# ---- key_debounce ----
key_debounce, routing congestion:
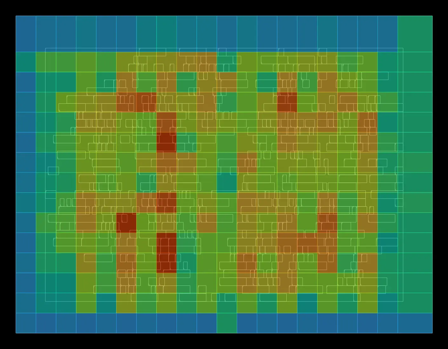
key_debounce, clock distribution:
Scale: 4 px per um.
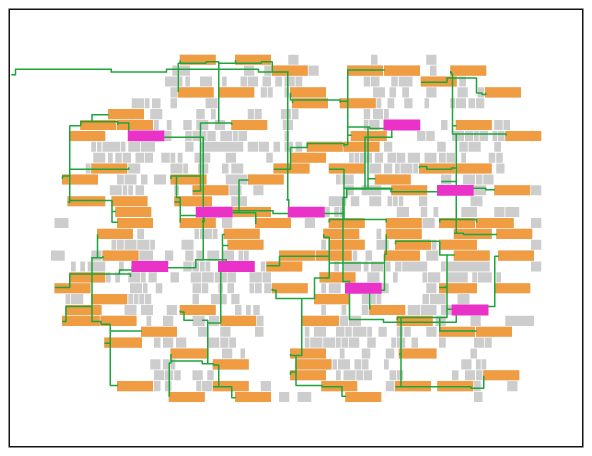
<file path="config.mk">
export PLATFORM = sky130hd
export DESIGN_NAME = key_debounce
export DESIGN_NICKNAME = d
export VERILOG_FILES = /design/src/rtl/key_debounce.sv
export SDC_FILE = /design/constraint.sdc
export NUM_CORES = 1
export LEC_CHECK = 0
export CAP_MARGIN = 5
export CORE_AREA = 10 10 133 99
export DETAILED_ROUTE_END_ITERATION = 7
export DIE_AREA = 0 0 143 109
export HOLD_SLACK_MARGIN = 0.15
export PLACE_DENSITY_LB_ADDON = 0.1
export SKIP_LAST_GASP = 1
export SLEW_MARGIN = 30
export SYNTH_ARGS = -nofsm -noshare
export SYNTH_HDL_FRONTEND = slang
export SYNTH_SLANG_ARGS = --single-unit
</file>
<file path="constraint.sdc">
create_clock -name clk50m_i -period 2.7 [get_ports clk50m_i]
set_input_delay 0.54 -clock clk50m_i [delete_from_list [all_inputs] [get_ports clk50m_i]]
set_output_delay 0.54 -clock clk50m_i [all_outputs]
set_load 0.1 [all_outputs]
</file>
<file path="src/rtl/key_debounce.sv">
// Per-key synchronizer and stability-counter debouncer for active-low push-buttons.
// Optional release strobe port is compiled in when KEY_DEBOUNCE_RELEASE_EN is defined.
module key_debounce #(
    parameter int unsigned KEYS            = 4,
    parameter int unsigned SYNC_STAGES     = 2,
    parameter int unsigned DEBOUNCE_CYCLES = 1000000
) (
    input  logic            clk50m_i,
    input  logic            rst_n_i,
    input  logic [KEYS-1:0] key_i,
    output logic [KEYS-1:0] key_o,
    output logic [KEYS-1:0] key_press_o
`ifdef KEY_DEBOUNCE_RELEASE_EN
    ,
    output logic [KEYS-1:0] key_release_o
`endif
);

    localparam int unsigned     CNT_W    = $clog2(DEBOUNCE_CYCLES + 1);
    localparam logic [CNT_W-1:0] CNT_LAST = CNT_W'(DEBOUNCE_CYCLES - 1);

    for (genvar k = 0; k < KEYS; k++) begin : g_key
        logic [SYNC_STAGES-1:0] sync_q;
        logic                   stable_q;
        logic [CNT_W-1:0]       cnt_q;
        logic                   key_q;
        logic                   press_q;
        logic                   synced_c;
        logic                   accept_c;

        assign synced_c = sync_q[SYNC_STAGES-1];
        assign accept_c = (synced_c != stable_q) && (cnt_q == CNT_LAST);

        // Metastability chain; resets to the released (high) level.
        always_ff @(posedge clk50m_i or negedge rst_n_i) begin
            if (!rst_n_i) begin
                sync_q <= '1;
            end else begin
                sync_q <= {sync_q[SYNC_STAGES-2:0], key_i[k]};
            end
        end

        // Stability counter: any match clears it, a full run of mismatches commits.
        always_ff @(posedge clk50m_i or negedge rst_n_i) begin
            if (!rst_n_i) begin
                stable_q <= 1'b1;
                cnt_q    <= '0;
                key_q    <= 1'b0;
                press_q  <= 1'b0;
            end else begin
                press_q <= 1'b0;
                if (synced_c == stable_q) begin
                    cnt_q <= '0;
                end else if (accept_c) begin
                    stable_q <= synced_c;
                    cnt_q    <= '0;
                    key_q    <= ~synced_c;
                    press_q  <= ~synced_c;
                end else begin
                    cnt_q <= cnt_q + CNT_W'(1);
                end
            end
        end

        assign key_o[k]       = key_q;
        assign key_press_o[k] = press_q;

`ifdef KEY_DEBOUNCE_RELEASE_EN
        logic release_q;

        always_ff @(posedge clk50m_i or negedge rst_n_i) begin
            if (!rst_n_i) begin
                release_q <= 1'b0;
            end else begin
                release_q <= accept_c & synced_c;
            end
        end

        assign key_release_o[k] = release_q;
`endif
    end

endmodule
</file>
==> Slide: Implementation Results <==
Synthesis and Place & Route Summary

Outcome
  – Outcome: finished clean

Detailed routing
  – DR WL/cell: 14.4 um
  – 1st-pass router iterations: 4
  – Met2 WL: 3870 um

Synth
  – Compound Share, Synth: 7.49%
  – Synthesized area: 0.00478 sq mm
  – Synth Flop Type: dfrtp_1
  – Syn avg cell area: 10.1 sq um
  – Simple share: 24.8%
  – FA/HA/MAJ Cells, Area Fraction: 1.05%
  – Post-synth area hogs: dfrtp_1 46%, dfstp_2 6.6%, xnor2_1 5.3%
  – Xor+xnor area frac: 8.80%

Critical path
  – Buf/Inv on CP: 0
  – Delay-heaviest family, CP: simple AND/OR/NAND/NOR gates
  – Crit path capture: g_key[1].stable_q

Clock network
  – Clock-pin slew on the worst setup and hold paths: 0.07 ns
  – Post-CTS Setup Inserts: 0
  – Bufs on Longest Clock Path: 2

Placement
  – GPL Wtd Cong: 0.765
  – Place WS: 0.647 ns

Final timing
  – Tcrit/Tclk final: 77.0%
  – Minimum clock period: 2.08 ns
  – Finish-stage setup viols: 0

Global route
  – Total grt overflow: 0
  – Gr usage total: 12.1%
  – First-pass GRT wire length: 15,300 um

Floorplanning
  – Die height: 109 um
  – Die area: 0.0156 sq mm

Finish
  – Post-Layout Cell Count: 624
  – Layout cell share with drive strength beyond 1: 13.1%
## Picture notes: 'routing congestion' of key_debounce
utilization after layout: 50.0%
GR Util met3: 4.00%
met2 global-route usage: 17.3%

## Picture notes: 'clock distribution' of key_debounce
flip-flops: in orange, count 100. cells driving clock nets: in magenta, count 9. clock wires: in green, length 1,280 um.
There are 10 routed clock nets.

## synth_stat cells, drive strengths merged (14+ instances only)
cell type,instances
a21oi,28
buf,16
dfrtp,88
inv,14
nand2,27
nand3,30
nor2,58
o21ai,18
or3,17
or4,16
xnor2,29
xor2,19
## area by class of cell
cell class | instances | area, sq um
clock buffer | 10 | 239
timing repair buffer | 23 | 195
sequential | 100 | 2520
clock inverter | 6 | 93.8
inverter | 14 | 52.6
tap | 136 | 170
multi-input combinational | 335 | 2080
fill | 969 | 5350
## report_power, final
part,switching (uW),internal (uW)
clock network,586,846
registers,18.5,1520
logic,67.5,34.8

# ---- msk_share_encoder_flat ----
msk_share_encoder_flat, clock distribution:
Scale: 8 px per um.
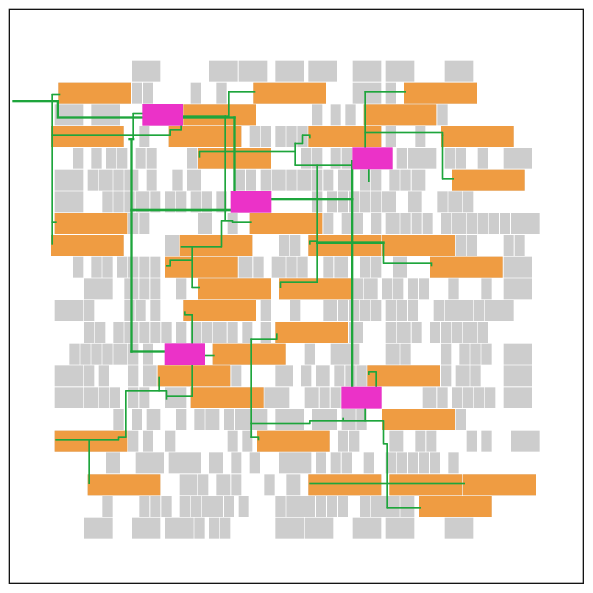
msk_share_encoder_flat, routing congestion:
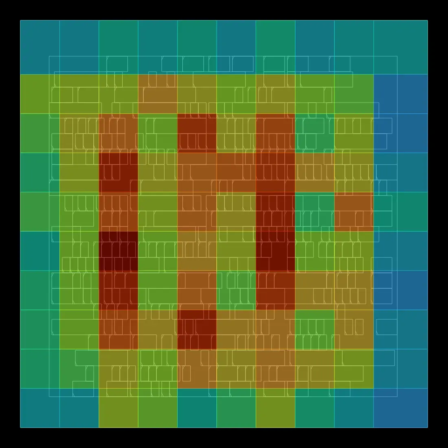
<file path="src/rtl/msk_share_encoder_pkg.sv">
// Shared types and index helpers for the masking encoder slice.
package msk_enc_pkg;

  // Width of the randomness bus: one fresh W-bit mask per non-final share.
  function automatic int rnd_width(input int d, input int w);
    return (d - 1) * w;
  endfunction

  // Position of share j of bit i in the per-bit interleaved sharing.
  function automatic int shidx(input int i, input int j, input int d);
    return i * d + j;
  endfunction

  typedef enum logic [1:0] {
    EMPTY = 2'd0,
    ONE   = 2'd1,
    FULL  = 2'd2
  } fifo_state_t;

endpackage

</file>
<file path="src/rtl/msk_share_encoder_if.sv">
// Handshake bundle between the stream producer, the encoder and the masked datapath.
interface msk_share_encoder_if #(
  parameter int d = 2,
  parameter int W = 8
);
  import msk_enc_pkg::*;

  logic [W-1:0]                in_data;
  logic                        in_valid;
  logic                        in_ready;
  logic [rnd_width(d, W)-1:0]  rnd;
  logic                        rnd_valid;
  logic                        rnd_ready;
  logic [d*W-1:0]              out_shares;
  logic                        out_valid;
  logic                        out_ready;
  logic                        rnd_starve;
  logic                        starve_clr;

  modport master (
    output in_data, in_valid, rnd, rnd_valid, out_ready, starve_clr,
    input  in_ready, rnd_ready, out_shares, out_valid, rnd_starve
  );

  modport slave (
    input  in_data, in_valid, rnd, rnd_valid, out_ready, starve_clr,
    output in_ready, rnd_ready, out_shares, out_valid, rnd_starve
  );
endinterface

</file>
<file path="src/rtl/msk_share_encoder_fifo.sv">
// Two-entry valid/ready buffer; head entry drives the output, vacated entries are zeroed.
module msk_skid_fifo2
  import msk_enc_pkg::*;
#(
  parameter int DW = 16
) (
  input  logic          clk,
  input  logic          rst_n,
  input  logic          push,
  input  logic [DW-1:0] din,
  output logic          space,
  output logic [DW-1:0] dout,
  output logic          dvalid,
  input  logic          dready
);
  fifo_state_t   state_q, state_d;
  logic [DW-1:0] head_q, head_d, tail_q, tail_d;
  logic          pop;

  assign pop    = dvalid & dready;
  assign dvalid = (state_q != EMPTY);
  assign space  = (state_q != FULL);
  assign dout   = head_q;

  // Occupancy transitions; freed slots are cleared so no stale share lingers.
  always_comb begin
    state_d = state_q;
    head_d  = head_q;
    tail_d  = tail_q;
    case (state_q)
      EMPTY: if (push) begin
        head_d  = din;
        state_d = ONE;
      end
      ONE: begin
        if (push && !pop) begin
          tail_d  = din;
          state_d = FULL;
        end else if (push && pop) begin
          head_d = din;
        end else if (pop) begin
          head_d  = '0;
          state_d = EMPTY;
        end
      end
      FULL: if (pop) begin
        head_d  = tail_q;
        tail_d  = '0;
        state_d = ONE;
      end
      default: begin
        head_d  = '0;
        tail_d  = '0;
        state_d = EMPTY;
      end
    endcase
  end

  // State and storage registers; reset empties the buffer and wipes both slots.
  always_ff @(posedge clk or negedge rst_n) begin
    if (!rst_n) begin
      state_q <= EMPTY;
      head_q  <= '0;
      tail_q  <= '0;
    end else begin
      state_q <= state_d;
      head_q  <= head_d;
      tail_q  <= tail_d;
    end
  end
endmodule

</file>
<file path="src/rtl/msk_share_encoder.sv">
// Masking encoder: splits each word into d Boolean shares and buffers the sharing.
module msk_share_encoder
  import msk_enc_pkg::*;
#(
  parameter int d = 2,
  parameter int W = 8
) (
  input logic               clk,
  input logic               rst_n,
  msk_share_encoder_if.slave bus
);
  logic                  space;
  logic                  fire;
  logic [d-1:0][W-1:0]   share;
  logic [d*W-1:0]        share_il;
  logic                  rnd_starve_q, rnd_starve_d;

  // Word and randomness are taken together or not at all; ready never sees out_ready.
  assign fire          = bus.in_valid & bus.rnd_valid & space;
  assign bus.in_ready  = fire;
  assign bus.rnd_ready = fire;
  assign bus.rnd_starve = rnd_starve_q;

  // Shares 0..d-2 are the masks; the last share folds all masks into the plaintext.
  always_comb begin
    share      = '0;
    share[d-1] = bus.in_data;
    for (int j = 0; j < d - 1; j++) begin
      share[j]   = bus.rnd[j*W +: W];
      share[d-1] = share[d-1] ^ bus.rnd[j*W +: W];
    end
  end

  // Interleave so the d shares of each bit sit side by side for the gadgets.
  always_comb begin
    share_il = '0;
    for (int i = 0; i < W; i++)
      for (int j = 0; j < d; j++)
        share_il[shidx(i, j, d)] = share[j][i];
  end

  msk_skid_fifo2 #(.DW(d*W)) u_fifo (
    .clk    (clk),
    .rst_n  (rst_n),
    .push   (fire),
    .din    (share_il),
    .space  (space),
    .dout   (bus.out_shares),
    .dvalid (bus.out_valid),
    .dready (bus.out_ready)
  );

  // Sticky starvation flag; a fresh starve event outranks a same-cycle clear.
  always_comb begin
    rnd_starve_d = (bus.in_valid & ~bus.rnd_valid & space) | (rnd_starve_q & ~bus.starve_clr);
  end

  // Starve flag register.
  always_ff @(posedge clk or negedge rst_n) begin
    if (!rst_n) rnd_starve_q <= 1'b0;
    else        rnd_starve_q <= rnd_starve_d;
  end
endmodule

</file>
<file path="src/flat_wrapper.sv">
// flat-port wrapper written by rule: the top's interface ports become plain ports
module msk_share_encoder_flat import msk_enc_pkg::*;
#(
  parameter int d = 2,
  parameter int W = 8
)
  (clk, rst_n, bus_in_data, bus_in_valid, bus_rnd, bus_rnd_valid, bus_out_ready, bus_starve_clr, bus_in_ready, bus_rnd_ready, bus_out_shares, bus_out_valid, bus_rnd_starve);
  msk_share_encoder_if #(.d(d), .W(W)) bus_i ();
  input logic clk;
  input logic rst_n;
  input wire logic [$bits(bus_i.in_data)-1:0] bus_in_data;
  input wire logic [$bits(bus_i.in_valid)-1:0] bus_in_valid;
  input wire logic [$bits(bus_i.rnd)-1:0] bus_rnd;
  input wire logic [$bits(bus_i.rnd_valid)-1:0] bus_rnd_valid;
  input wire logic [$bits(bus_i.out_ready)-1:0] bus_out_ready;
  input wire logic [$bits(bus_i.starve_clr)-1:0] bus_starve_clr;
  output wire logic [$bits(bus_i.in_ready)-1:0] bus_in_ready;
  output wire logic [$bits(bus_i.rnd_ready)-1:0] bus_rnd_ready;
  output wire logic [$bits(bus_i.out_shares)-1:0] bus_out_shares;
  output wire logic [$bits(bus_i.out_valid)-1:0] bus_out_valid;
  output wire logic [$bits(bus_i.rnd_starve)-1:0] bus_rnd_starve;
  assign bus_i.in_data = bus_in_data;
  assign bus_i.in_valid = bus_in_valid;
  assign bus_i.rnd = bus_rnd;
  assign bus_i.rnd_valid = bus_rnd_valid;
  assign bus_i.out_ready = bus_out_ready;
  assign bus_i.starve_clr = bus_starve_clr;
  assign bus_in_ready = bus_i.in_ready;
  assign bus_rnd_ready = bus_i.rnd_ready;
  assign bus_out_shares = bus_i.out_shares;
  assign bus_out_valid = bus_i.out_valid;
  assign bus_rnd_starve = bus_i.rnd_starve;
  msk_share_encoder #(.d(d), .W(W)) u_core (.clk(clk), .rst_n(rst_n), .bus(bus_i));
endmodule
</file>
<file path="config.mk">
export PLATFORM = sky130hd
export DESIGN_NAME = msk_share_encoder_flat
export DESIGN_NICKNAME = d
export VERILOG_FILES = /design/src/rtl/msk_share_encoder_pkg.sv /design/src/rtl/msk_share_encoder_if.sv /design/src/rtl/msk_share_encoder_fifo.sv /design/src/rtl/msk_share_encoder.sv /design/src/flat_wrapper.sv
export SDC_FILE = /design/constraint.sdc
export NUM_CORES = 1
export LEC_CHECK = 0
export ABC_AREA = 1
export CORE_MARGIN = 5
export CORE_UTILIZATION = 55
export DETAILED_ROUTE_END_ITERATION = 12
export GPL_ROUTABILITY_DRIVEN = 0
export PLACE_DENSITY = 0.85
export RECOVER_POWER = 100
export SKIP_CTS_REPAIR_TIMING = 1
export SLEW_MARGIN = 0
export SYNTH_ARGS = -nofsm -noshare
export SYNTH_HDL_FRONTEND = slang
export SYNTH_SLANG_ARGS = --single-unit
</file>
<file path="constraint.sdc">
create_clock -name clk -period 4 [get_ports clk]
set_input_delay 1 -clock clk [delete_from_list [all_inputs] [get_ports clk]]
set_output_delay 1 -clock clk [all_outputs]
set_load 0.01 [all_outputs]
</file>
==> Slide: Implementation Results <==
Synthesis and Place & Route Summary

Final timing
  – Count of pins over their slew limit: 36
  – Hold WS: 0.466 ns

Global route
  – Gr usage total: 20.2%

Finish
  – Final nets: 377

Synth
  – Syn avg cell area: 6.60 sq um
  – Sequential area share after synthesis: 42.0%
  – Simple share: 42.4%

Outcome
  – Outcome: complete, but fails checks
  – Failing checks: max-capacitance violations, max-slew violations

Clock network
  – # clock sinks: 35
  – Clock-pin slew on the worst setup and hold paths: 0.08 ns
  – CTS tree: yes

Detailed routing
  – Routed WL: 4870 um

Flow run
  – OpenROAD warning count: 26
  – Max cap viols: 1

Critical path
  – Startpoint Class: flip-flop
  – RR Startpoint: u_core.u_fifo.state_q[0]
  – Crit-path max FO: 18

Placement
  – Place WS: 0.580 ns
  – Placed cells: 396

Floorplanning
  – Die area: 0.00512 sq mm
  – Die width: 71.6 um
  – Floorplan core density: 57.0%
## Picture notes: 'clock distribution' of msk_share_encoder_flat
flip-flops: in orange, count 35. cells driving clock nets: in magenta, count 5. clock wires: in green, length 459 um.
Position of the flops: all over the die.
clk ins delay skew pair: 0.30 ns
clock share of power: 16.7%
Clock net power: 253 uW
clk_skew: 0.0128 ns

## Picture notes: 'routing congestion' of msk_share_encoder_flat
GR Util met3: 4.07%
met2 global-route usage: 33.8%
met1 Usage GRT: 26.2%
DR WL/cell: 12.0 um

sequential cells by signal, indices dropped and copies added (netlist names):
name / flops
u_core.bus.rnd_starve: 1
u_core.u_fifo.tail_q: 16
u_core.u_fifo.state_q: 2
u_core.u_fifo.dout: 16
power groups by stage:
stage | Clock [uW] | Sequential (uW) | Combinational [uW]
final | 253 | 581 | 688
after CTS | 257 | 586 | 754
after global routing | 271 | 603 | 781
after detailed placement | 0 | 591 | 750
after global placement | 0 | 587 | 734
after floorplan | 0 | 596 | 479

# ---- uart_rx_flat ----
uart_rx_flat, clock distribution:
Scale: 8 px per um.
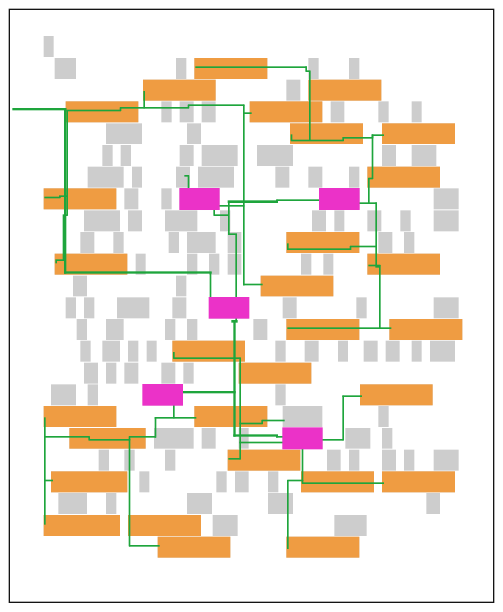
uart_rx_flat, sequential cells coloured by netlist name:
Scale: 6 px per um.
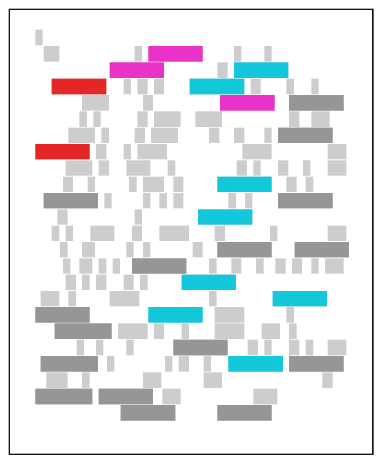
### src/rtl/uart_rx_if.sv
// Serial receive bundle: rx pin in, assembled byte plus status pulses out.
// The receiver takes the slave view; whoever drives the pin takes the master view.
interface uart_rx_if;
  logic       rx;
  logic [7:0] data_out;
  logic       rx_done;
  logic       frame_err;
  logic       parity_err;
  logic       rx_busy;

  modport master (
    output rx,
    input  data_out, rx_done, frame_err, parity_err, rx_busy
  );

  modport slave (
    input  rx,
    output data_out, rx_done, frame_err, parity_err, rx_busy
  );
endinterface

### src/rtl/uart_rx.sv
// 8N1 UART receiver (LSB first, BAUD_DIV clk/bit); optional parity bit with macro UART_RX_PARITY_EN.
// Latency: pin->rx_s 2 clk; rx_done/frame_err/parity_err pulse 1 clk after the mid-stop-bit sample.
// No backpressure: the line cannot be stalled, so data_out must be taken on the pulse cycle.
module uart_rx #(
  parameter int BAUD_DIV   = 4,
  parameter int PARITY_ODD = 0
) (
  input  logic     clk,
  input  logic     reset_n,
  uart_rx_if.slave bus
);

  localparam int             CW   = $clog2(BAUD_DIV);
  localparam logic [CW-1:0] LAST = CW'(BAUD_DIV - 1);
  localparam logic [CW-1:0] HALF = CW'(BAUD_DIV / 2 - 1);

  if (BAUD_DIV < 4 || PARITY_ODD < 0 || PARITY_ODD > 1) begin : g_param_check
    $error("uart_rx: BAUD_DIV must be >= 4 and PARITY_ODD 0 or 1");
  end

`ifdef UART_RX_PARITY_EN
  typedef enum logic [2:0] {IDLE, START, DATA, PARITY, STOP} state_t;
`else
  typedef enum logic [1:0] {IDLE, START, DATA, STOP} state_t;
`endif

  state_t        state_q, state_d;
  logic [CW-1:0] baud_q, baud_d;
  logic [2:0]    bit_q, bit_d;
  logic [7:0]    shreg_q, shreg_d;
  logic [7:0]    data_q, data_d;
  logic          done_q, done_d;
  logic          ferr_q, ferr_d;
  logic          busy_q, busy_d;
  logic          rx_meta, rx_s, rx_prev;
`ifdef UART_RX_PARITY_EN
  logic          perr_q, perr_d;
  logic          par_bad_q, par_bad_d;
`endif

  // Synchroniser and edge history idle high so reset never looks like a start edge.
  always_ff @(posedge clk or negedge reset_n) begin
    if (!reset_n) begin
      rx_meta <= 1'b1;
      rx_s    <= 1'b1;
      rx_prev <= 1'b1;
    end else begin
      rx_meta <= bus.rx;
      rx_s    <= rx_meta;
      rx_prev <= rx_s;
    end
  end

  always_ff @(posedge clk or negedge reset_n) begin
    if (!reset_n) begin
      state_q   <= IDLE;
      baud_q    <= '0;
      bit_q     <= '0;
      shreg_q   <= '0;
      data_q    <= '0;
      done_q    <= 1'b0;
      ferr_q    <= 1'b0;
      busy_q    <= 1'b0;
`ifdef UART_RX_PARITY_EN
      perr_q    <= 1'b0;
      par_bad_q <= 1'b0;
`endif
    end else begin
      state_q   <= state_d;
      baud_q    <= baud_d;
      bit_q     <= bit_d;
      shreg_q   <= shreg_d;
      data_q    <= data_d;
      done_q    <= done_d;
      ferr_q    <= ferr_d;
      busy_q    <= busy_d;
`ifdef UART_RX_PARITY_EN
      perr_q    <= perr_d;
      par_bad_q <= par_bad_d;
`endif
    end
  end

  always_comb begin
    state_d   = state_q;
    baud_d    = baud_q + CW'(1);
    bit_d     = bit_q;
    shreg_d   = shreg_q;
    data_d    = data_q;
    done_d    = 1'b0;
    ferr_d    = 1'b0;
    busy_d    = busy_q;
`ifdef UART_RX_PARITY_EN
    perr_d    = 1'b0;
    par_bad_d = par_bad_q;
`endif
    case (state_q)
      IDLE: begin
        baud_d = '0;
        bit_d  = '0;
        // Only a real falling edge starts a frame; a held-low line (break) is ignored.
        if (rx_prev && !rx_s) begin
          state_d = START;
          busy_d  = 1'b1;
        end
      end
      START: begin
        if (baud_q == HALF) begin
          baud_d = '0;
          if (!rx_s) begin
            state_d = DATA;
          end else begin
            state_d = IDLE;
            busy_d  = 1'b0;
          end
        end
      end
      DATA: begin
        if (baud_q == LAST) begin
          baud_d  = '0;
          shreg_d = {rx_s, shreg_q[7:1]};
          bit_d   = bit_q + 3'd1;
          if (bit_q == 3'd7) begin
            bit_d = '0;
`ifdef UART_RX_PARITY_EN
            state_d = PARITY;
`else
            state_d = STOP;
`endif
          end
        end
      end
`ifdef UART_RX_PARITY_EN
      PARITY: begin
        if (baud_q == LAST) begin
          baud_d    = '0;
          par_bad_d = (rx_s != (^shreg_q ^ PARITY_ODD[0]));
          state_d   = STOP;
        end
      end
`endif
      STOP: begin
        // Returning to IDLE at mid stop bit leaves half a bit to catch the next start edge.
        if (baud_q == LAST) begin
          baud_d  = '0;
          data_d  = shreg_q;
          state_d = IDLE;
          busy_d  = 1'b0;
          if (!rx_s) begin
            ferr_d = 1'b1;
`ifdef UART_RX_PARITY_EN
          end else if (par_bad_q) begin
            perr_d = 1'b1;
`endif
          end else begin
            done_d = 1'b1;
          end
        end
      end
      default: begin
        state_d = IDLE;
        busy_d  = 1'b0;
      end
    endcase
  end

  assign bus.data_out   = data_q;
  assign bus.rx_done    = done_q;
  assign bus.frame_err  = ferr_q;
  assign bus.rx_busy    = busy_q;
`ifdef UART_RX_PARITY_EN
  assign bus.parity_err = perr_q;
`else
  assign bus.parity_err = 1'b0;
`endif

endmodule
### src/flat_wrapper.sv
// flat-port wrapper written by rule: the top's interface ports become plain ports
module uart_rx_flat 
#(
  parameter int BAUD_DIV   = 4,
  parameter int PARITY_ODD = 0
)
  (clk, reset_n, bus_rx, bus_data_out, bus_rx_done, bus_frame_err, bus_parity_err, bus_rx_busy);
  uart_rx_if bus_i ();
  input  logic clk;
  input  logic reset_n;
  input wire logic [$bits(bus_i.rx)-1:0] bus_rx;
  output wire logic [$bits(bus_i.data_out)-1:0] bus_data_out;
  output wire logic [$bits(bus_i.rx_done)-1:0] bus_rx_done;
  output wire logic [$bits(bus_i.frame_err)-1:0] bus_frame_err;
  output wire logic [$bits(bus_i.parity_err)-1:0] bus_parity_err;
  output wire logic [$bits(bus_i.rx_busy)-1:0] bus_rx_busy;
  assign bus_i.rx = bus_rx;
  assign bus_data_out = bus_i.data_out;
  assign bus_rx_done = bus_i.rx_done;
  assign bus_frame_err = bus_i.frame_err;
  assign bus_parity_err = bus_i.parity_err;
  assign bus_rx_busy = bus_i.rx_busy;
  uart_rx #(.BAUD_DIV(BAUD_DIV), .PARITY_ODD(PARITY_ODD)) u_core (.clk(clk), .reset_n(reset_n), .bus(bus_i));
endmodule
### config.mk
export PLATFORM = sky130hd
export DESIGN_NAME = uart_rx_flat
export DESIGN_NICKNAME = d
export VERILOG_FILES = /design/src/rtl/uart_rx_if.sv /design/src/rtl/uart_rx.sv /design/src/flat_wrapper.sv
export SDC_FILE = /design/constraint.sdc
export NUM_CORES = 1
export LEC_CHECK = 0
export ABC_AREA = 1
export ABC_CLOCK_PERIOD_IN_PS = 1600
export CAP_MARGIN = 20
export CELL_PAD_IN_SITES_DETAIL_PLACEMENT = 1
export CELL_PAD_IN_SITES_GLOBAL_PLACEMENT = 2
export CORE_ASPECT_RATIO = 1.25
export CORE_MARGIN = 3
export CORE_UTILIZATION = 33
export DETAILED_ROUTE_END_ITERATION = 7
export GPL_TIMING_DRIVEN = 0
export PLACE_DENSITY_LB_ADDON = 0.08
export SLEW_MARGIN = 30
export SYNTH_ARGS = -nofsm -noshare
export SYNTH_HDL_FRONTEND = slang
export SYNTH_SLANG_ARGS = --single-unit
### constraint.sdc
create_clock -name clk -period 1.6 [get_ports clk]
set_clock_uncertainty 0.1 [all_clocks]
set_input_delay 0.4 -clock clk [delete_from_list [all_inputs] [get_ports clk]]
set_output_delay 0.4 -clock clk [all_outputs]
set_load 0.02 [all_outputs]
==> Slide: Implementation Results <==
Synthesis and Place & Route Summary

Critical path
  – Reg2reg setup slack: 0.10 ns
  – Worst setup path start: u_core.baud_q[0]
  – Crit-path max FO: 10

Power
  – Switching share of power: 32.8%
  – Share of power burned in registers: 44.7%
  – P_leak: 0.000751 uW
  – Clock share of power: 32.8%
  – Comb group: 455 uW

Global route
  – Met1 Usage GRT: 14.0%

Clock network
  – Clock-pin slew on the worst setup and hold paths: 0.07 ns
  – Post-CTS Setup Inserts: 0

Final timing
  – Final TNS setup: 0 ns
  – Final Hold Fails: 0

Floorplanning
  – Site Rows: 24
  – Floorplan core density: 34.7%
  – Die height: 73.9 um

Synth
  – Distinct lib cells used: 20
  – Nets at Floorplan: 133

Finish
  – Area Overhead vs Synth: 21.5%
  – Combinational share of cell area: 27.2%

Detailed routing
  – Via density: 4.72

Placement
  – GPL Wtd Cong: 0.773
  – Placed Area: 0.00139 sq mm

Outcome
  – Outcome: finished clean
Notes on 'clock distribution' of uart_rx_flat above:
flip-flops: in orange, count 29. clock wires: in green, length 425 um. cells driving clock nets: in magenta, count 5.
Position of the flops: all over the die.

Notes on 'sequential cells coloured by netlist name' of uart_rx_flat above:
`u_core.bit_q`: in magenta, sequential cells 3. `u_core.baud_q`: in red, sequential cells 2. `u_core.shreg_q`: in cyan, sequential cells 8.
Another 16 sequential cells are not coloured.
Sequential Power: 904 uW
flop share of the area: 49.3%
utilization after layout: 42.1%
sequential cell area: 729 sq um

==> placed cells by master, fill, tap and decap left out, drive strengths merged <==
master	count
nor2	7
nand2	31
clkinv	1
dlygate4sd2	11
conb	1
a21oi	1
clkbuf	7
o21ai	16
mux2	1
buf	5
nand3	12
clkdlybuf4s50	1
dfstp	3
ha	5
o31ai	1
inv	17
dfrtp	26
==> repair_timing <==
| item | 4_1_cts | 5_1_grt |
|---|---|---|
| endpoints found under the setup margin | 11 | 0 |
| hold buffers | 0 | 0 |
| resized | 11 | 0 |

# ---- keypad_scanner ----
--- config.mk ---
export PLATFORM = sky130hd
export DESIGN_NAME = keypad_scanner
export DESIGN_NICKNAME = d
export VERILOG_FILES = /design/src/rtl/keypad_scanner.sv
export SDC_FILE = /design/constraint.sdc
export NUM_CORES = 1
export LEC_CHECK = 0
export CELL_PAD_IN_SITES_DETAIL_PLACEMENT = 1
export CELL_PAD_IN_SITES_GLOBAL_PLACEMENT = 2
export CORE_MARGIN = 3
export CORE_UTILIZATION = 39
export CTS_CLUSTER_DIAMETER = 50
export DETAILED_ROUTE_END_ITERATION = 7
export GPL_ROUTABILITY_DRIVEN = 0
export GPL_TIMING_DRIVEN = 0
export HOLD_SLACK_MARGIN = 0.1
export PLACE_DENSITY = 0.92
export SLEW_MARGIN = 0
export SYNTH_ARGS = -nofsm -noshare
export SYNTH_HDL_FRONTEND = slang
export SYNTH_SLANG_ARGS = --single-unit
--- constraint.sdc ---
create_clock -name hwclk -period 5.2 [get_ports hwclk]
set_input_delay 1.04 -clock hwclk [delete_from_list [all_inputs] [get_ports hwclk]]
set_output_delay 1.04 -clock hwclk [all_outputs]
set_load 0.02 [all_outputs]
--- src/rtl/keypad_scanner.sv ---
// Matrix-keypad scanner: one-hot active-low row drive, synchronised column sense,
// whole-frame debounce, single/multi-key classification and a 1-deep press-event
// register with valid/ready handshake and sticky overflow.
module keypad_scanner #(
  parameter int unsigned ROWS     = 3,
  parameter int unsigned COLS     = 3,
  parameter int unsigned SCAN_DIV = 1200,
  parameter int unsigned DEBOUNCE = 4,
  parameter int unsigned KEY_W    = 4
) (
  input  logic             hwclk,
  input  logic             rst,
  output logic [ROWS-1:0]  row_n,
  input  logic [COLS-1:0]  col_n,
  output logic [KEY_W-1:0] key_code,
  output logic             key_valid,
  input  logic             key_ready,
  output logic             key_down,
  output logic             key_multi,
  output logic             overflow
);

  localparam int unsigned N  = ROWS * COLS;
  localparam int unsigned RW = $clog2(ROWS);
  localparam int unsigned DW = $clog2(SCAN_DIV);
  localparam int unsigned CW = $clog2(DEBOUNCE + 1);

  logic [COLS-1:0]  col_s1_q, col_s2_q;
  logic [RW-1:0]    r_q;
  logic [DW-1:0]    d_q;
  logic [N-1:0]     raw_q, raw_d, prev_q, deb_q;
  logic [CW-1:0]    stable_q, stable_d;
  logic             frame_end_q;
  logic             sample, frame_end, accept;
  logic             seen, multi, single, press_evt;
  logic [KEY_W-1:0] enc;
  logic [KEY_W-1:0] key_code_q;
  logic             key_valid_q, key_down_q, key_multi_q, overflow_q;

  assign sample    = (d_q == DW'(SCAN_DIV - 1));
  assign frame_end = sample && (r_q == RW'(ROWS - 1));

  // Two-flop column synchroniser; resets to the released (high) level.
  always_ff @(posedge hwclk) begin
    if (rst) begin
      col_s1_q <= '1;
      col_s2_q <= '1;
    end else begin
      col_s1_q <= col_n;
      col_s2_q <= col_s1_q;
    end
  end

  // Row/dwell scan counters; the row advances on its last dwell cycle.
  always_ff @(posedge hwclk) begin
    if (rst) begin
      r_q <= '0;
      d_q <= '0;
    end else if (sample) begin
      d_q <= '0;
      r_q <= (r_q == RW'(ROWS - 1)) ? '0 : r_q + RW'(1);
    end else begin
      d_q <= d_q + DW'(1);
    end
  end

  // Row drive follows the current row index directly.
  always_comb begin
    row_n = ~(ROWS'(1) << r_q);
  end

  // Raw frame with the current row's sample merged in, plus the debounce count update.
  always_comb begin
    raw_d    = raw_q;
    stable_d = stable_q;
    if (sample) begin
      raw_d[r_q*COLS +: COLS] = ~col_s2_q;
    end
    if (frame_end) begin
      if (raw_d != prev_q) begin
        stable_d = '0;
      end else if (stable_q != CW'(DEBOUNCE)) begin
        stable_d = stable_q + CW'(1);
      end
    end
  end

  // Accept only in the cycle right after frame end, while raw_q is a complete frame.
  assign accept = frame_end_q && (stable_q == CW'(DEBOUNCE)) && (raw_q != deb_q);

  // Frame registers and debounced matrix.
  always_ff @(posedge hwclk) begin
    if (rst) begin
      raw_q       <= '0;
      prev_q      <= '0;
      deb_q       <= '0;
      stable_q    <= '0;
      frame_end_q <= 1'b0;
    end else begin
      raw_q       <= raw_d;
      stable_q    <= stable_d;
      frame_end_q <= frame_end;
      if (frame_end) prev_q <= raw_d;
      if (accept)    deb_q  <= raw_q;
    end
  end

  // Popcount classification (0 / 1 / >=2) and index of the set bit.
  always_comb begin
    seen  = 1'b0;
    multi = 1'b0;
    enc   = '0;
    for (int unsigned i = 0; i < N; i++) begin
      if (deb_q[i]) begin
        if (seen) multi = 1'b1;
        seen = 1'b1;
        enc  = KEY_W'(i);
      end
    end
  end

  assign single = seen && !multi;
  // Registered class lags deb_q by one cycle, so both low means the previous state was idle.
  assign press_evt = single && !key_down_q && !key_multi_q;

  // Level outputs and the 1-deep event register with handshake and sticky overflow.
  always_ff @(posedge hwclk) begin
    if (rst) begin
      key_down_q  <= 1'b0;
      key_multi_q <= 1'b0;
      key_code_q  <= '0;
      key_valid_q <= 1'b0;
      overflow_q  <= 1'b0;
    end else begin
      key_down_q  <= single;
      key_multi_q <= multi;
      if (press_evt) begin
        if (key_valid_q && !key_ready) begin
          overflow_q <= 1'b1;
        end else begin
          key_code_q  <= enc;
          key_valid_q <= 1'b1;
        end
      end else if (key_valid_q && key_ready) begin
        key_valid_q <= 1'b0;
      end
    end
  end

  assign key_code  = key_code_q;
  assign key_valid = key_valid_q;
  assign key_down  = key_down_q;
  assign key_multi = key_multi_q;
  assign overflow  = overflow_q;

endmodule

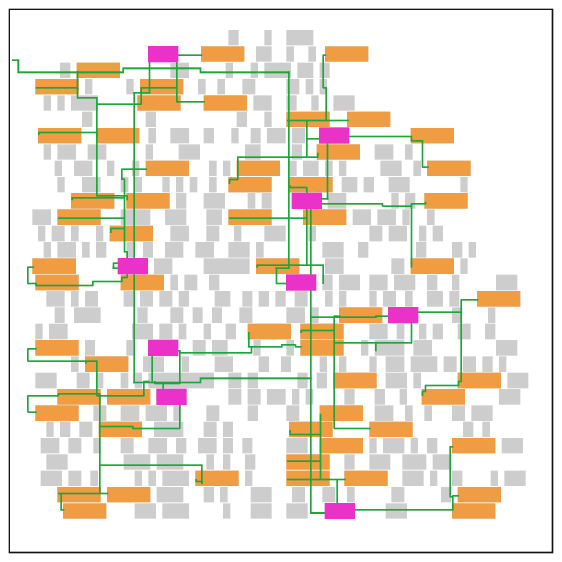
keypad_scanner: clock distribution
Scale: 6 px per um.
clock wires: in green, length 880 um. cells driving clock nets: in magenta, count 9. flip-flops: in orange, count 58.
Position of the flops: all over the die. There are 10 routed clock nets.
clk ins delay skew pair: 0.34 ns
clk_skew: 0.00477 ns
Clock net power: 434 uW
clock share of power: 47.9%

==> Slide: Implementation Results <==
Synthesis and Place & Route Summary

Final timing
  – Minimum clock period: 3.06 ns
  – Worst Slack Setup Final: 2.14 ns
  – Worst rel slew slack: 52.4%
  – Tcrit/Tclk final: 58.9%

Clock network
  – Bufs on Longest Clock Path: 2
  – CTS tree: yes
  – # clock sinks: 58
  – Root buf cell: clkbuf_8

Critical path
  – R2R Path End: stable_q[2]
  – Crit-path max FO: 10
  – Crit path top cell by count: inv_1
  – FF-to-FF path depth: 10

Min path
  – Hold endpoint: col_s2_q[1]

Floorplanning
  – Die height: 90.3 um

Global route
  – Initial antenna violation count: 0
  – Gr usage total: 18.8%

Synth
  – Synth Flop Type: dfxtp_1
  – EDFF count, synth: 0

Power
  – Pwr Density: 278 mW/mm^2
  – Psw: 192 uW

Outcome
  – Outcome: finished clean

Finish
  – Combinational share of cell area: 45.9%
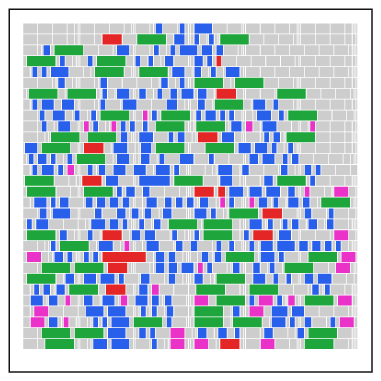
keypad_scanner: placement by cell class
Scale: 4 px per um. Fill, decap, tap and diode cells in grey.
flip-flops: in green, cells 58, share of their area 37%. other buffers and delay cells: in magenta, cells 32, share of their area 7.2%. all other logic: in blue, cells 254, share of their area 49%. clock drivers and dummy loads: in red, cells 15, share of their area 6.5%.
core area: 0.00683 sq mm
utilization after layout: 47.7%
design area: 0.00326 sq mm

[metal layers]
layer  track usage, %  wire [um]
met1             21.2       3000
met5                0          0
met3             3.50        239
met4             11.5        273
met2             32.7       3560
[worst reg2reg max path, stage by stage (launching register included)]
cell,delay (ns)
dfxtp_1,0.50
inv_1,0.14
ha_1,0.39
or3b_1,0.35
buf_2,0.16
o21ai_1,0.12
a31oi_1,0.13
a211o_1,0.32
nor4_4,0.38
a31oi_1,0.13
nor3_1,0.18

# ---- multi_cycle_control ----
**src/rtl/multi_cycle_control_pkg.sv**
```systemverilog
// Shared encodings for the multi-cycle MIPS-style control unit: FSM states, opcodes,
// datapath select codes and the opcode classifier.
package multi_cycle_control_pkg;

  typedef enum logic [2:0] {
    StIf  = 3'b000,
    StId  = 3'b001,
    StExe = 3'b010,
    StMem = 3'b011,
    StWb  = 3'b100
  } state_e;

  typedef enum logic [2:0] {
    ClsArith,
    ClsLoad,
    ClsStore,
    ClsBranch,
    ClsJump,
    ClsHalt
  } op_class_e;

  localparam logic [5:0] OpAdd         = 6'b000000;
  localparam logic [5:0] OpSub         = 6'b000001;
  localparam logic [5:0] OpAddiu       = 6'b000010;
  localparam logic [5:0] OpAnd         = 6'b010000;
  localparam logic [5:0] OpAndi        = 6'b010001;
  localparam logic [5:0] OpOri         = 6'b010010;
  localparam logic [5:0] OpSlt         = 6'b100110;
  localparam logic [5:0] OpSlti        = 6'b100111;
  localparam logic [5:0] OpSw          = 6'b110000;
  localparam logic [5:0] OpLw          = 6'b110001;
  localparam logic [5:0] OpBeq         = 6'b110100;
  localparam logic [5:0] OpBne         = 6'b110101;
  localparam logic [5:0] OpBltz        = 6'b110110;
  localparam logic [5:0] OpJ           = 6'b111000;
  localparam logic [5:0] OpJr          = 6'b111001;
  localparam logic [5:0] OpJal         = 6'b111010;
  localparam logic [5:0] OpHaltDefault = 6'b111111;

  localparam logic [1:0] PcPlus4  = 2'b00;
  localparam logic [1:0] PcBranch = 2'b01;
  localparam logic [1:0] PcReg    = 2'b10;
  localparam logic [1:0] PcJump   = 2'b11;

  localparam logic [1:0] RdRt = 2'b00;
  localparam logic [1:0] RdRd = 2'b01;
  localparam logic [1:0] RdRa = 2'b10;

  localparam logic [2:0] AluAdd = 3'b000;
  localparam logic [2:0] AluSub = 3'b001;
  localparam logic [2:0] AluOr  = 3'b011;
  localparam logic [2:0] AluAnd = 3'b100;
  localparam logic [2:0] AluSlt = 3'b110;

  typedef struct packed {
    logic       pc_wre;
    logic [1:0] pc_src;
    logic       ir_wre;
    logic       ins_mem_rw;
    logic       reg_wre;
    logic       m_rd;
    logic       m_wr;
    logic       ext_sel;
    logic       alu_src_a;
    logic       alu_src_b;
    logic       db_data_src;
    logic [1:0] reg_dst;
    logic [2:0] alu_op;
  } ctrl_t;

  // Halt match wins over every other decode; unknown opcodes become jump-class nops.
  function automatic op_class_e op_class(input logic [5:0] op, input logic [5:0] halt_op);
    if (op == halt_op) return ClsHalt;
    case (op)
      OpAdd, OpSub, OpAddiu, OpAnd, OpAndi, OpOri, OpSlt, OpSlti: return ClsArith;
      OpLw:                                                       return ClsLoad;
      OpSw:                                                       return ClsStore;
      OpBeq, OpBne, OpBltz:                                       return ClsBranch;
      default:                                                    return ClsJump;
    endcase
  endfunction

  function automatic logic [2:0] alu_op_of(input logic [5:0] op);
    case (op)
      OpSub, OpBeq, OpBne, OpBltz: return AluSub;
      OpOri:                       return AluOr;
      OpAnd, OpAndi:               return AluAnd;
      OpSlt, OpSlti:               return AluSlt;
      default:                     return AluAdd;
    endcase
  endfunction

endpackage

```
**src/rtl/multi_cycle_control_decoder.sv**
```systemverilog
// Combinational datapath decode from FSM state and opcode; zero/sign only steer PCSrc in EXE.
module control_decoder
  import multi_cycle_control_pkg::*;
#(
  parameter logic [5:0] HaltOp = OpHaltDefault
) (
  input  state_e      i_state,
  input  logic [5:0]  i_opcode,
  input  logic        i_zero,
  input  logic        i_sign,
  output ctrl_t       o_ctrl
);

  op_class_e w_class;
  logic      w_taken;
  logic      w_imm;
  logic      w_r_type;

  always_comb begin
    w_class  = op_class(i_opcode, HaltOp);
    w_taken  = ((i_opcode == OpBeq) & i_zero) | ((i_opcode == OpBne) & ~i_zero) |
               ((i_opcode == OpBltz) & i_sign);
    w_imm    = i_opcode inside {OpAddiu, OpAndi, OpOri, OpSlti, OpLw, OpSw};
    w_r_type = i_opcode inside {OpAdd, OpSub, OpAnd, OpSlt};

    o_ctrl = '0;
    case (i_state)
      StIf: begin
        o_ctrl.ir_wre     = 1'b1;
        o_ctrl.ins_mem_rw = 1'b1;
      end
      StId: begin
        if (w_class == ClsJump) begin
          o_ctrl.pc_wre = 1'b1;
          case (i_opcode)
            OpJ:  o_ctrl.pc_src = PcJump;
            OpJr: o_ctrl.pc_src = PcReg;
            OpJal: begin
              o_ctrl.pc_src  = PcJump;
              o_ctrl.reg_wre = 1'b1;
              o_ctrl.reg_dst = RdRa;
            end
            default: o_ctrl.pc_src = PcPlus4;
          endcase
        end
      end
      StExe: begin
        o_ctrl.alu_op    = alu_op_of(i_opcode);
        o_ctrl.ext_sel   = !(i_opcode inside {OpAndi, OpOri});
        o_ctrl.alu_src_b = w_imm;
        if (w_class == ClsBranch) begin
          o_ctrl.pc_wre = 1'b1;
          o_ctrl.pc_src = w_taken ? PcBranch : PcPlus4;
        end
      end
      StMem: begin
        if (w_class == ClsStore) begin
          o_ctrl.m_wr   = 1'b1;
          o_ctrl.pc_wre = 1'b1;
        end else if (w_class == ClsLoad) begin
          o_ctrl.m_rd = 1'b1;
        end
      end
      StWb: begin
        o_ctrl.reg_wre     = 1'b1;
        o_ctrl.pc_wre      = 1'b1;
        o_ctrl.db_data_src = (w_class == ClsLoad);
        o_ctrl.reg_dst     = w_r_type ? RdRd : RdRt;
      end
      default: o_ctrl = '0;
    endcase
  end

endmodule

```
**src/rtl/multi_cycle_control.sv**
```systemverilog
// Multi-cycle control FSM: state register and sequencing, datapath decode in control_decoder.
module multi_cycle_control
  import multi_cycle_control_pkg::*;
#(
  parameter logic [5:0]  HALT_OP  = 6'b111111,
  parameter int unsigned ALU_OP_W = 3
) (
  input  logic                CLK,
  input  logic                RST,
  input  logic [5:0]          opcode,
  input  logic                zero,
  input  logic                sign,
  output logic [2:0]          State,
  output logic                PCWre,
  output logic [1:0]          PCSrc,
  output logic                IRWre,
  output logic                InsMemRW,
  output logic                RegWre,
  output logic                mRD,
  output logic                mWR,
  output logic                ExtSel,
  output logic                ALUSrcA,
  output logic                ALUSrcB,
  output logic                DBDataSrc,
  output logic [1:0]          RegDst,
  output logic [ALU_OP_W-1:0] ALUOp
);

  state_e    r_state;
  state_e    w_next_state;
  op_class_e w_class;
  ctrl_t     w_ctrl;

  always_comb begin
    w_class      = op_class(opcode, HALT_OP);
    w_next_state = StIf;
    case (r_state)
      StIf: w_next_state = StId;
      StId: begin
        case (w_class)
          ClsJump: w_next_state = StIf;
          ClsHalt: w_next_state = StId;
          default: w_next_state = StExe;
        endcase
      end
      StExe: begin
        case (w_class)
          ClsBranch:         w_next_state = StIf;
          ClsLoad, ClsStore: w_next_state = StMem;
          default:           w_next_state = StWb;
        endcase
      end
      StMem:   w_next_state = (w_class == ClsLoad) ? StWb : StIf;
      StWb:    w_next_state = StIf;
      default: w_next_state = StIf;
    endcase
  end

  always_ff @(posedge CLK or negedge RST) begin
    if (!RST) r_state <= StIf;
    else      r_state <= w_next_state;
  end

  control_decoder #(
    .HaltOp (HALT_OP)
  ) u_decoder (
    .i_state  (r_state),
    .i_opcode (opcode),
    .i_zero   (zero),
    .i_sign   (sign),
    .o_ctrl   (w_ctrl)
  );

  assign State     = r_state;
  assign PCWre     = w_ctrl.pc_wre;
  assign PCSrc     = w_ctrl.pc_src;
  assign IRWre     = w_ctrl.ir_wre;
  assign InsMemRW  = w_ctrl.ins_mem_rw;
  assign RegWre    = w_ctrl.reg_wre;
  assign mRD       = w_ctrl.m_rd;
  assign mWR       = w_ctrl.m_wr;
  assign ExtSel    = w_ctrl.ext_sel;
  assign ALUSrcA   = w_ctrl.alu_src_a;
  assign ALUSrcB   = w_ctrl.alu_src_b;
  assign DBDataSrc = w_ctrl.db_data_src;
  assign RegDst    = w_ctrl.reg_dst;
  assign ALUOp     = ALU_OP_W'(w_ctrl.alu_op);

endmodule

```
**config.mk**
```make
export PLATFORM = sky130hd
export DESIGN_NAME = multi_cycle_control
export DESIGN_NICKNAME = d
export VERILOG_FILES = /design/src/rtl/multi_cycle_control_pkg.sv /design/src/rtl/multi_cycle_control_decoder.sv /design/src/rtl/multi_cycle_control.sv
export SDC_FILE = /design/constraint.sdc
export NUM_CORES = 1
export LEC_CHECK = 0
export CAP_MARGIN = 0
export CORE_UTILIZATION = 40
export CTS_CLUSTER_SIZE = 40
export DETAILED_ROUTE_END_ITERATION = 12
export PLACE_DENSITY = 0.78
export SYNTH_ARGS = -nofsm -noshare
export SYNTH_HDL_FRONTEND = slang
export SYNTH_SLANG_ARGS = --single-unit
export TNS_END_PERCENT = 30
```
**constraint.sdc**
```tcl
create_clock -name CLK -period 1.74 [get_ports CLK]
set_clock_uncertainty 0.1 [all_clocks]
set_input_delay 0.261 -clock CLK [delete_from_list [all_inputs] [get_ports CLK]]
set_output_delay 0.261 -clock CLK [all_outputs]
set_load 0.005 [all_outputs]
```
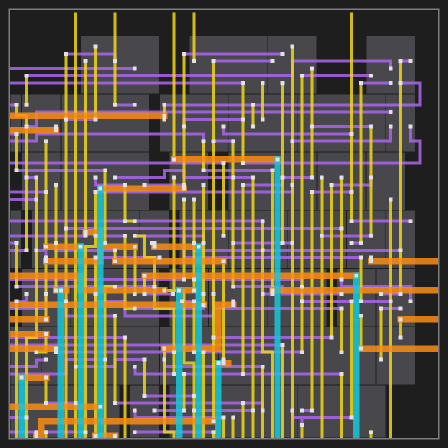
multi_cycle_control: close-up of the layout
Region (22, 22) to (42, 42) um. Cells in grey, sequential cells in the stronger grey; small squares are vias.
met4: in cyan. met3: in orange. met2: in yellow. met1: in purple.
Sequential cells in the window: 0. Most frequent: buf_4 (7), buf_2 (5). 41 logic cells have their middle in the window.

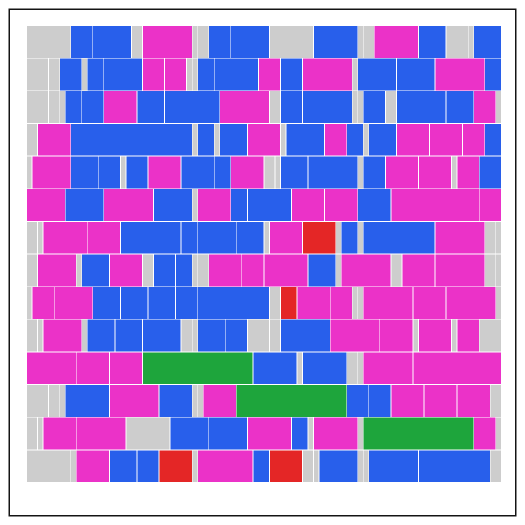
multi_cycle_control: placement by cell class
Scale: 12 px per um. Fill, decap, tap and diode cells in grey.
other buffers and delay cells: in magenta, cells 70, share of their area 46%. all other logic: in blue, cells 82, share of their area 46%. clock drivers and dummy loads: in red, cells 4, share of their area 2.0%. flip-flops: in green, cells 3, share of their area 5.8%.

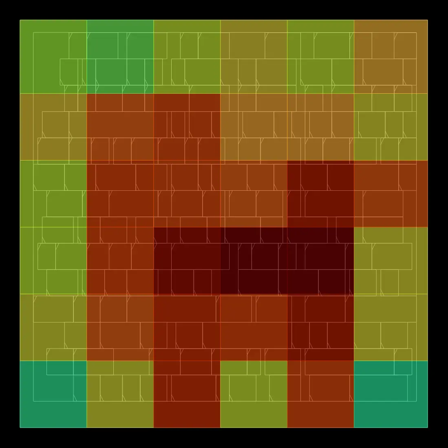
multi_cycle_control: routing congestion
Most Crowded Layer GR: met2
met1 Usage GRT: 48.5%
DR WL/cell: 20.8 um
met2 global-route usage: 69.1%

==> Slide: Implementation Results <==
Synthesis and Place & Route Summary

Outcome
  – Outcome: complete, but fails checks
  – Failing checks: negative setup slack

Synth
  – # Cells Yosys: 95
  – Distinct lib cells used: 38
  – Flops & latches, synth: 3

Clock network
  – Bufs on Longest Clock Path: 2

Final timing
  – Finish-stage setup viols: 14
  – Worst Slack Setup Final: -0.427 ns
  – Final Hold Fails: 0
  – RSZ-0062 raised after global routing: yes

Critical path
  – Crit path capture: PCWre
  – Worst setup path start: State[2]

Placement
  – Placed cells: 159

Power
  – P_leak: 0.000648 uW

Detailed routing
  – Routed WL: 3640 um

Finish
  – Data buffer area share: 45.1%
  – Registers: 3
  – Top Layout Cells: 29 x buf_4, 12 x buf_6, 10 x buf_2, 7 x a21oi_1

Global route
  – Total grt overflow: 0
[stage by stage]
step	setup TNS, ns	utilization (%)	worst slack (ns)
after floorplan	0	-	0.150
after global placement	-7.66	72.9	-0.605
after detailed placement	-8.74	72.9	-0.726
after CTS	-2.16	85.9	-0.306
after global routing	-3.53	88.0	-0.458
final	-3.09	88.0	-0.427
[per-layer routing]
| layer | part of all wire (%) | vias up |
|---|---|---|
| li1 | - | 476 |
| met4 | 7.0 | 0 |
| met5 | 0 | - |
| met1 | 36 | 530 |
| met3 | 10 | 35 |
| met2 | 46 | 110 |

# ---- kernel_bram_loader ----
kernel_bram_loader, routing congestion:
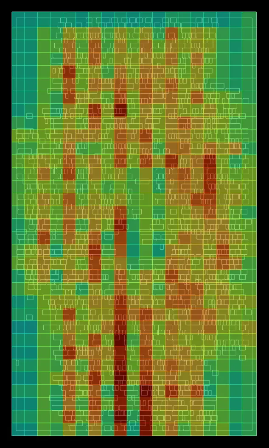
[src/rtl/kernel_bram_loader.sv]
// Packs TAPS streamed weights per channel into one word and writes it to kernel BRAM port A.
// Optional tlast checking is enabled by defining KERNEL_LOADER_TLAST_CHECK_EN.
module kernel_bram_loader #(
  parameter int unsigned KERNEL_WIDTH = 16,
  parameter int unsigned TAPS         = 9,
  parameter int unsigned ADDR_WIDTH   = 8
) (
  input  logic                         clk,
  input  logic                         rst,
  input  logic                         start,
  input  logic [ADDR_WIDTH:0]          num_channels,
  input  logic [KERNEL_WIDTH-1:0]      s_axis_tdata,
  input  logic                         s_axis_tvalid,
  output logic                         s_axis_tready,
  input  logic                         s_axis_tlast,
  output logic                         ena_kernel_BRAM,
  output logic                         wea_kernel_BRAM,
  output logic [ADDR_WIDTH-1:0]        kernel_BRAM_addra,
  output logic [TAPS*KERNEL_WIDTH-1:0] kernel_BRAM_dina,
  output logic                         busy,
  output logic                         done,
  output logic                         err
);

  localparam int unsigned WORD_W = TAPS * KERNEL_WIDTH;
  localparam int unsigned TAP_W  = (TAPS > 1) ? $clog2(TAPS) : 1;
  localparam int unsigned NCH_W  = ADDR_WIDTH + 1;
  localparam logic [NCH_W-1:0] MAX_CH = NCH_W'(1 << ADDR_WIDTH);

`ifdef KERNEL_LOADER_TLAST_CHECK_EN
  localparam bit TLAST_CHECK_EN = 1'b1;
`else
  localparam bit TLAST_CHECK_EN = 1'b0;
`endif

  typedef enum logic [1:0] {IDLE, LOAD, FLUSH, DONE} state_t;

  state_t                                 state, state_next;
  logic [TAP_W-1:0]                       tap_cnt;
  logic [ADDR_WIDTH-1:0]                  ch_cnt;
  logic [ADDR_WIDTH-1:0]                  last_ch;
  logic [TAPS-2:0][KERNEL_WIDTH-1:0]      pack;

  logic                                   accept_c;
  logic                                   word_end_c;
  logic                                   final_beat_c;
  logic                                   early_abort_c;
  logic                                   tlast_missing_c;
  logic [NCH_W-1:0]                       nch_sat_c;

  // Handshake decode and next-state logic
  always_comb begin
    nch_sat_c       = (num_channels > MAX_CH) ? MAX_CH : num_channels;
    accept_c        = s_axis_tready & s_axis_tvalid;
    word_end_c      = accept_c && (tap_cnt == TAP_W'(TAPS - 1));
    final_beat_c    = word_end_c && (ch_cnt == last_ch);
    early_abort_c   = TLAST_CHECK_EN && accept_c && s_axis_tlast && !final_beat_c;
    tlast_missing_c = TLAST_CHECK_EN && final_beat_c && !s_axis_tlast;
    state_next      = state;
    case (state)
      IDLE:    if (start) state_next = (num_channels == '0) ? DONE : LOAD;
      LOAD: begin
        if (early_abort_c)     state_next = DONE;
        else if (final_beat_c) state_next = FLUSH;
      end
      FLUSH:   state_next = DONE;
      DONE:    state_next = IDLE;
      default: state_next = IDLE;
    endcase
  end

  always_ff @(posedge clk) begin
    if (rst) state <= IDLE;
    else     state <= state_next;
  end

  // Packing datapath and registered outputs; status flags follow the next state
  always_ff @(posedge clk) begin
    if (rst) begin
      tap_cnt           <= '0;
      ch_cnt            <= '0;
      last_ch           <= '0;
      pack              <= '0;
      s_axis_tready     <= 1'b0;
      ena_kernel_BRAM   <= 1'b0;
      wea_kernel_BRAM   <= 1'b0;
      kernel_BRAM_addra <= '0;
      kernel_BRAM_dina  <= '0;
      busy              <= 1'b0;
      done              <= 1'b0;
      err               <= 1'b0;
    end else begin
      ena_kernel_BRAM <= 1'b0;
      wea_kernel_BRAM <= 1'b0;
      s_axis_tready   <= (state_next == LOAD);
      busy            <= (state_next == LOAD) || (state_next == FLUSH);
      done            <= (state_next == DONE);

      if (state == IDLE && start) begin
        tap_cnt <= '0;
        ch_cnt  <= '0;
        last_ch <= ADDR_WIDTH'(nch_sat_c - 1'b1);
        err     <= 1'b0;
      end

      if (early_abort_c || tlast_missing_c) err <= 1'b1;

      if (accept_c && !early_abort_c) begin
        if (word_end_c) begin
          ena_kernel_BRAM   <= 1'b1;
          wea_kernel_BRAM   <= 1'b1;
          kernel_BRAM_addra <= ch_cnt;
          kernel_BRAM_dina  <= WORD_W'({s_axis_tdata, pack});
          tap_cnt           <= '0;
          ch_cnt            <= ch_cnt + 1'b1;
        end else begin
          for (int k = 0; k < int'(TAPS) - 1; k++) begin
            if (tap_cnt == TAP_W'(k)) pack[k] <= s_axis_tdata;
          end
          tap_cnt <= tap_cnt + 1'b1;
        end
      end
    end
  end

endmodule

[config.mk]
export PLATFORM = sky130hd
export DESIGN_NAME = kernel_bram_loader
export DESIGN_NICKNAME = d
export VERILOG_FILES = /design/src/rtl/kernel_bram_loader.sv
export SDC_FILE = /design/constraint.sdc
export NUM_CORES = 1
export LEC_CHECK = 0
export CAP_MARGIN = 10
export CORE_AREA = 2 2 130 227
export CTS_BUF_LIST = sky130_fd_sc_hd__clkbuf_8
export DETAILED_ROUTE_END_ITERATION = 12
export DIE_AREA = 0 0 132 229
export RECOVER_POWER = 50
export SLEW_MARGIN = 15
export SYNTH_ARGS = -nofsm -noshare
export SYNTH_HDL_FRONTEND = slang
export SYNTH_SLANG_ARGS = --single-unit
[constraint.sdc]
create_clock -name clk -period 1.9 [get_ports clk]
set_input_delay 0.38 -clock clk [delete_from_list [all_inputs] [get_ports clk]]
set_output_delay 0.38 -clock clk [all_outputs]
set_load 0.03 [all_outputs]
==> Slide: Implementation Results <==
Synthesis and Place & Route Summary

Finish
  – Inverters: 3
  – Most used logic cell in the final layout: nand2_1

Synth
  – Area leader share: 54.8%
  – EDFF count, synth: 0
  – Synth Flop Type: dfxtp_1

Critical path
  – Crit path kind: flip-flop to flip-flop
  – FF-to-FF path depth: 9

Floorplanning
  – Site Rows: 82
  – Die area: 0.0302 sq mm

Detailed routing
  – Number of remaining DRC errors: 0

Final timing
  – Fmax: 0.562 GHz

Outcome
  – Outcome: finished clean

Clock network
  – Hold buffers post-CTS: 0
  – Clock-pin slew on the worst setup and hold paths: 0.07 ns
  – Num CTS Buffers: 44
  – # clock sinks: 306
  – CTS tree: yes

Min path
  – Worst hold-check path type: input port to flip-flop
## Picture notes: 'routing congestion' of kernel_bram_loader
DR WL/cell: 15.6 um
utilization after layout: 50.9%
met1 Usage GRT: 24.9%
Most Crowded Layer GR: met2
GR Util met3: 3.32%

per-stage QoR:
| stage | power [uW] | cell area [sq um] | utilization [%] |
|---|---|---|---|
| finish | 12000 | 14500 | 50.9 |
| global route | 12400 | 14500 | 50.9 |
| CTS | 12100 | 14500 | 51.2 |
| detailed placement | 7160 | 13900 | 49.0 |
| global placement | 7150 | 13900 | 49.0 |
| floorplan | 6880 | 11200 | - |
power breakdown:
group	switching [uW]	internal [uW]	leakage, uW	total, uW
Sequential	24.2	6450	0.00247	6480
Clock	2380	2630	0.000469	5010
Combinational	327	192	0.00274	519
Total	2730	9280	0.00568	12000

# ---- ps2_rx ----
## config.mk

```make
export PLATFORM = sky130hd
export DESIGN_NAME = ps2_rx
export DESIGN_NICKNAME = d
export VERILOG_FILES = /design/src/rtl/ps2_pkg.sv /design/src/rtl/ps2_clk_filter.sv /design/src/rtl/ps2_rx.sv
export SDC_FILE = /design/constraint.sdc
export NUM_CORES = 1
export LEC_CHECK = 0
export CORE_ASPECT_RATIO = 0.75
export CORE_MARGIN = 2
export CORE_UTILIZATION = 45
export CTS_BUF_LIST = sky130_fd_sc_hd__clkbuf_4 sky130_fd_sc_hd__clkbuf_8
export DETAILED_ROUTE_END_ITERATION = 16
export SYNTH_ARGS = -nofsm -noshare
export SYNTH_HDL_FRONTEND = slang
export SYNTH_SLANG_ARGS = --single-unit
```

## constraint.sdc

```tcl
create_clock -name clk_i -period 4 [get_ports clk_i]
set_input_delay 0.6 -clock clk_i [delete_from_list [all_inputs] [get_ports clk_i]]
set_output_delay 0.6 -clock clk_i [all_outputs]
set_load 0.02 [all_outputs]
```

## src/rtl/ps2_pkg.sv

```systemverilog
// Shared types and constants for the PS/2 device-to-host receiver.
package ps2_pkg;

  typedef enum logic [1:0] {
    IDLE,
    DATA,
    PARITY,
    STOP
  } ps2_rx_state_t;

  localparam int PS2_DATA_BITS  = 8;
  localparam int PS2_FRAME_BITS = 11;

  // PS/2 uses odd parity: the data bits plus the parity bit hold an odd number of ones.
  function automatic logic parity_ok(input logic [PS2_DATA_BITS-1:0] data, input logic par);
    return ^{data, par};
  endfunction

endpackage

```

## src/rtl/ps2_clk_filter.sv

```systemverilog
// Two-flop synchroniser and run-length glitch filter for the PS/2 clock line.
// Produces a one-cycle pulse whenever the filtered level falls from 1 to 0.
module ps2_clk_filter #(
  parameter int FILTER_LEN = 8
) (
  input  logic clk,
  input  logic rst_n,
  input  logic line,
  output logic fall
);

  localparam int CNT_W = (FILTER_LEN < 2) ? 1 : $clog2(FILTER_LEN + 1);
  localparam logic [CNT_W-1:0] CNT_LAST = CNT_W'(FILTER_LEN - 1);

  logic [1:0]       sync;
  logic             level;
  logic [CNT_W-1:0] cnt;

  // Flops preset to 1 so an idle (high) line produces no edge when reset releases.
  always_ff @(posedge clk or negedge rst_n) begin
    if (!rst_n) begin
      sync  <= 2'b11;
      level <= 1'b1;
      cnt   <= '0;
      fall  <= 1'b0;
    end else begin
      sync <= {sync[0], line};
      fall <= 1'b0;
      if (sync[1] == level) begin
        cnt <= '0;
      end else if (cnt == CNT_LAST) begin
        level <= sync[1];
        cnt   <= '0;
        fall  <= level;
      end else begin
        cnt <= cnt + CNT_W'(1);
      end
    end
  end

endmodule

```

## src/rtl/ps2_rx.sv

```systemverilog
// PS/2 device-to-host frame receiver: 11-bit LSB-first frames with start, odd parity
// and stop checks, inter-edge timeout, and one-cycle result strobes.
//   state  | meaning
//   IDLE   | waiting for a start bit (data low on a filtered fall)
//   DATA   | shifting in the 8 data bits, LSB first
//   PARITY | waiting for the parity bit
//   STOP   | waiting for the stop bit, then evaluating the frame
module ps2_rx
  import ps2_pkg::*;
#(
  parameter int FILTER_LEN     = 8,
  parameter int TIMEOUT_CYCLES = 20000
) (
  input  logic       clk_i,
  input  logic       reset_i,
  input  logic       ps2_clk_i,
  input  logic       ps2_data_i,
  output logic [7:0] data_o,
  output logic       valid_o,
  output logic       parity_err_o,
  output logic       frame_err_o,
  output logic       busy_o
);

  localparam int TO_W = $clog2(TIMEOUT_CYCLES + 1);
  localparam logic [TO_W-1:0] TO_MAX = TO_W'(TIMEOUT_CYCLES);
  localparam logic [3:0] LAST_BIT = 4'(PS2_DATA_BITS - 1);

  ps2_rx_state_t            state, state_nxt;
  logic [3:0]               bit_cnt, bit_cnt_nxt;
  logic [PS2_DATA_BITS-1:0] shift, shift_nxt;
  logic                     par_bit, par_bit_nxt;
  logic [TO_W-1:0]          to_cnt, to_cnt_nxt;
  logic [7:0]               data_nxt;
  logic                     valid_nxt, perr_nxt, ferr_nxt;
  logic [1:0]               data_sync;
  logic                     data_bit;
  logic                     fall;
  logic                     timeout;

  ps2_clk_filter #(
    .FILTER_LEN(FILTER_LEN)
  ) u_clk_filter (
    .clk  (clk_i),
    .rst_n(reset_i),
    .line (ps2_clk_i),
    .fall (fall)
  );

  assign data_bit = data_sync[1];
  assign busy_o   = (state != IDLE);
  assign timeout  = (state != IDLE) && (to_cnt == TO_MAX);

  always_ff @(posedge clk_i or negedge reset_i) begin
    if (!reset_i) begin
      data_sync    <= 2'b11;
      state        <= IDLE;
      bit_cnt      <= '0;
      shift        <= '0;
      par_bit      <= 1'b0;
      to_cnt       <= '0;
      data_o       <= '0;
      valid_o      <= 1'b0;
      parity_err_o <= 1'b0;
      frame_err_o  <= 1'b0;
    end else begin
      data_sync    <= {data_sync[0], ps2_data_i};
      state        <= state_nxt;
      bit_cnt      <= bit_cnt_nxt;
      shift        <= shift_nxt;
      par_bit      <= par_bit_nxt;
      to_cnt       <= to_cnt_nxt;
      data_o       <= data_nxt;
      valid_o      <= valid_nxt;
      parity_err_o <= perr_nxt;
      frame_err_o  <= ferr_nxt;
    end
  end

  always_comb begin
    if (state == IDLE || fall || timeout) begin
      to_cnt_nxt = '0;
    end else if (to_cnt != TO_MAX) begin
      to_cnt_nxt = to_cnt + TO_W'(1);
    end else begin
      to_cnt_nxt = to_cnt;
    end
  end

  always_comb begin
    state_nxt   = state;
    bit_cnt_nxt = bit_cnt;
    shift_nxt   = shift;
    par_bit_nxt = par_bit;
    data_nxt    = data_o;
    valid_nxt   = 1'b0;
    perr_nxt    = 1'b0;
    ferr_nxt    = 1'b0;

    if (timeout) begin
      // A fall coinciding with the abort is judged as if the FSM were already idle.
      ferr_nxt    = 1'b1;
      state_nxt   = (fall && !data_bit) ? DATA : IDLE;
      bit_cnt_nxt = '0;
      shift_nxt   = '0;
    end else begin
      case (state)
        IDLE: begin
          if (fall && !data_bit) begin
            state_nxt   = DATA;
            bit_cnt_nxt = '0;
            shift_nxt   = '0;
          end
        end
        DATA: begin
          if (fall) begin
            shift_nxt   = {data_bit, shift[PS2_DATA_BITS-1:1]};
            bit_cnt_nxt = bit_cnt + 4'd1;
            if (bit_cnt == LAST_BIT) begin
              state_nxt = PARITY;
            end
          end
        end
        PARITY: begin
          if (fall) begin
            par_bit_nxt = data_bit;
            state_nxt   = STOP;
          end
        end
        STOP: begin
          if (fall) begin
            state_nxt = IDLE;
            if (!data_bit) begin
              ferr_nxt = 1'b1;
            end else if (!parity_ok(shift, par_bit)) begin
              perr_nxt = 1'b1;
            end else begin
              data_nxt  = shift;
              valid_nxt = 1'b1;
            end
          end
        end
        default: state_nxt = IDLE;
      endcase
    end
  end

endmodule
```

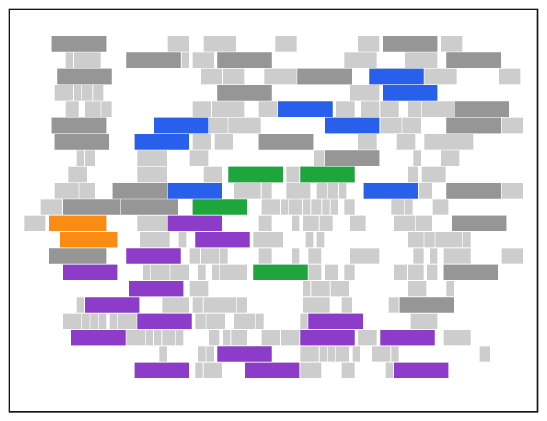
ps2_rx: sequential cells coloured by netlist name
Scale: 6 px per um.
`to_cnt`: in purple, sequential cells 15. `bit_cnt`: in green, sequential cells 4, where middle. `u_clk_filter.sync`: in orange, sequential cells 2. `shift`: in blue, sequential cells 8.
Another 22 sequential cells are not coloured.
utilization after layout: 54.0%
Sequential Power: 604 uW
sequential cell area: 0.00128 sq mm
flop share of the area: 47.7%

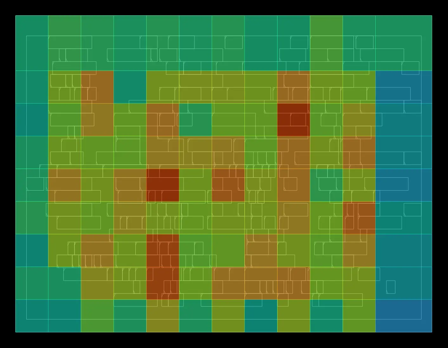
ps2_rx: routing congestion
GR Util met3: 3.72%
gr usage total: 16.3%

==> Slide: Implementation Results <==
Synthesis and Place & Route Summary

Synth
  – Synth warn: 0
  – Post-synth area hogs: dfrtp_1 49%, dfstp_2 5.5%, mux2_4 5.1%
  – Commonest cells in the netlist: 46 x dfrtp_1, 23 x nor2_1, 13 x nand2_1, 12 x xnor2_1
  – Simple share: 16.9%
  – Mux share: 6.49%
  – Dominant combinational family: simple AND/OR/NAND/NOR gates

Finish
  – Layout cell share with drive strength beyond 1: 13.5%
  – Comb area: 0.00103 sq mm

Power
  – Clock net power: 320 uW
  – P_leak: 0.00126 uW
  – Share of power burned in registers: 50.3%

Final timing
  – Worst rel slew slack: 49.1%
  – Hold WS: 0.235 ns
  – Tcrit/Tclk final: 64.1%
  – Worst-Margin Slew: 0.761 ns
  – Minimum clock period: 2.56 ns

Floorplanning
  – Die width: 87.8 um
  – Site Rows: 22
  – Core area: 0.00498 sq mm
  – Floorplan core density: 47.6%

Critical path
  – Worst setup path start: state[0]
  – Startpoint Class: flip-flop

Detailed routing
  – Number of remaining DRC errors: 0
  – Remaining antenna violation count: 0
  – DR vias: 1,518

Global route
  – Vias in the first global route: 1,497

Placement
  – Port Buffers: 15
  – Placed cells: 287

Outcome
  – Outcome: finished clean

Clock network
  – Bufs on Longest Clock Path: 2
worst max-delay path, delay by kind of cell, from the launching register on:
family          cells  cell delay [ns]
compound gates      1             0.27
flops               1             0.42
simple gates        4             1.32
buf+inv             1             0.10
fa+ha+maj           1             0.33
area by class of cell:
cell class | instances | share of cell area [%]
Clock buffer | 7 | 3.58
Clock inverter | 1 | 0.279
Inverter | 8 | 1.12
Multi-Input combinational cell | 140 | 38.3
Sequential cell | 51 | 47.7
Tap cell | 72 | 3.35
Timing Repair Buffer | 16 | 5.68

# ---- stream_demux_nch ----
stream_demux_nch, placement by cell class:
Scale: 6 px per um. Fill, decap, tap and diode cells in grey.
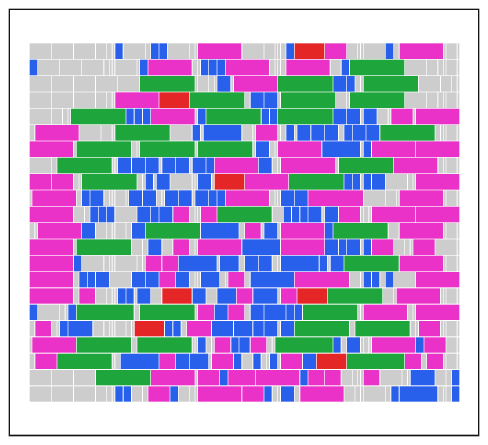
stream_demux_nch, clock distribution:
Scale: 8 px per um.
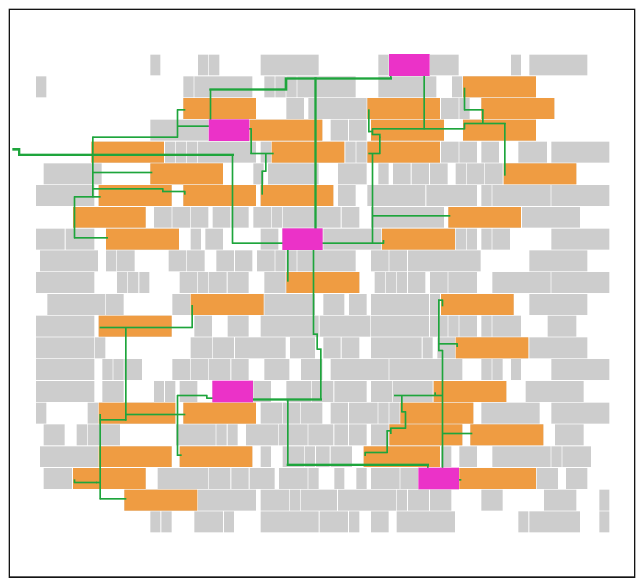
==> config.mk <==
export PLATFORM = sky130hd
export DESIGN_NAME = stream_demux_nch
export DESIGN_NICKNAME = d
export VERILOG_FILES = /design/src/rtl/stream_demux_nch.sv
export SDC_FILE = /design/constraint.sdc
export NUM_CORES = 1
export LEC_CHECK = 0
export ABC_AREA = 1
export CORE_ASPECT_RATIO = 0.9
export CORE_MARGIN = 3
export CORE_UTILIZATION = 39
export DETAILED_ROUTE_END_ITERATION = 10
export PLACE_DENSITY = 0.76
export SYNTH_ARGS = -nofsm -noshare
export SYNTH_HDL_FRONTEND = slang
export SYNTH_SLANG_ARGS = --single-unit
==> constraint.sdc <==
create_clock -name clk -period 1.25 [get_ports clk]
set_input_delay 0.125 -clock clk [delete_from_list [all_inputs] [get_ports clk]]
set_output_delay 0.125 -clock clk [all_outputs]
set_load 0.05 [all_outputs]
==> src/rtl/stream_demux_nch.sv <==
// ============================================================================
// stream_demux_nch
//
// Registered 1-to-N stream demultiplexer with valid/ready flow control on the
// input and on every output channel. Each accepted input word is steered to
// the channel named by in_sel, or to every channel when in_bcast is set.
// Every channel owns a one-word output register, so a slot can be drained
// and reloaded in the same cycle. A word whose in_sel is out of range is
// accepted, discarded and counted in a saturating drop counter.
//
// Parameters
//   DATA_W  width of one data word
//   NUM_CH  number of output channels (2..16)
//   SEL_W   select width, at least $clog2(NUM_CH)
//   CNT_W   width of the drop counter
//
// Ports
//   clk        rising-edge clock
//   rst_n      asynchronous active-low reset (clears slots and drop counter)
//   in_data    input word
//   in_sel     destination channel for unicast
//   in_bcast   1: send to all channels, in_sel ignored
//   in_valid   input word/sel/bcast are valid
//   in_ready   input accepted this cycle (combinational, never from in_valid)
//   out_data   channel i at bits [i*DATA_W +: DATA_W]
//   out_valid  per-channel valid
//   out_ready  per-channel ready from the consumers
//   drop_cnt   saturating count of out-of-range words
// ============================================================================
module stream_demux_nch #(
   parameter int DATA_W = 8,
   parameter int NUM_CH = 4,
   parameter int SEL_W  = $clog2(NUM_CH),
   parameter int CNT_W  = 16
) (
   input  logic                     clk,
   input  logic                     rst_n,
   input  logic [DATA_W-1:0]        in_data,
   input  logic [SEL_W-1:0]         in_sel,
   input  logic                     in_bcast,
   input  logic                     in_valid,
   output logic                     in_ready,
   output logic [NUM_CH*DATA_W-1:0] out_data,
   output logic [NUM_CH-1:0]        out_valid,
   input  logic [NUM_CH-1:0]        out_ready,
   output logic [CNT_W-1:0]         drop_cnt
);

   // One extra bit so NUM_CH itself is representable when SEL_W is minimal.
   localparam logic [SEL_W:0] NUM_CH_L = (SEL_W+1)'(NUM_CH);

   // Saturating increment: the drop counter sticks at all-ones.
   function automatic logic [CNT_W-1:0] sat_inc(input logic [CNT_W-1:0] v);
      return (&v) ? v : v + 1'b1;
   endfunction

   logic [NUM_CH-1:0] vld_p1;
   logic [DATA_W-1:0] data_p1 [NUM_CH];
   logic [CNT_W-1:0]  drop_cnt_p1;

   logic [NUM_CH-1:0] can_acc;
   logic [NUM_CH-1:0] sel_hit;
   logic [NUM_CH-1:0] load;
   logic              sel_ok;
   logic              xfer;
   logic              drop;

   // ---- stage p0: steering and handshake decision (combinational) ----
   always_comb begin
      sel_hit = '0;
      for (int i = 0; i < NUM_CH; i++) begin
         sel_hit[i] = ({1'b0, in_sel} == (SEL_W+1)'(i));
      end
   end

   // A slot can take a word if it is empty or is being drained this cycle.
   assign can_acc = ~vld_p1 | out_ready;
   assign sel_ok  = ({1'b0, in_sel} < NUM_CH_L);

   always_comb begin
      in_ready = 1'b1;
      if (in_bcast) begin
         in_ready = &can_acc;
      end else if (sel_ok) begin
         in_ready = |(sel_hit & can_acc);
      end
   end

   assign xfer = in_valid & in_ready;
   assign drop = xfer & ~in_bcast & ~sel_ok;

   always_comb begin
      load = '0;
      if (xfer) begin
         load = in_bcast ? {NUM_CH{1'b1}} : sel_hit;
      end
   end

   // ---- stage p1: per-channel output slots ----
   for (genvar g = 0; g < NUM_CH; g++) begin : g_slot
      always_ff @(posedge clk or negedge rst_n) begin
         if (!rst_n) begin
            vld_p1[g]  <= 1'b0;
            data_p1[g] <= '0;
         end else begin
            if (load[g]) begin
               vld_p1[g]  <= 1'b1;
               data_p1[g] <= in_data;
            end else if (out_ready[g]) begin
               vld_p1[g]  <= 1'b0;
            end
         end
      end

      assign out_data[g*DATA_W +: DATA_W] = data_p1[g];
   end

   always_ff @(posedge clk or negedge rst_n) begin
      if (!rst_n) begin
         drop_cnt_p1 <= '0;
      end else if (drop) begin
         drop_cnt_p1 <= sat_inc(drop_cnt_p1);
      end
   end

   assign out_valid = vld_p1;
   assign drop_cnt  = drop_cnt_p1;

endmodule

==> Slide: Implementation Results <==
Synthesis and Place & Route Summary

Outcome
  – Outcome: complete, but fails checks
  – Failing checks: negative setup slack

Final timing
  – Worst Slack Setup Final: -0.302 ns
  – Finish-stage setup viols: 37
  – Fmax: 0.644 GHz
  – Final TNS setup: -8.01 ns

Finish
  – N_diodes: 0
  – Top Layout Cells: 49 x nand2_1, 44 x buf_12, 33 x dfrtp_1, 32 x nand4_1, 25 x nand2_2
  – Most used logic cell in the final layout: nand2_1

Power
  – VDD IR max: 1000 uV
  – Power Total: 6230 uW
  – Switching share of power: 42.2%
  – Sequential Power: 1840 uW

Synth
  – Simple share: 34.7%
  – Cells after Synth: 193
  – Distinct lib cells used: 21
  – EDFF count, synth: 0
  – Synthesized area: 0.00182 sq mm
  – Compound Share, Synth: 2.20%
  – Dominant combinational family: simple AND/OR/NAND/NOR gates

Global route
  – Met2 global-route usage: 26.8%
  – Met1 Usage GRT: 24.2%
  – Gr usage total: 17.7%

Detailed routing
  – Iteration-0 DRC Markers: 154

Critical path
  – Startpoint Class: flip-flop
  – Reg2reg setup slack: -0.30 ns
  – Crit path capture: out_data[8]

Floorplanning
  – # IOs: 71
Notes on 'placement by cell class' of stream_demux_nch above:
flip-flops: in green, cells 36, share of their area 28%. other buffers and delay cells: in magenta, cells 87, share of their area 41%. clock drivers and dummy loads: in red, cells 7, share of their area 3.0%. all other logic: in blue, cells 151, share of their area 28%.
core area: 0.00429 sq mm
Site Rows: 22
utilization after layout: 76.4%

Notes on 'clock distribution' of stream_demux_nch above:
clock wires: in green, length 443 um. flip-flops: in orange, count 36. cells driving clock nets: in magenta, count 5.
There are 6 routed clock nets.
clk ins delay skew pair: 0.29 ns
Clock net power: 879 uW
clk_skew: 0.00500 ns

[state kept, by name, indices dropped and copies added (netlist names)]
name	count
out_data	32
out_valid	4
[area by class of cell]
type,count,area share (%)
repair buffers,87,39.8
flip-flops and latches,36,27.6
multi-input cells,144,26.6
clock buffers,7,2.94
well taps,60,2.29
inverters,7,0.877
[worst max-delay path, stage by stage (launching register included)]
cell,delay (ns)
dfrtp_2,0.42
nand2_4,0.08
nand2_2,0.05
o21ai_2,0.13
nand2_2,0.10
nand2_8,0.10
buf_12,0.11
clkbuf_16,0.15
buf_12,0.11
nand4_1,0.10
nand2_1,0.13

# ---- gmii2fifo18 ----
<file path="config.mk">
export PLATFORM = sky130hd
export DESIGN_NAME = gmii2fifo18
export DESIGN_NICKNAME = d
export VERILOG_FILES = /design/src/rtl/gmii_pkg.sv /design/src/rtl/gmii_byte_pairer.sv /design/src/rtl/gmii2fifo18.sv
export SDC_FILE = /design/constraint.sdc
export NUM_CORES = 1
export LEC_CHECK = 0
export CAP_MARGIN = 20
export CORE_ASPECT_RATIO = 0.75
export CORE_MARGIN = 10
export CORE_UTILIZATION = 30
export CTS_CLUSTER_DIAMETER = 200
export DETAILED_ROUTE_END_ITERATION = 10
export GPL_TIMING_DRIVEN = 1
export HOLD_SLACK_MARGIN = 0.15
export PLACE_DENSITY = 0.56
export SLEW_MARGIN = 20
export SYNTH_ARGS = -nofsm -noshare
export SYNTH_HDL_FRONTEND = slang
export SYNTH_SLANG_ARGS = --single-unit
export TNS_END_PERCENT = 1
</file>
<file path="constraint.sdc">
create_clock -name gmii_rx_clk -period 2.43 [get_ports gmii_rx_clk]
set_input_delay 0.243 -clock gmii_rx_clk [delete_from_list [all_inputs] [get_ports gmii_rx_clk]]
set_output_delay 0.243 -clock gmii_rx_clk [all_outputs]
set_load 0.01 [all_outputs]
</file>
<file path="src/rtl/gmii_pkg.sv">
// rtl/gmii_pkg.sv - shared constants and word builder for the GMII to 18-bit FIFO packer
package gmii_pkg;

  localparam int FIFO_W      = 18;
  localparam int HI_FLAG_BIT = 17;
  localparam int LO_FLAG_BIT = 16;
  localparam logic [7:0]        SFD       = 8'hD5;
  localparam logic [FIFO_W-1:0] IDLE_WORD = '0;

  // High byte is always valid in a data word; only the low byte may be absent.
  function automatic logic [FIFO_W-1:0] make_word(input logic       lo_valid,
                                                  input logic [7:0] hi,
                                                  input logic [7:0] lo);
    logic [FIFO_W-1:0] w;
    w              = IDLE_WORD;
    w[HI_FLAG_BIT] = 1'b1;
    w[LO_FLAG_BIT] = lo_valid;
    w[15:8]        = hi;
    w[7:0]         = lo;
    return w;
  endfunction

endpackage

</file>
<file path="src/rtl/gmii_byte_pairer.sv">
// rtl/gmii_byte_pairer.sv - holds one byte and emits a two-byte word (or a half word on flush)
module gmii_byte_pairer
  import gmii_pkg::*;
(
  input  logic              clk_i,
  input  logic              rst_i,
  input  logic              push_i,
  input  logic              flush_i,
  input  logic [7:0]        byte_i,
  output logic [FIFO_W-1:0] word_o,
  output logic              word_valid_o
);

  logic [7:0] hold_q, hold_d;
  logic       occ_q, occ_d;

  always_comb begin
    hold_d       = hold_q;
    occ_d        = occ_q;
    word_o       = IDLE_WORD;
    word_valid_o = 1'b0;
    if (push_i) begin
      if (occ_q) begin
        word_o       = make_word(1'b1, hold_q, byte_i);
        word_valid_o = 1'b1;
        occ_d        = 1'b0;
      end else begin
        hold_d = byte_i;
        occ_d  = 1'b1;
      end
    end else if (flush_i) begin
      if (occ_q) begin
        word_o       = make_word(1'b0, hold_q, 8'h00);
        word_valid_o = 1'b1;
      end
      occ_d = 1'b0;
    end
  end

  always_ff @(posedge clk_i) begin
    if (rst_i) begin
      hold_q <= 8'h00;
      occ_q  <= 1'b0;
    end else begin
      hold_q <= hold_d;
      occ_q  <= occ_d;
    end
  end

endmodule

</file>
<file path="src/rtl/gmii2fifo18.sv">
// rtl/gmii2fifo18.sv - GMII RX byte stream to 18-bit FIFO words with post-frame idle gap
// Optional preamble/SFD stripping when GMII2FIFO18_PREAMBLE_STRIP_EN is defined.
module gmii2fifo18
  import gmii_pkg::*;
#(
  parameter logic [3:0] Gap = 4'h4
) (
  input  logic        gmii_rx_clk,
  input  logic        sys_rst,
  input  logic        gmii_rx_dv,
  input  logic [7:0]  gmii_rxd,
  output logic [17:0] din,
  input  logic        full,
  output logic        wr_en,
  output logic        wr_clk
);

`ifdef GMII2FIFO18_PREAMBLE_STRIP_EN
  localparam logic STRIP_EN = 1'b1;
`else
  localparam logic STRIP_EN = 1'b0;
`endif

  logic              active_q, active_d;
  logic              sfd_seen_q, sfd_seen_d;
  logic [3:0]        gap_q, gap_d;
  logic [FIFO_W-1:0] din_q, din_d;
  logic              wr_en_q, wr_en_d;
  logic              push, flush;
  logic [FIFO_W-1:0] pair_word;
  logic              pair_valid;

  gmii_byte_pairer u_pairer (
    .clk_i        (gmii_rx_clk),
    .rst_i        (sys_rst),
    .push_i       (push),
    .flush_i      (flush),
    .byte_i       (gmii_rxd),
    .word_o       (pair_word),
    .word_valid_o (pair_valid)
  );

  always_comb begin
    active_d   = active_q;
    sfd_seen_d = sfd_seen_q;
    gap_d      = gap_q;
    din_d      = din_q;
    wr_en_d    = 1'b0;
    push       = 1'b0;
    flush      = 1'b0;
    if (gmii_rx_dv) begin
      active_d = 1'b1;
      // A new frame cuts short any delimiter still being written.
      if (!active_q) gap_d = 4'd0;
      if (STRIP_EN && !sfd_seen_q) begin
        if (gmii_rxd == SFD) sfd_seen_d = 1'b1;
      end else begin
        push = 1'b1;
      end
    end else if (active_q) begin
      active_d   = 1'b0;
      flush      = 1'b1;
      sfd_seen_d = 1'b0;
      gap_d      = (STRIP_EN && !sfd_seen_q) ? 4'd0 : Gap;
    end else if (gap_q != 4'd0) begin
      gap_d   = gap_q - 4'd1;
      din_d   = IDLE_WORD;
      wr_en_d = !full;
    end
    // A word dropped on full still consumes the pair; there is no retry.
    if (pair_valid) begin
      din_d   = pair_word;
      wr_en_d = !full;
    end
  end

  always_ff @(posedge gmii_rx_clk) begin
    if (sys_rst) begin
      active_q   <= 1'b0;
      sfd_seen_q <= 1'b0;
      gap_q      <= 4'd0;
      din_q      <= IDLE_WORD;
      wr_en_q    <= 1'b0;
    end else begin
      active_q   <= active_d;
      sfd_seen_q <= sfd_seen_d;
      gap_q      <= gap_d;
      din_q      <= din_d;
      wr_en_q    <= wr_en_d;
    end
  end

  assign din    = din_q;
  assign wr_en  = wr_en_q;
  assign wr_clk = gmii_rx_clk;

endmodule

</file>
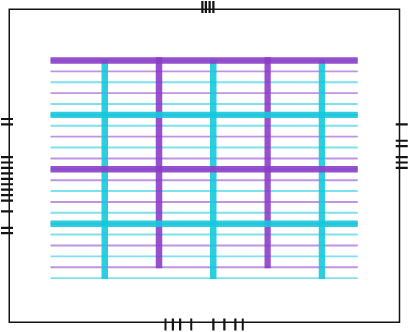
gmii2fifo18: power grid
Scale: 4 px per um. Pins as bars on the die edge.
VDD: in purple. VSS: in cyan.
4 straps on met5. 21 met1 rails follow the rows. 5 straps on met4. The core has 20 rows.
die height: 77.9 um
core area: 0.00418 sq mm
die width: 97.2 um
VDD IR max: 600 uV

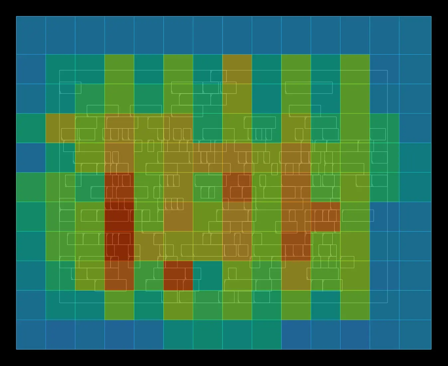
gmii2fifo18: routing congestion
gr usage total: 9.73%
DR WL/cell: 14.7 um

==> Slide: Implementation Results <==
Synthesis and Place & Route Summary

Finish
  – Utilization after layout: 44.5%
  – Largest cell class: sequential cells
  – Design area: 0.00186 sq mm
  – Combinational share of cell area: 31.8%
  – Inverters: 2

Power
  – Comb group: 158 uW
  – P_leak: 0.000641 uW

Synth
  – Mux share: 0%

Floorplanning
  – # IOs: 32

Global route
  – Met1 Usage GRT: 11.8%
  – Most Crowded Layer GR: met2

Min path
  – Hold Path Depth: 2

Final timing
  – Final Hold Fails: 0
  – Count of pins over their slew limit: 0

Critical path
  – Crit path capture: wr_clk
  – Buf/Inv on CP: 3

Placement
  – Port Buffers: 31

Outcome
  – Outcome: finished clean

Clock network
  – Clock-pin slew on the worst setup and hold paths: 0.07 ns

Detailed routing
  – 1st-pass router iterations: 4
## per-layer routing
metal	share of wire (%)	up-vias	wire, um
met3	8.0	2	291
met4	0.63	0	23
li1	-	617	-
met1	48	588	1760
met2	43	35	1560
met5	0	-	0
## worst reg2reg max path, cell delays in order, from the launching register on
cell	delay [ns]
dfxtp_1	0.39
inv_1	0.06
ha_1	0.22
nor3b_2	0.16
buf_4	0.21
or4_1	0.52
a31oi_1	0.13
## cells by family after synthesis
logic type	count (synthesis)
buffers and inverters	17
DFF	33
AOI/OAI and AO/OA	54
and+or+nand+nor	54
adders and majority gates	1

# ---- ikaopll_bus_writer_flat ----
ikaopll_bus_writer_flat, clock distribution:
Scale: 8 px per um.
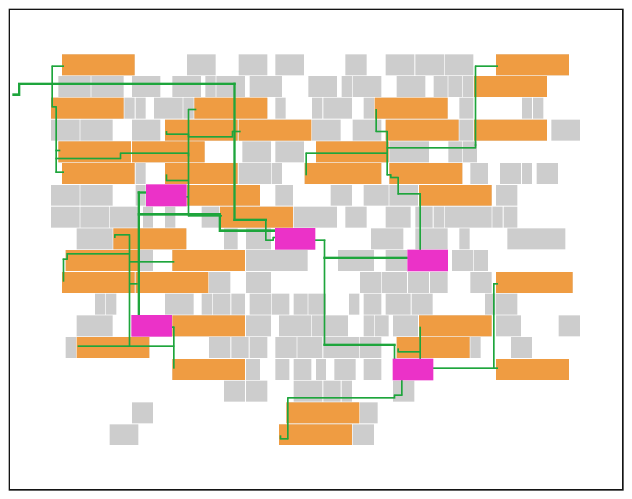
ikaopll_bus_writer_flat, routing congestion:
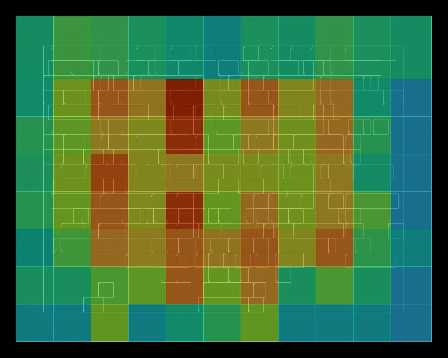
[src/rtl/ikaopll_bus_writer_if.sv]
// Request handshake plus the IKAOPLL-facing CPU bus driven by the write sequencer.
interface ikaopll_bus_writer_if;
  logic       req_valid;
  logic       req_ready;
  logic       req_a0;
  logic [7:0] req_data;
  logic       cs_n;
  logic       wr_n;
  logic       a0;
  logic [7:0] d;
  logic       busy;
  logic       guard_active;
  logic       phim_tick;

  modport master (
    output req_valid, req_a0, req_data,
    input  req_ready, cs_n, wr_n, a0, d, busy, guard_active, phim_tick
  );

  modport slave (
    input  req_valid, req_a0, req_data,
    output req_ready, cs_n, wr_n, a0, d, busy, guard_active, phim_tick
  );
endinterface

[src/rtl/ikaopll_bus_writer.sv]
// phiM-aligned write sequencer for IKAOPLL: setup/strobe/hold bus timing plus
// the YM2413 minimum gap after address and data writes.
module ikaopll_bus_writer #(
  parameter int PHIM_DIV      = 4,
  parameter int WR_TICKS      = 2,
  parameter int MIN_WAIT_ADDR = 12,
  parameter int MIN_WAIT_DATA = 84
) (
  input logic                 i_XIN_EMUCLK,
  input logic                 i_IC_n,
  ikaopll_bus_writer_if.slave bus
);

  localparam int DIV_W    = (PHIM_DIV > 1) ? $clog2(PHIM_DIV) : 1;
  localparam int STB_W    = (WR_TICKS > 1) ? $clog2(WR_TICKS) : 1;
  localparam int MAX_WAIT = (MIN_WAIT_ADDR > MIN_WAIT_DATA) ? MIN_WAIT_ADDR : MIN_WAIT_DATA;
  localparam int GRD_W    = (MAX_WAIT > 0) ? $clog2(MAX_WAIT + 1) : 1;

  localparam logic [DIV_W-1:0] DIV_LAST  = DIV_W'(PHIM_DIV - 1);
  localparam logic [STB_W-1:0] STB_LAST  = STB_W'(WR_TICKS - 1);
  localparam logic [GRD_W-1:0] GUARD_ADR = GRD_W'(MIN_WAIT_ADDR);
  localparam logic [GRD_W-1:0] GUARD_DAT = GRD_W'(MIN_WAIT_DATA);

  typedef enum logic [2:0] {
    S_IDLE,
    S_WAIT,
    S_SETUP,
    S_STROBE,
    S_HOLD
  } state_t;

  state_t           state_q, state_d;
  logic [DIV_W-1:0] div_q, div_d;
  logic             tick_q, tick_d;
  logic [GRD_W-1:0] guard_q, guard_d;
  logic [STB_W-1:0] stb_q, stb_d;
  logic             lat_a0_q, lat_a0_d;
  logic [7:0]       lat_data_q, lat_data_d;
  logic             cs_n_q, cs_n_d;
  logic             wr_n_q, wr_n_d;
  logic             a0_q, a0_d;
  logic [7:0]       d_q, d_d;

  // tick_q is high during the last divider cycle, so the edge that ends it is the tick edge
  always_comb begin
    div_d  = (div_q == DIV_LAST) ? '0 : div_q + DIV_W'(1);
    tick_d = (div_d == DIV_LAST);
  end

  always_comb begin
    state_d    = state_q;
    guard_d    = guard_q;
    stb_d      = stb_q;
    lat_a0_d   = lat_a0_q;
    lat_data_d = lat_data_q;
    cs_n_d     = cs_n_q;
    wr_n_d     = wr_n_q;
    a0_d       = a0_q;
    d_d        = d_q;

    if (tick_q && (guard_q != '0))
      guard_d = guard_q - GRD_W'(1);

    case (state_q)
      S_IDLE: begin
        if (bus.req_valid) begin
          lat_a0_d   = bus.req_a0;
          lat_data_d = bus.req_data;
          state_d    = S_WAIT;
        end
      end
      S_WAIT: begin
        // guard==1 is about to expire on this tick, so the gap is exactly the guard length
        if (tick_q && (guard_q <= GRD_W'(1))) begin
          state_d = S_SETUP;
          cs_n_d  = 1'b0;
          wr_n_d  = 1'b1;
          a0_d    = lat_a0_q;
          d_d     = lat_data_q;
        end
      end
      S_SETUP: begin
        if (tick_q) begin
          state_d = S_STROBE;
          wr_n_d  = 1'b0;
          stb_d   = '0;
        end
      end
      S_STROBE: begin
        if (tick_q) begin
          if (stb_q == STB_LAST) begin
            state_d = S_HOLD;
            cs_n_d  = 1'b1;
            wr_n_d  = 1'b1;
          end else begin
            stb_d = stb_q + STB_W'(1);
          end
        end
      end
      S_HOLD: begin
        if (tick_q) begin
          state_d = S_IDLE;
          d_d     = 8'h00;
          guard_d = lat_a0_q ? GUARD_DAT : GUARD_ADR;
        end
      end
      default: state_d = S_IDLE;
    endcase
  end

  always_ff @(posedge i_XIN_EMUCLK or negedge i_IC_n) begin
    if (!i_IC_n) begin
      state_q    <= S_IDLE;
      div_q      <= '0;
      tick_q     <= 1'b0;
      guard_q    <= '0;
      stb_q      <= '0;
      lat_a0_q   <= 1'b0;
      lat_data_q <= 8'h00;
      cs_n_q     <= 1'b1;
      wr_n_q     <= 1'b1;
      a0_q       <= 1'b0;
      d_q        <= 8'h00;
    end else begin
      state_q    <= state_d;
      div_q      <= div_d;
      tick_q     <= tick_d;
      guard_q    <= guard_d;
      stb_q      <= stb_d;
      lat_a0_q   <= lat_a0_d;
      lat_data_q <= lat_data_d;
      cs_n_q     <= cs_n_d;
      wr_n_q     <= wr_n_d;
      a0_q       <= a0_d;
      d_q        <= d_d;
    end
  end

  assign bus.req_ready    = (state_q == S_IDLE);
  assign bus.busy         = (state_q != S_IDLE);
  assign bus.guard_active = (guard_q != '0);
  assign bus.phim_tick    = tick_q;
  assign bus.cs_n         = cs_n_q;
  assign bus.wr_n         = wr_n_q;
  assign bus.a0           = a0_q;
  assign bus.d            = d_q;

endmodule

[src/flat_wrapper.sv]
// flat-port wrapper written by rule: the top's interface ports become plain ports
module ikaopll_bus_writer_flat 
#(
  parameter int PHIM_DIV      = 4,
  parameter int WR_TICKS      = 2,
  parameter int MIN_WAIT_ADDR = 12,
  parameter int MIN_WAIT_DATA = 84
)
  (i_XIN_EMUCLK, i_IC_n, bus_req_valid, bus_req_a0, bus_req_data, bus_req_ready, bus_cs_n, bus_wr_n, bus_a0, bus_d, bus_busy, bus_guard_active, bus_phim_tick);
  ikaopll_bus_writer_if bus_i ();
  input logic i_XIN_EMUCLK;
  input logic i_IC_n;
  input wire logic [$bits(bus_i.req_valid)-1:0] bus_req_valid;
  input wire logic [$bits(bus_i.req_a0)-1:0] bus_req_a0;
  input wire logic [$bits(bus_i.req_data)-1:0] bus_req_data;
  output wire logic [$bits(bus_i.req_ready)-1:0] bus_req_ready;
  output wire logic [$bits(bus_i.cs_n)-1:0] bus_cs_n;
  output wire logic [$bits(bus_i.wr_n)-1:0] bus_wr_n;
  output wire logic [$bits(bus_i.a0)-1:0] bus_a0;
  output wire logic [$bits(bus_i.d)-1:0] bus_d;
  output wire logic [$bits(bus_i.busy)-1:0] bus_busy;
  output wire logic [$bits(bus_i.guard_active)-1:0] bus_guard_active;
  output wire logic [$bits(bus_i.phim_tick)-1:0] bus_phim_tick;
  assign bus_i.req_valid = bus_req_valid;
  assign bus_i.req_a0 = bus_req_a0;
  assign bus_i.req_data = bus_req_data;
  assign bus_req_ready = bus_i.req_ready;
  assign bus_cs_n = bus_i.cs_n;
  assign bus_wr_n = bus_i.wr_n;
  assign bus_a0 = bus_i.a0;
  assign bus_d = bus_i.d;
  assign bus_busy = bus_i.busy;
  assign bus_guard_active = bus_i.guard_active;
  assign bus_phim_tick = bus_i.phim_tick;
  ikaopll_bus_writer #(.PHIM_DIV(PHIM_DIV), .WR_TICKS(WR_TICKS), .MIN_WAIT_ADDR(MIN_WAIT_ADDR), .MIN_WAIT_DATA(MIN_WAIT_DATA)) u_core (.i_XIN_EMUCLK(i_XIN_EMUCLK), .i_IC_n(i_IC_n), .bus(bus_i));
endmodule
[config.mk]
export PLATFORM = sky130hd
export DESIGN_NAME = ikaopll_bus_writer_flat
export DESIGN_NICKNAME = d
export VERILOG_FILES = /design/src/rtl/ikaopll_bus_writer_if.sv /design/src/rtl/ikaopll_bus_writer.sv /design/src/flat_wrapper.sv
export SDC_FILE = /design/constraint.sdc
export NUM_CORES = 1
export LEC_CHECK = 0
export CAP_MARGIN = 20
export CORE_ASPECT_RATIO = 0.75
export CORE_MARGIN = 5
export CORE_UTILIZATION = 50
export CTS_BUF_LIST = sky130_fd_sc_hd__clkbuf_8
export CTS_CLUSTER_DIAMETER = 50
export DETAILED_ROUTE_END_ITERATION = 10
export GPL_TIMING_DRIVEN = 1
export PLACE_DENSITY = 0.75
export SLEW_MARGIN = 20
export SYNTH_ARGS = -nofsm -noshare
export SYNTH_HDL_FRONTEND = slang
export SYNTH_SLANG_ARGS = --single-unit
[constraint.sdc]
create_clock -name i_XIN_EMUCLK -period 2 [get_ports i_XIN_EMUCLK]
set_clock_uncertainty 0.15 [all_clocks]
set_input_delay 0.2 -clock i_XIN_EMUCLK [delete_from_list [all_inputs] [get_ports i_XIN_EMUCLK]]
set_output_delay 0.2 -clock i_XIN_EMUCLK [all_outputs]
set_load 0.05 [all_outputs]
==> Slide: Implementation Results <==
Synthesis and Place & Route Summary

Floorplanning
  – Die area: 0.00458 sq mm
  – Die height: 59.9 um

Finish
  – Top Layout Cells: 32 x dfrtp_1, 20 x clkdlybuf4s50_1, 15 x inv_1, 12 x nand2_1, 12 x buf_4
  – Largest cell class: sequential cells
  – FILL cells: 256
  – Non-clock buffer count: 33
  – Clock network area share: 4.58%

Final timing
  – Worst-Margin Slew: 0.506 ns
  – Hold WS: 0.168 ns

Global route
  – Total grt overflow: 0
  – First-pass GRT wire length: 5600 um

Power
  – VDD IR max: 990 uV
  – Power Total: 3230 uW

Critical path
  – Crit-path max FO: 5
  – Buf/Inv on CP: 2
  – Required @ worst endpoint: 1.65 ns

Synth
  – Distinct lib cells used: 47

Outcome
  – Outcome: finished clean

Placement
  – GPL Wtd Cong: 0.814
About 'clock distribution' of ikaopll_bus_writer_flat:
clock wires: in green, length 375 um. flip-flops: in orange, count 34. cells driving clock nets: in magenta, count 5.
There are 6 routed clock nets.

About 'routing congestion' of ikaopll_bus_writer_flat:
gr usage total: 15.9%
GR Util met3: 5.27%
met2 global-route usage: 24.9%

-- routing by layer --
| metal | vias up | track usage (%) | share of wire, % |
|---|---|---|---|
| li1 | 593 | - | - |
| met1 | 594 | 20.9 | 47 |
| met2 | 30 | 24.9 | 46 |
| met3 | 7 | 5.27 | 5.2 |
| met4 | 0 | 5.99 | 1.3 |
| met5 | - | 0 | 0 |

# ---- hazard_scheduler ----
hazard_scheduler, power grid:
Scale: 6 px per um. Pins as bars on the die edge.
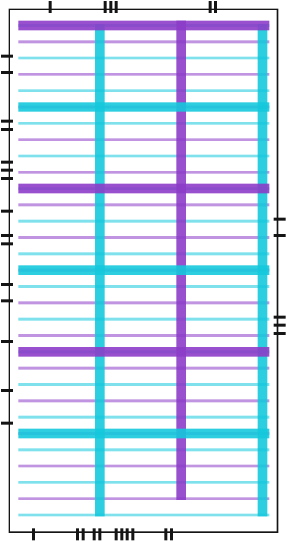
===== src/rtl/mips_pkg.sv =====
// Shared encodings for the MIPS hazard scheduler: use/new times, forward selects
// and the shadow pipeline-stage records.
package mips_pkg;

    localparam logic [1:0] TUSE_NONE = 2'd3;

    localparam logic [1:0] TNEW_LINK = 2'd0;
    localparam logic [1:0] TNEW_ALU  = 2'd1;
    localparam logic [1:0] TNEW_LOAD = 2'd2;

    localparam logic [1:0] FWD_REG = 2'b00;
    localparam logic [1:0] FWD_W   = 2'b01;
    localparam logic [1:0] FWD_M   = 2'b10;

    typedef struct packed {
        logic [4:0] rs;
        logic [4:0] rt;
        logic [4:0] wr;
        logic       reg_write;
        logic [1:0] tnew;
        logic       md_start;
        logic       md_div;
    } e_stage_t;

    typedef struct packed {
        logic [4:0] wr;
        logic       reg_write;
        logic [1:0] tnew;
    } m_stage_t;

    typedef struct packed {
        logic [4:0] wr;
        logic       reg_write;
    } w_stage_t;

    // One stage closer to the result: saturating decrement of Tnew.
    function automatic logic [1:0] tnew_age(input logic [1:0] tnew);
        case (tnew)
            TNEW_LOAD: tnew_age = TNEW_ALU;
            TNEW_ALU:  tnew_age = TNEW_LINK;
            TNEW_LINK: tnew_age = TNEW_LINK;
            default:   tnew_age = tnew - 2'd1;
        endcase
    endfunction

endpackage


===== src/rtl/hazard_scheduler_md_sched.sv =====
// Mult/div scheduler: busy countdown started from the E stage and the
// interlock that holds HI/LO users in D while the unit is occupied.
module md_sched
    import mips_pkg::*;
#(
    parameter int MULT_CYCLES = 5,
    parameter int DIV_CYCLES  = 10
) (
    input  logic clk,
    input  logic reset,
    input  logic i_md_start,
    input  logic i_md_div,
    input  logic i_md_use,
    output logic o_md_busy,
    output logic o_stall_md
);

    logic [3:0] r_count;
    logic       r_busy;
    logic [3:0] w_count_nxt;

    always_comb begin
        // NOTE: default assigned first so this combinational block cannot infer a latch.
        w_count_nxt = r_count;
        if (i_md_start) begin
            w_count_nxt = i_md_div ? 4'(DIV_CYCLES) : 4'(MULT_CYCLES);
        end else if (r_count != 4'd0) begin
            w_count_nxt = r_count - 4'd1;
        end
    end

    // NOTE: non-blocking assignments so every flop samples pre-edge values.
    always_ff @(posedge clk) begin
        if (!reset) begin
            r_count <= 4'd0;
            r_busy  <= 1'b0;
        end else begin
            r_count <= w_count_nxt;
            r_busy  <= (w_count_nxt != 4'd0);
        end
    end

    // The start itself blocks users during its E cycle, before busy rises.
    assign o_md_busy  = r_busy;
    assign o_stall_md = i_md_use & (r_busy | i_md_start);

endmodule


===== src/rtl/hazard_scheduler.sv =====
// Central hazard controller for the 5-stage MIPS pipeline: stall, flush and
// forward selects plus mult/div scheduling. Optional stall counters: HAZARD_STATS_EN.
module hazard_scheduler
    import mips_pkg::*;
#(
    parameter int MULT_CYCLES = 5,
    parameter int DIV_CYCLES  = 10
) (
    input  logic       clk,
    input  logic       reset,
    input  logic [1:0] Tuse_rs,
    input  logic [1:0] Tuse_rt,
    input  logic [1:0] TnewD,
    input  logic [4:0] rsD,
    input  logic [4:0] rtD,
    input  logic [4:0] wrD,
    input  logic       RegWriteD,
    input  logic       md_startD,
    input  logic       md_divD,
    input  logic       md_useD,
    output logic       stallF,
    output logic       stallD,
    output logic       flushE,
    output logic       forwardAD,
    output logic       forwardBD,
    output logic [1:0] forwardAE,
    output logic [1:0] forwardBE,
    output logic       md_busy
`ifdef HAZARD_STATS_EN
    ,
    output logic [31:0] stall_cnt,
    output logic [31:0] md_stall_cnt
`endif
);

    e_stage_t r_e;
    m_stage_t r_m;
    w_stage_t r_w;

    e_stage_t w_e_nxt;
    logic     w_stall_rs;
    logic     w_stall_rt;
    logic     w_stall_md;
    logic     w_stall;

    // A producer blocks D while its result is further away than the consumer's use time.
    function automatic logic reg_hazard(input logic [4:0] src, input logic [1:0] tuse,
                                        input e_stage_t e, input m_stage_t m);
        reg_hazard = (src != 5'd0) && (tuse != TUSE_NONE) &&
                     ((e.reg_write && (e.wr == src) && (tuse < e.tnew)) ||
                      (m.reg_write && (m.wr == src) && (tuse < m.tnew)));
    endfunction

    function automatic logic [1:0] fwd_e(input logic [4:0] src, input m_stage_t m,
                                         input w_stage_t w);
        if (src == 5'd0)
            return FWD_REG;
        if (m.reg_write && (m.wr == src) && (m.tnew == TNEW_LINK))
            return FWD_M;
        if (w.reg_write && (w.wr == src))
            return FWD_W;
        return FWD_REG;
    endfunction

    assign w_e_nxt = '{rs: rsD, rt: rtD, wr: wrD, reg_write: RegWriteD,
                       tnew: TnewD, md_start: md_startD, md_div: md_divD};

    md_sched #(
        .MULT_CYCLES (MULT_CYCLES),
        .DIV_CYCLES  (DIV_CYCLES)
    ) u_md_sched (
        .clk        (clk),
        .reset      (reset),
        .i_md_start (r_e.md_start),
        .i_md_div   (r_e.md_div),
        .i_md_use   (md_useD),
        .o_md_busy  (md_busy),
        .o_stall_md (w_stall_md)
    );

    assign w_stall_rs = reg_hazard(rsD, Tuse_rs, r_e, r_m);
    assign w_stall_rt = reg_hazard(rtD, Tuse_rt, r_e, r_m);
    assign w_stall    = w_stall_rs | w_stall_rt | w_stall_md;

    assign stallF = w_stall;
    assign stallD = w_stall;
    assign flushE = w_stall;

    assign forwardAD = (rsD != 5'd0) && r_m.reg_write && (r_m.wr == rsD) && (r_m.tnew == TNEW_LINK);
    assign forwardBD = (rtD != 5'd0) && r_m.reg_write && (r_m.wr == rtD) && (r_m.tnew == TNEW_LINK);
    assign forwardAE = fwd_e(r_e.rs, r_m, r_w);
    assign forwardBE = fwd_e(r_e.rt, r_m, r_w);

    // A stalled D instruction leaves a bubble in E instead of advancing.
    always_ff @(posedge clk) begin
        if (!reset) begin
            r_e <= '0;
            r_m <= '0;
            r_w <= '0;
        end else begin
            r_e <= w_stall ? '0 : w_e_nxt;
            r_m <= '{wr: r_e.wr, reg_write: r_e.reg_write, tnew: tnew_age(r_e.tnew)};
            r_w <= '{wr: r_m.wr, reg_write: r_m.reg_write};
        end
    end

`ifdef HAZARD_STATS_EN
    logic [31:0] r_stall_cnt;
    logic [31:0] r_md_stall_cnt;

    always_ff @(posedge clk) begin
        if (!reset) begin
            r_stall_cnt    <= 32'd0;
            r_md_stall_cnt <= 32'd0;
        end else begin
            r_stall_cnt    <= r_stall_cnt + {31'd0, w_stall};
            r_md_stall_cnt <= r_md_stall_cnt + {31'd0, w_stall_md};
        end
    end

    assign stall_cnt    = r_stall_cnt;
    assign md_stall_cnt = r_md_stall_cnt;
`endif

endmodule


===== config.mk =====
export PLATFORM = sky130hd
export DESIGN_NAME = hazard_scheduler
export DESIGN_NICKNAME = d
export VERILOG_FILES = /design/src/rtl/mips_pkg.sv /design/src/rtl/hazard_scheduler_md_sched.sv /design/src/rtl/hazard_scheduler.sv
export SDC_FILE = /design/constraint.sdc
export NUM_CORES = 1
export LEC_CHECK = 0
export CAP_MARGIN = 5
export CORE_ASPECT_RATIO = 2
export CORE_UTILIZATION = 59
export CTS_BUF_LIST = sky130_fd_sc_hd__clkbuf_2 sky130_fd_sc_hd__clkbuf_4 sky130_fd_sc_hd__clkbuf_8
export DETAILED_ROUTE_END_ITERATION = 10
export GPL_TIMING_DRIVEN = 0
export PLACE_DENSITY = 0.95
export SLEW_MARGIN = 20
export SYNTH_ARGS = -nofsm -noshare
export SYNTH_HDL_FRONTEND = slang
export SYNTH_SLANG_ARGS = --single-unit
export TNS_END_PERCENT = 5

===== constraint.sdc =====
create_clock -name clk -period 5.2 [get_ports clk]
set_input_delay 0.78 -clock clk [delete_from_list [all_inputs] [get_ports clk]]
set_output_delay 0.78 -clock clk [all_outputs]
set_load 0.005 [all_outputs]

==> Slide: Implementation Results <==
Synthesis and Place & Route Summary

Critical path
  – Reg2reg setup slack: 3.15 ns
  – CP max stage delay: 0.49 ns
  – Required @ worst endpoint: 4.42 ns
  – RR Startpoint: r_m[1]
  – Critical Path AT: 3.30 ns

Final timing
  – Worst Slack Setup Final: 1.12 ns
  – Final TNS setup: 0 ns
  – Tcrit/Tclk final: 78.4%

Synth
  – Post-synth ARST share: 0%
  – Count leader, synth: dfxtp_1
  – Sequential area share after synthesis: 36.7%
  – Synthesized area: 0.00213 sq mm

Global route
  – GR Util met3: 4.98%
  – Most Crowded Layer GR: met2
  – Vias in the first global route: 1,717

Power
  – P_leak: 0.00108 uW
  – VDD IR max: 351 uV

Finish
  – Registers: 39
  – Largest cell class: combinational gates
  – N_diodes: 0
  – Top Layout Cells: 39 x dfxtp_1, 36 x clkdlybuf4s50_1, 27 x xnor2_1, 27 x inv_1, 20 x nor3_2
  – Clock buf count: 6

Outcome
  – Outcome: finished clean

Floorplanning
  – Die area: 0.00386 sq mm

Clock network
  – Bufs on Longest Clock Path: 2
  – Post-CTS resize count: 0
  – H-tree levels: 2
## Picture notes: 'power grid' of hazard_scheduler
VDD: in purple. VSS: in cyan.
37 signal pins sit on the boundary. 6 straps on met5. 3 straps on met4. 31 met1 rails follow the rows.

through the flow:
stage,instances,area [sq um]
after global routing,316,2660
after global placement,308,2550
after detailed placement,308,2550
after floorplan,224,2130
final,316,2660
after CTS,316,2660
sequential cells by signal, indices dropped and copies added (netlist names):
signal,flops
u_md_sched.r_count,4
r_m,8
r_e,20
r_w,6
u_md_sched.o_md_busy,1
power by group:
part,internal [uW],switching (uW),leakage (uW)
clock network,155,105,0.0000612
registers,335,32.0,0.000321
logic,144,134,0.000693
total,635,271,0.00108
per-layer routing:
metal  vias up  wire (um)
met3        15        122
li1        836          -
met4         0        214
met1       836       1580
met2        45       2860
met5         -          0

# ---- tri_load_ctrl ----
### src/rtl/tri_pkg.sv
// Shared types and sizing for the triangle load controller.
// One triangle is NUM_WORDS serial words of WORD_W bits.
package tri_pkg;
    localparam int WORD_W    = 16;
    localparam int NUM_WORDS = 9;
    localparam int TIMEOUT   = 24;
    localparam int IDX_W     = $clog2(NUM_WORDS);
    localparam int TMR_W     = $clog2(TIMEOUT);
    localparam int TRI_W     = NUM_WORDS * WORD_W;

    typedef logic [WORD_W-1:0] tri_word_t;

    typedef enum logic [1:0] {
        S_IDLE,
        S_WAIT,
        S_FULL
    } state_t;
endpackage

### src/rtl/tri_out_reg.sv
// One-entry valid/ready holding register presenting a whole triangle.
// A load takes priority and may coincide with the handshake that empties it.
module tri_out_reg
    import tri_pkg::*;
#(
    parameter int W = TRI_W
) (
    input  logic         clk,
    input  logic         rst,
    input  logic         load,
    input  logic [W-1:0] load_data,
    input  logic         ready,
    output logic         valid,
    output logic [W-1:0] data
);
    logic         valid_reg;
    logic [W-1:0] data_reg;

    always_ff @(posedge clk or posedge rst) begin
        if (rst) begin
            valid_reg <= 1'b0;
            data_reg  <= '0;
        end else if (load) begin
            valid_reg <= 1'b1;
            data_reg  <= load_data;
        end else if (valid_reg && ready) begin
            valid_reg <= 1'b0;
        end
    end

    assign valid = valid_reg;
    assign data  = data_reg;
endmodule

### src/rtl/tri_load_ctrl.sv
// Sequences the serial deserializer to capture one triangle of NUM_WORDS words,
// then hands the complete bank to the rasterizer through a valid/ready register.
module tri_load_ctrl
    import tri_pkg::*;
(
    input  logic             clk,
    input  logic             rst,
    input  logic             link_start,
    input  logic             frame_sync,
    output logic             sipo_valid,
    input  logic             sipo_done,
    input  logic [WORD_W-1:0] sipo_word,
    output logic             tri_valid,
    input  logic             tri_ready,
    output logic [TRI_W-1:0] tri_data,
    output logic             busy,
    output logic             err_drop,
    output logic             err_timeout
);
    state_t           state_reg;
    logic [IDX_W-1:0] idx_reg;
    logic [TMR_W-1:0] tmr_reg;
    tri_word_t        bank_reg [NUM_WORDS];
    logic             err_drop_reg;
    logic             err_timeout_reg;

    logic             last_word;
    logic             start_ok;
    logic             out_load;
    logic [TRI_W-1:0] bank_flat;

    assign last_word = (idx_reg == IDX_W'(NUM_WORDS - 1));

    // A start is only taken when the SIPO is free, or is freeing up this cycle
    // on a word that does not complete the bank.
    always_comb begin
        start_ok = 1'b0;
        if (frame_sync) begin
            start_ok = 1'b1;
        end else begin
            case (state_reg)
                S_IDLE:  start_ok = 1'b1;
                S_WAIT:  start_ok = sipo_done && !last_word;
                default: start_ok = 1'b0;
            endcase
        end
    end

    assign sipo_valid = link_start && start_ok;
    assign out_load   = !frame_sync && (state_reg == S_FULL) && (!tri_valid || tri_ready);

    always_ff @(posedge clk or posedge rst) begin
        if (rst) begin
            state_reg       <= S_IDLE;
            idx_reg         <= '0;
            tmr_reg         <= '0;
            err_drop_reg    <= 1'b0;
            err_timeout_reg <= 1'b0;
            for (int i = 0; i < NUM_WORDS; i++) begin
                bank_reg[i] <= '0;
            end
        end else begin
            if (link_start && !start_ok) begin
                err_drop_reg <= 1'b1;
            end

            if (frame_sync) begin
                idx_reg   <= '0;
                tmr_reg   <= '0;
                state_reg <= link_start ? S_WAIT : S_IDLE;
            end else begin
                case (state_reg)
                    S_IDLE: begin
                        if (link_start) begin
                            tmr_reg   <= '0;
                            state_reg <= S_WAIT;
                        end
                    end
                    S_WAIT: begin
                        if (sipo_done) begin
                            bank_reg[idx_reg] <= sipo_word;
                            tmr_reg           <= '0;
                            if (last_word) begin
                                state_reg <= S_FULL;
                            end else begin
                                idx_reg   <= idx_reg + IDX_W'(1);
                                // a coincident start has already restarted the SIPO
                                state_reg <= link_start ? S_WAIT : S_IDLE;
                            end
                        end else if (tmr_reg == TMR_W'(TIMEOUT - 1)) begin
                            err_timeout_reg <= 1'b1;
                            idx_reg         <= '0;
                            tmr_reg         <= '0;
                            state_reg       <= S_IDLE;
                        end else if (tmr_reg != '1) begin
                            tmr_reg <= tmr_reg + TMR_W'(1);
                        end
                    end
                    S_FULL: begin
                        if (out_load) begin
                            idx_reg   <= '0;
                            state_reg <= S_IDLE;
                        end
                    end
                    default: state_reg <= S_IDLE;
                endcase
            end
        end
    end

    generate
        for (genvar gi = 0; gi < NUM_WORDS; gi++) begin : g_flat
            assign bank_flat[gi*WORD_W +: WORD_W] = bank_reg[gi];
        end
    endgenerate

    tri_out_reg #(
        .W(TRI_W)
    ) u_out_reg (
        .clk       (clk),
        .rst       (rst),
        .load      (out_load),
        .load_data (bank_flat),
        .ready     (tri_ready),
        .valid     (tri_valid),
        .data      (tri_data)
    );

    assign busy        = (state_reg != S_IDLE);
    assign err_drop    = err_drop_reg;
    assign err_timeout = err_timeout_reg;
endmodule
### config.mk
export PLATFORM = sky130hd
export DESIGN_NAME = tri_load_ctrl
export DESIGN_NICKNAME = d
export VERILOG_FILES = /design/src/rtl/tri_pkg.sv /design/src/rtl/tri_out_reg.sv /design/src/rtl/tri_load_ctrl.sv
export SDC_FILE = /design/constraint.sdc
export NUM_CORES = 1
export LEC_CHECK = 0
export ABC_AREA = 0
export CAP_MARGIN = 10
export CORE_MARGIN = 8
export CORE_UTILIZATION = 25
export CTS_CLUSTER_DIAMETER = 50
export DETAILED_ROUTE_END_ITERATION = 7
export GPL_TIMING_DRIVEN = 0
export PLACE_DENSITY = 0.5
export SYNTH_ARGS = -nofsm -noshare
export SYNTH_HDL_FRONTEND = slang
export SYNTH_HIERARCHICAL = 1
export SYNTH_SLANG_ARGS = --single-unit
### constraint.sdc
create_clock -name clk -period 11.8 [get_ports clk]
set_input_delay 2.36 -clock clk [delete_from_list [all_inputs] [get_ports clk]]
set_output_delay 2.36 -clock clk [all_outputs]
set_load 0.02 [all_outputs]
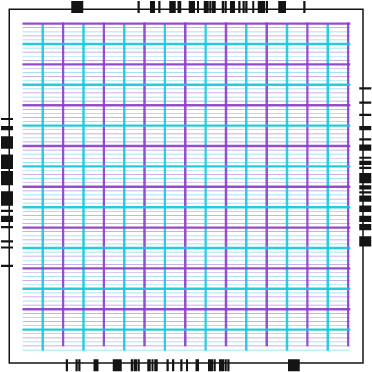
tri_load_ctrl: power grid
Scale: 1.5 px per um. Pins as bars on the die edge.
VDD: in purple. VSS: in cyan.
16 straps on met5. 81 met1 rails follow the rows. 16 straps on met4. The core has 80 rows. 171 signal pins sit on the boundary.
die width: 235 um
die height: 235 um
VDD IR max: 87.0 uV
core area: 0.0475 sq mm

==> Slide: Implementation Results <==
Synthesis and Place & Route Summary

Detailed routing
  – WL met3: 1760 um
  – Routed WL: 31,400 um

Final timing
  – Tcrit/Tclk final: 55.1%
  – Finish-stage setup viols: 0
  – Worst rel slew slack: 24.4%
  – Final TNS setup: 0 ns
  – RSZ-0062 raised after global routing: no

Finish
  – Largest cell class: sequential cells
  – Layout cell share with drive strength beyond 1: 42.4%

Synth
  – Simple share: 2.78%
  – Synth Flop Type: dfrtp_1
  – Distinct lib cells used: 43

Global route
  – Largest net degree at the start of global routing: 82
  – Met2 global-route usage: 18.6%

Clock network
  – Num CTS Buffers: 41

Critical path
  – Required @ worst endpoint: 9.44 ns
  – Startpoint Class: input port

Outcome
  – Outcome: finished clean

Placement
  – Place WS: 5.27 ns
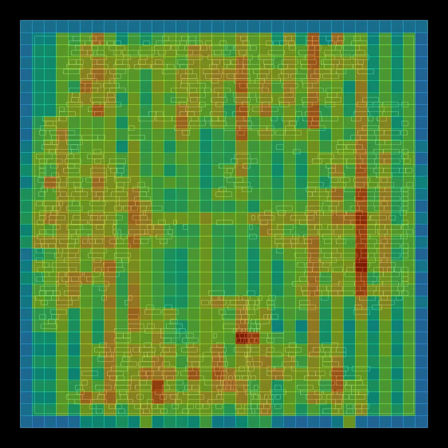
tri_load_ctrl: routing congestion
DR WL/cell: 20.1 um
utilization after layout: 33.4%
Most Crowded Layer GR: met2

## layout by cell type, fill, tap and decap left out, drive strengths merged, types with 4 or more instances in the layout
cell type,count
clkdlybuf4s50,169
dfrtp,302
clkinvlp,4
nand3,4
ha,6
inv,15
clkinv,6
nand2,9
clkbuf,51
nor3,5
nand2b,5
mux2,289
and2,4
buf,33
bufinv,4
## power by group
part	switching (uW)	internal, uW	total (uW)
logic	67.8	75.9	144
registers	37.0	1110	1150
clock network	470	756	1230
total	574	1950	2520


==> gallery <==
Clock distribution.
panel A
Scale: 12 px per um.
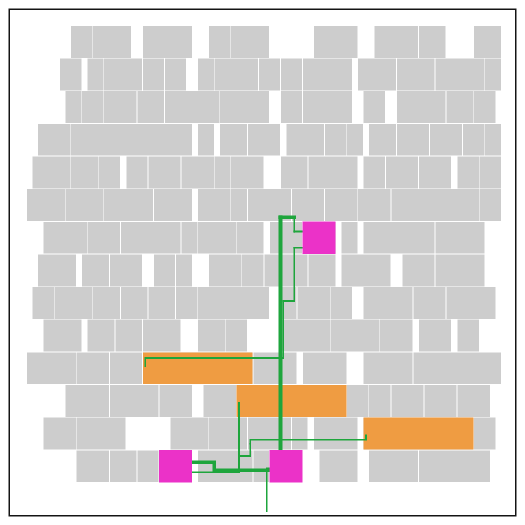
panel B
Scale: 2 px per um.
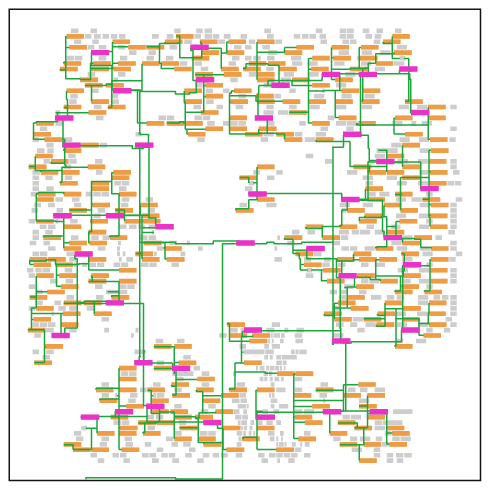
panel C
Scale: 8 px per um.
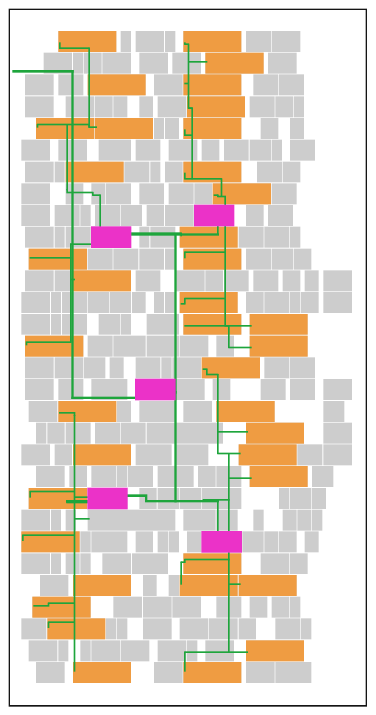
panel D
Scale: 6 px per um.
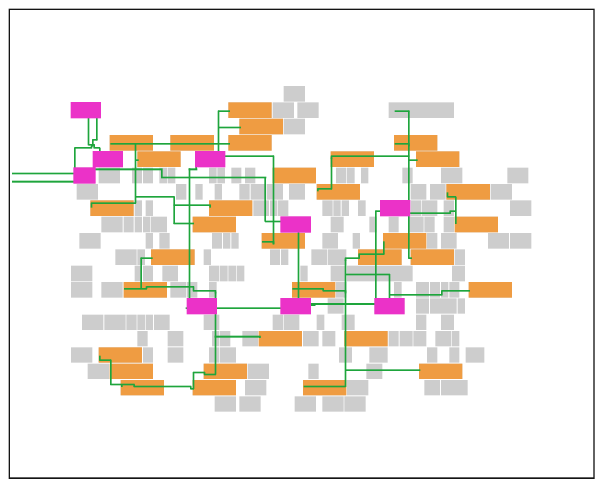
panel E
Scale: 3 px per um.
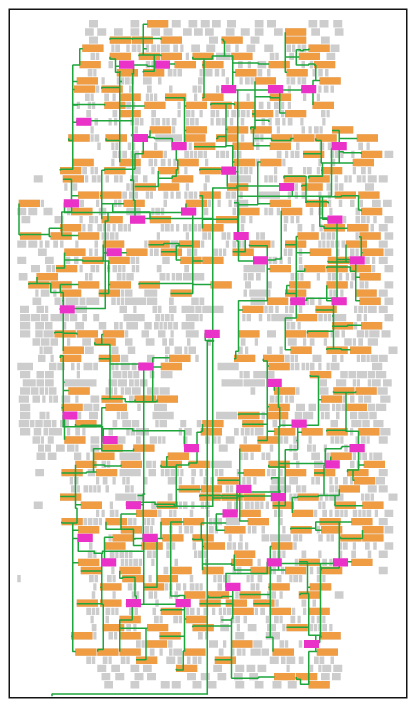
panel F
Scale: 6 px per um.
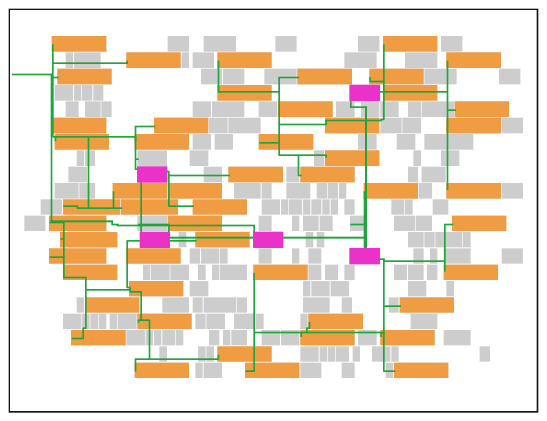
gmii2fifo18: panel D
hazard_scheduler: panel C
tri_load_ctrl: panel B
multi_cycle_control: panel A
kernel_bram_loader: panel E
ps2_rx: panel F
- largest die: panel B
- smallest die: panel A

Key to panel F:
cells driving clock nets: in magenta, count 5. clock wires: in green, length 568 um. flip-flops: in orange, count 51.
There are 6 routed clock nets.


==> layout pictures side by side <==
Power grid.
(a)
Scale: 2 px per um. Pins as bars on the die edge.
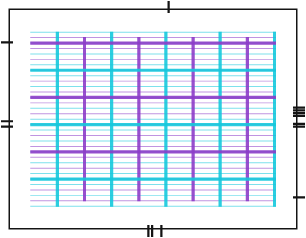
(b)
Scale: 4 px per um. Pins as bars on the die edge.
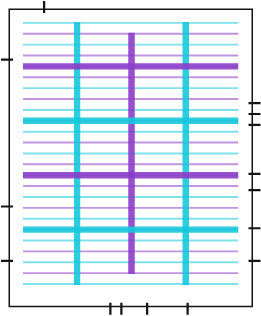
(c)
Scale: 4 px per um. Pins as bars on the die edge.
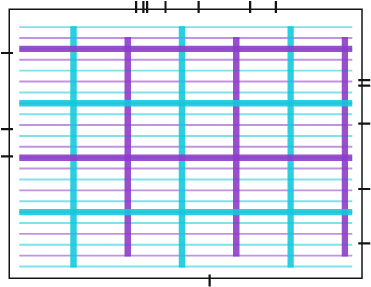
(d)
Scale: 10 px per um. Pins as bars on the die edge.
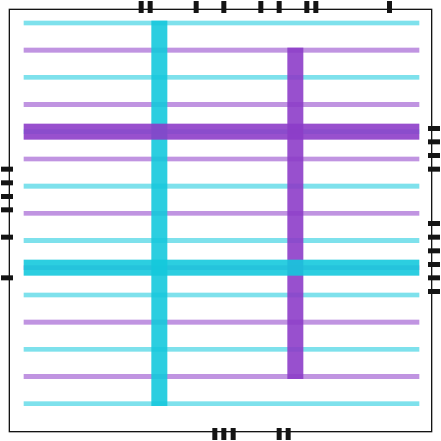
(e)
Scale: 4 px per um. Pins as bars on the die edge.
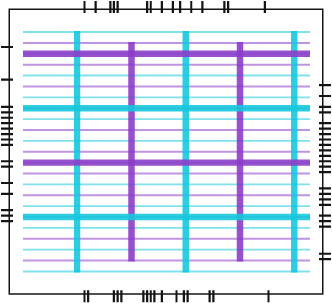
(f)
Scale: 4 px per um. Pins as bars on the die edge.
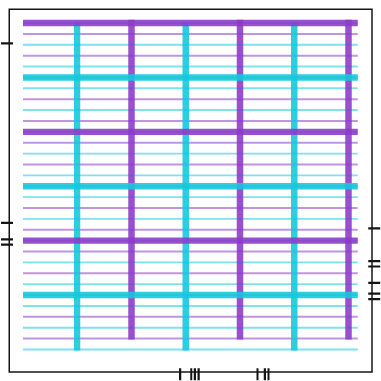
For uart_rx_flat, see (b).
For stream_demux_nch, see (e).
For key_debounce, see (a).
For multi_cycle_control, see (d).
For ps2_rx, see (c).
For keypad_scanner, see (f).
- smallest die: (d)
- most pins: (e)

Power is estimated from default activity; no workload was simulated.
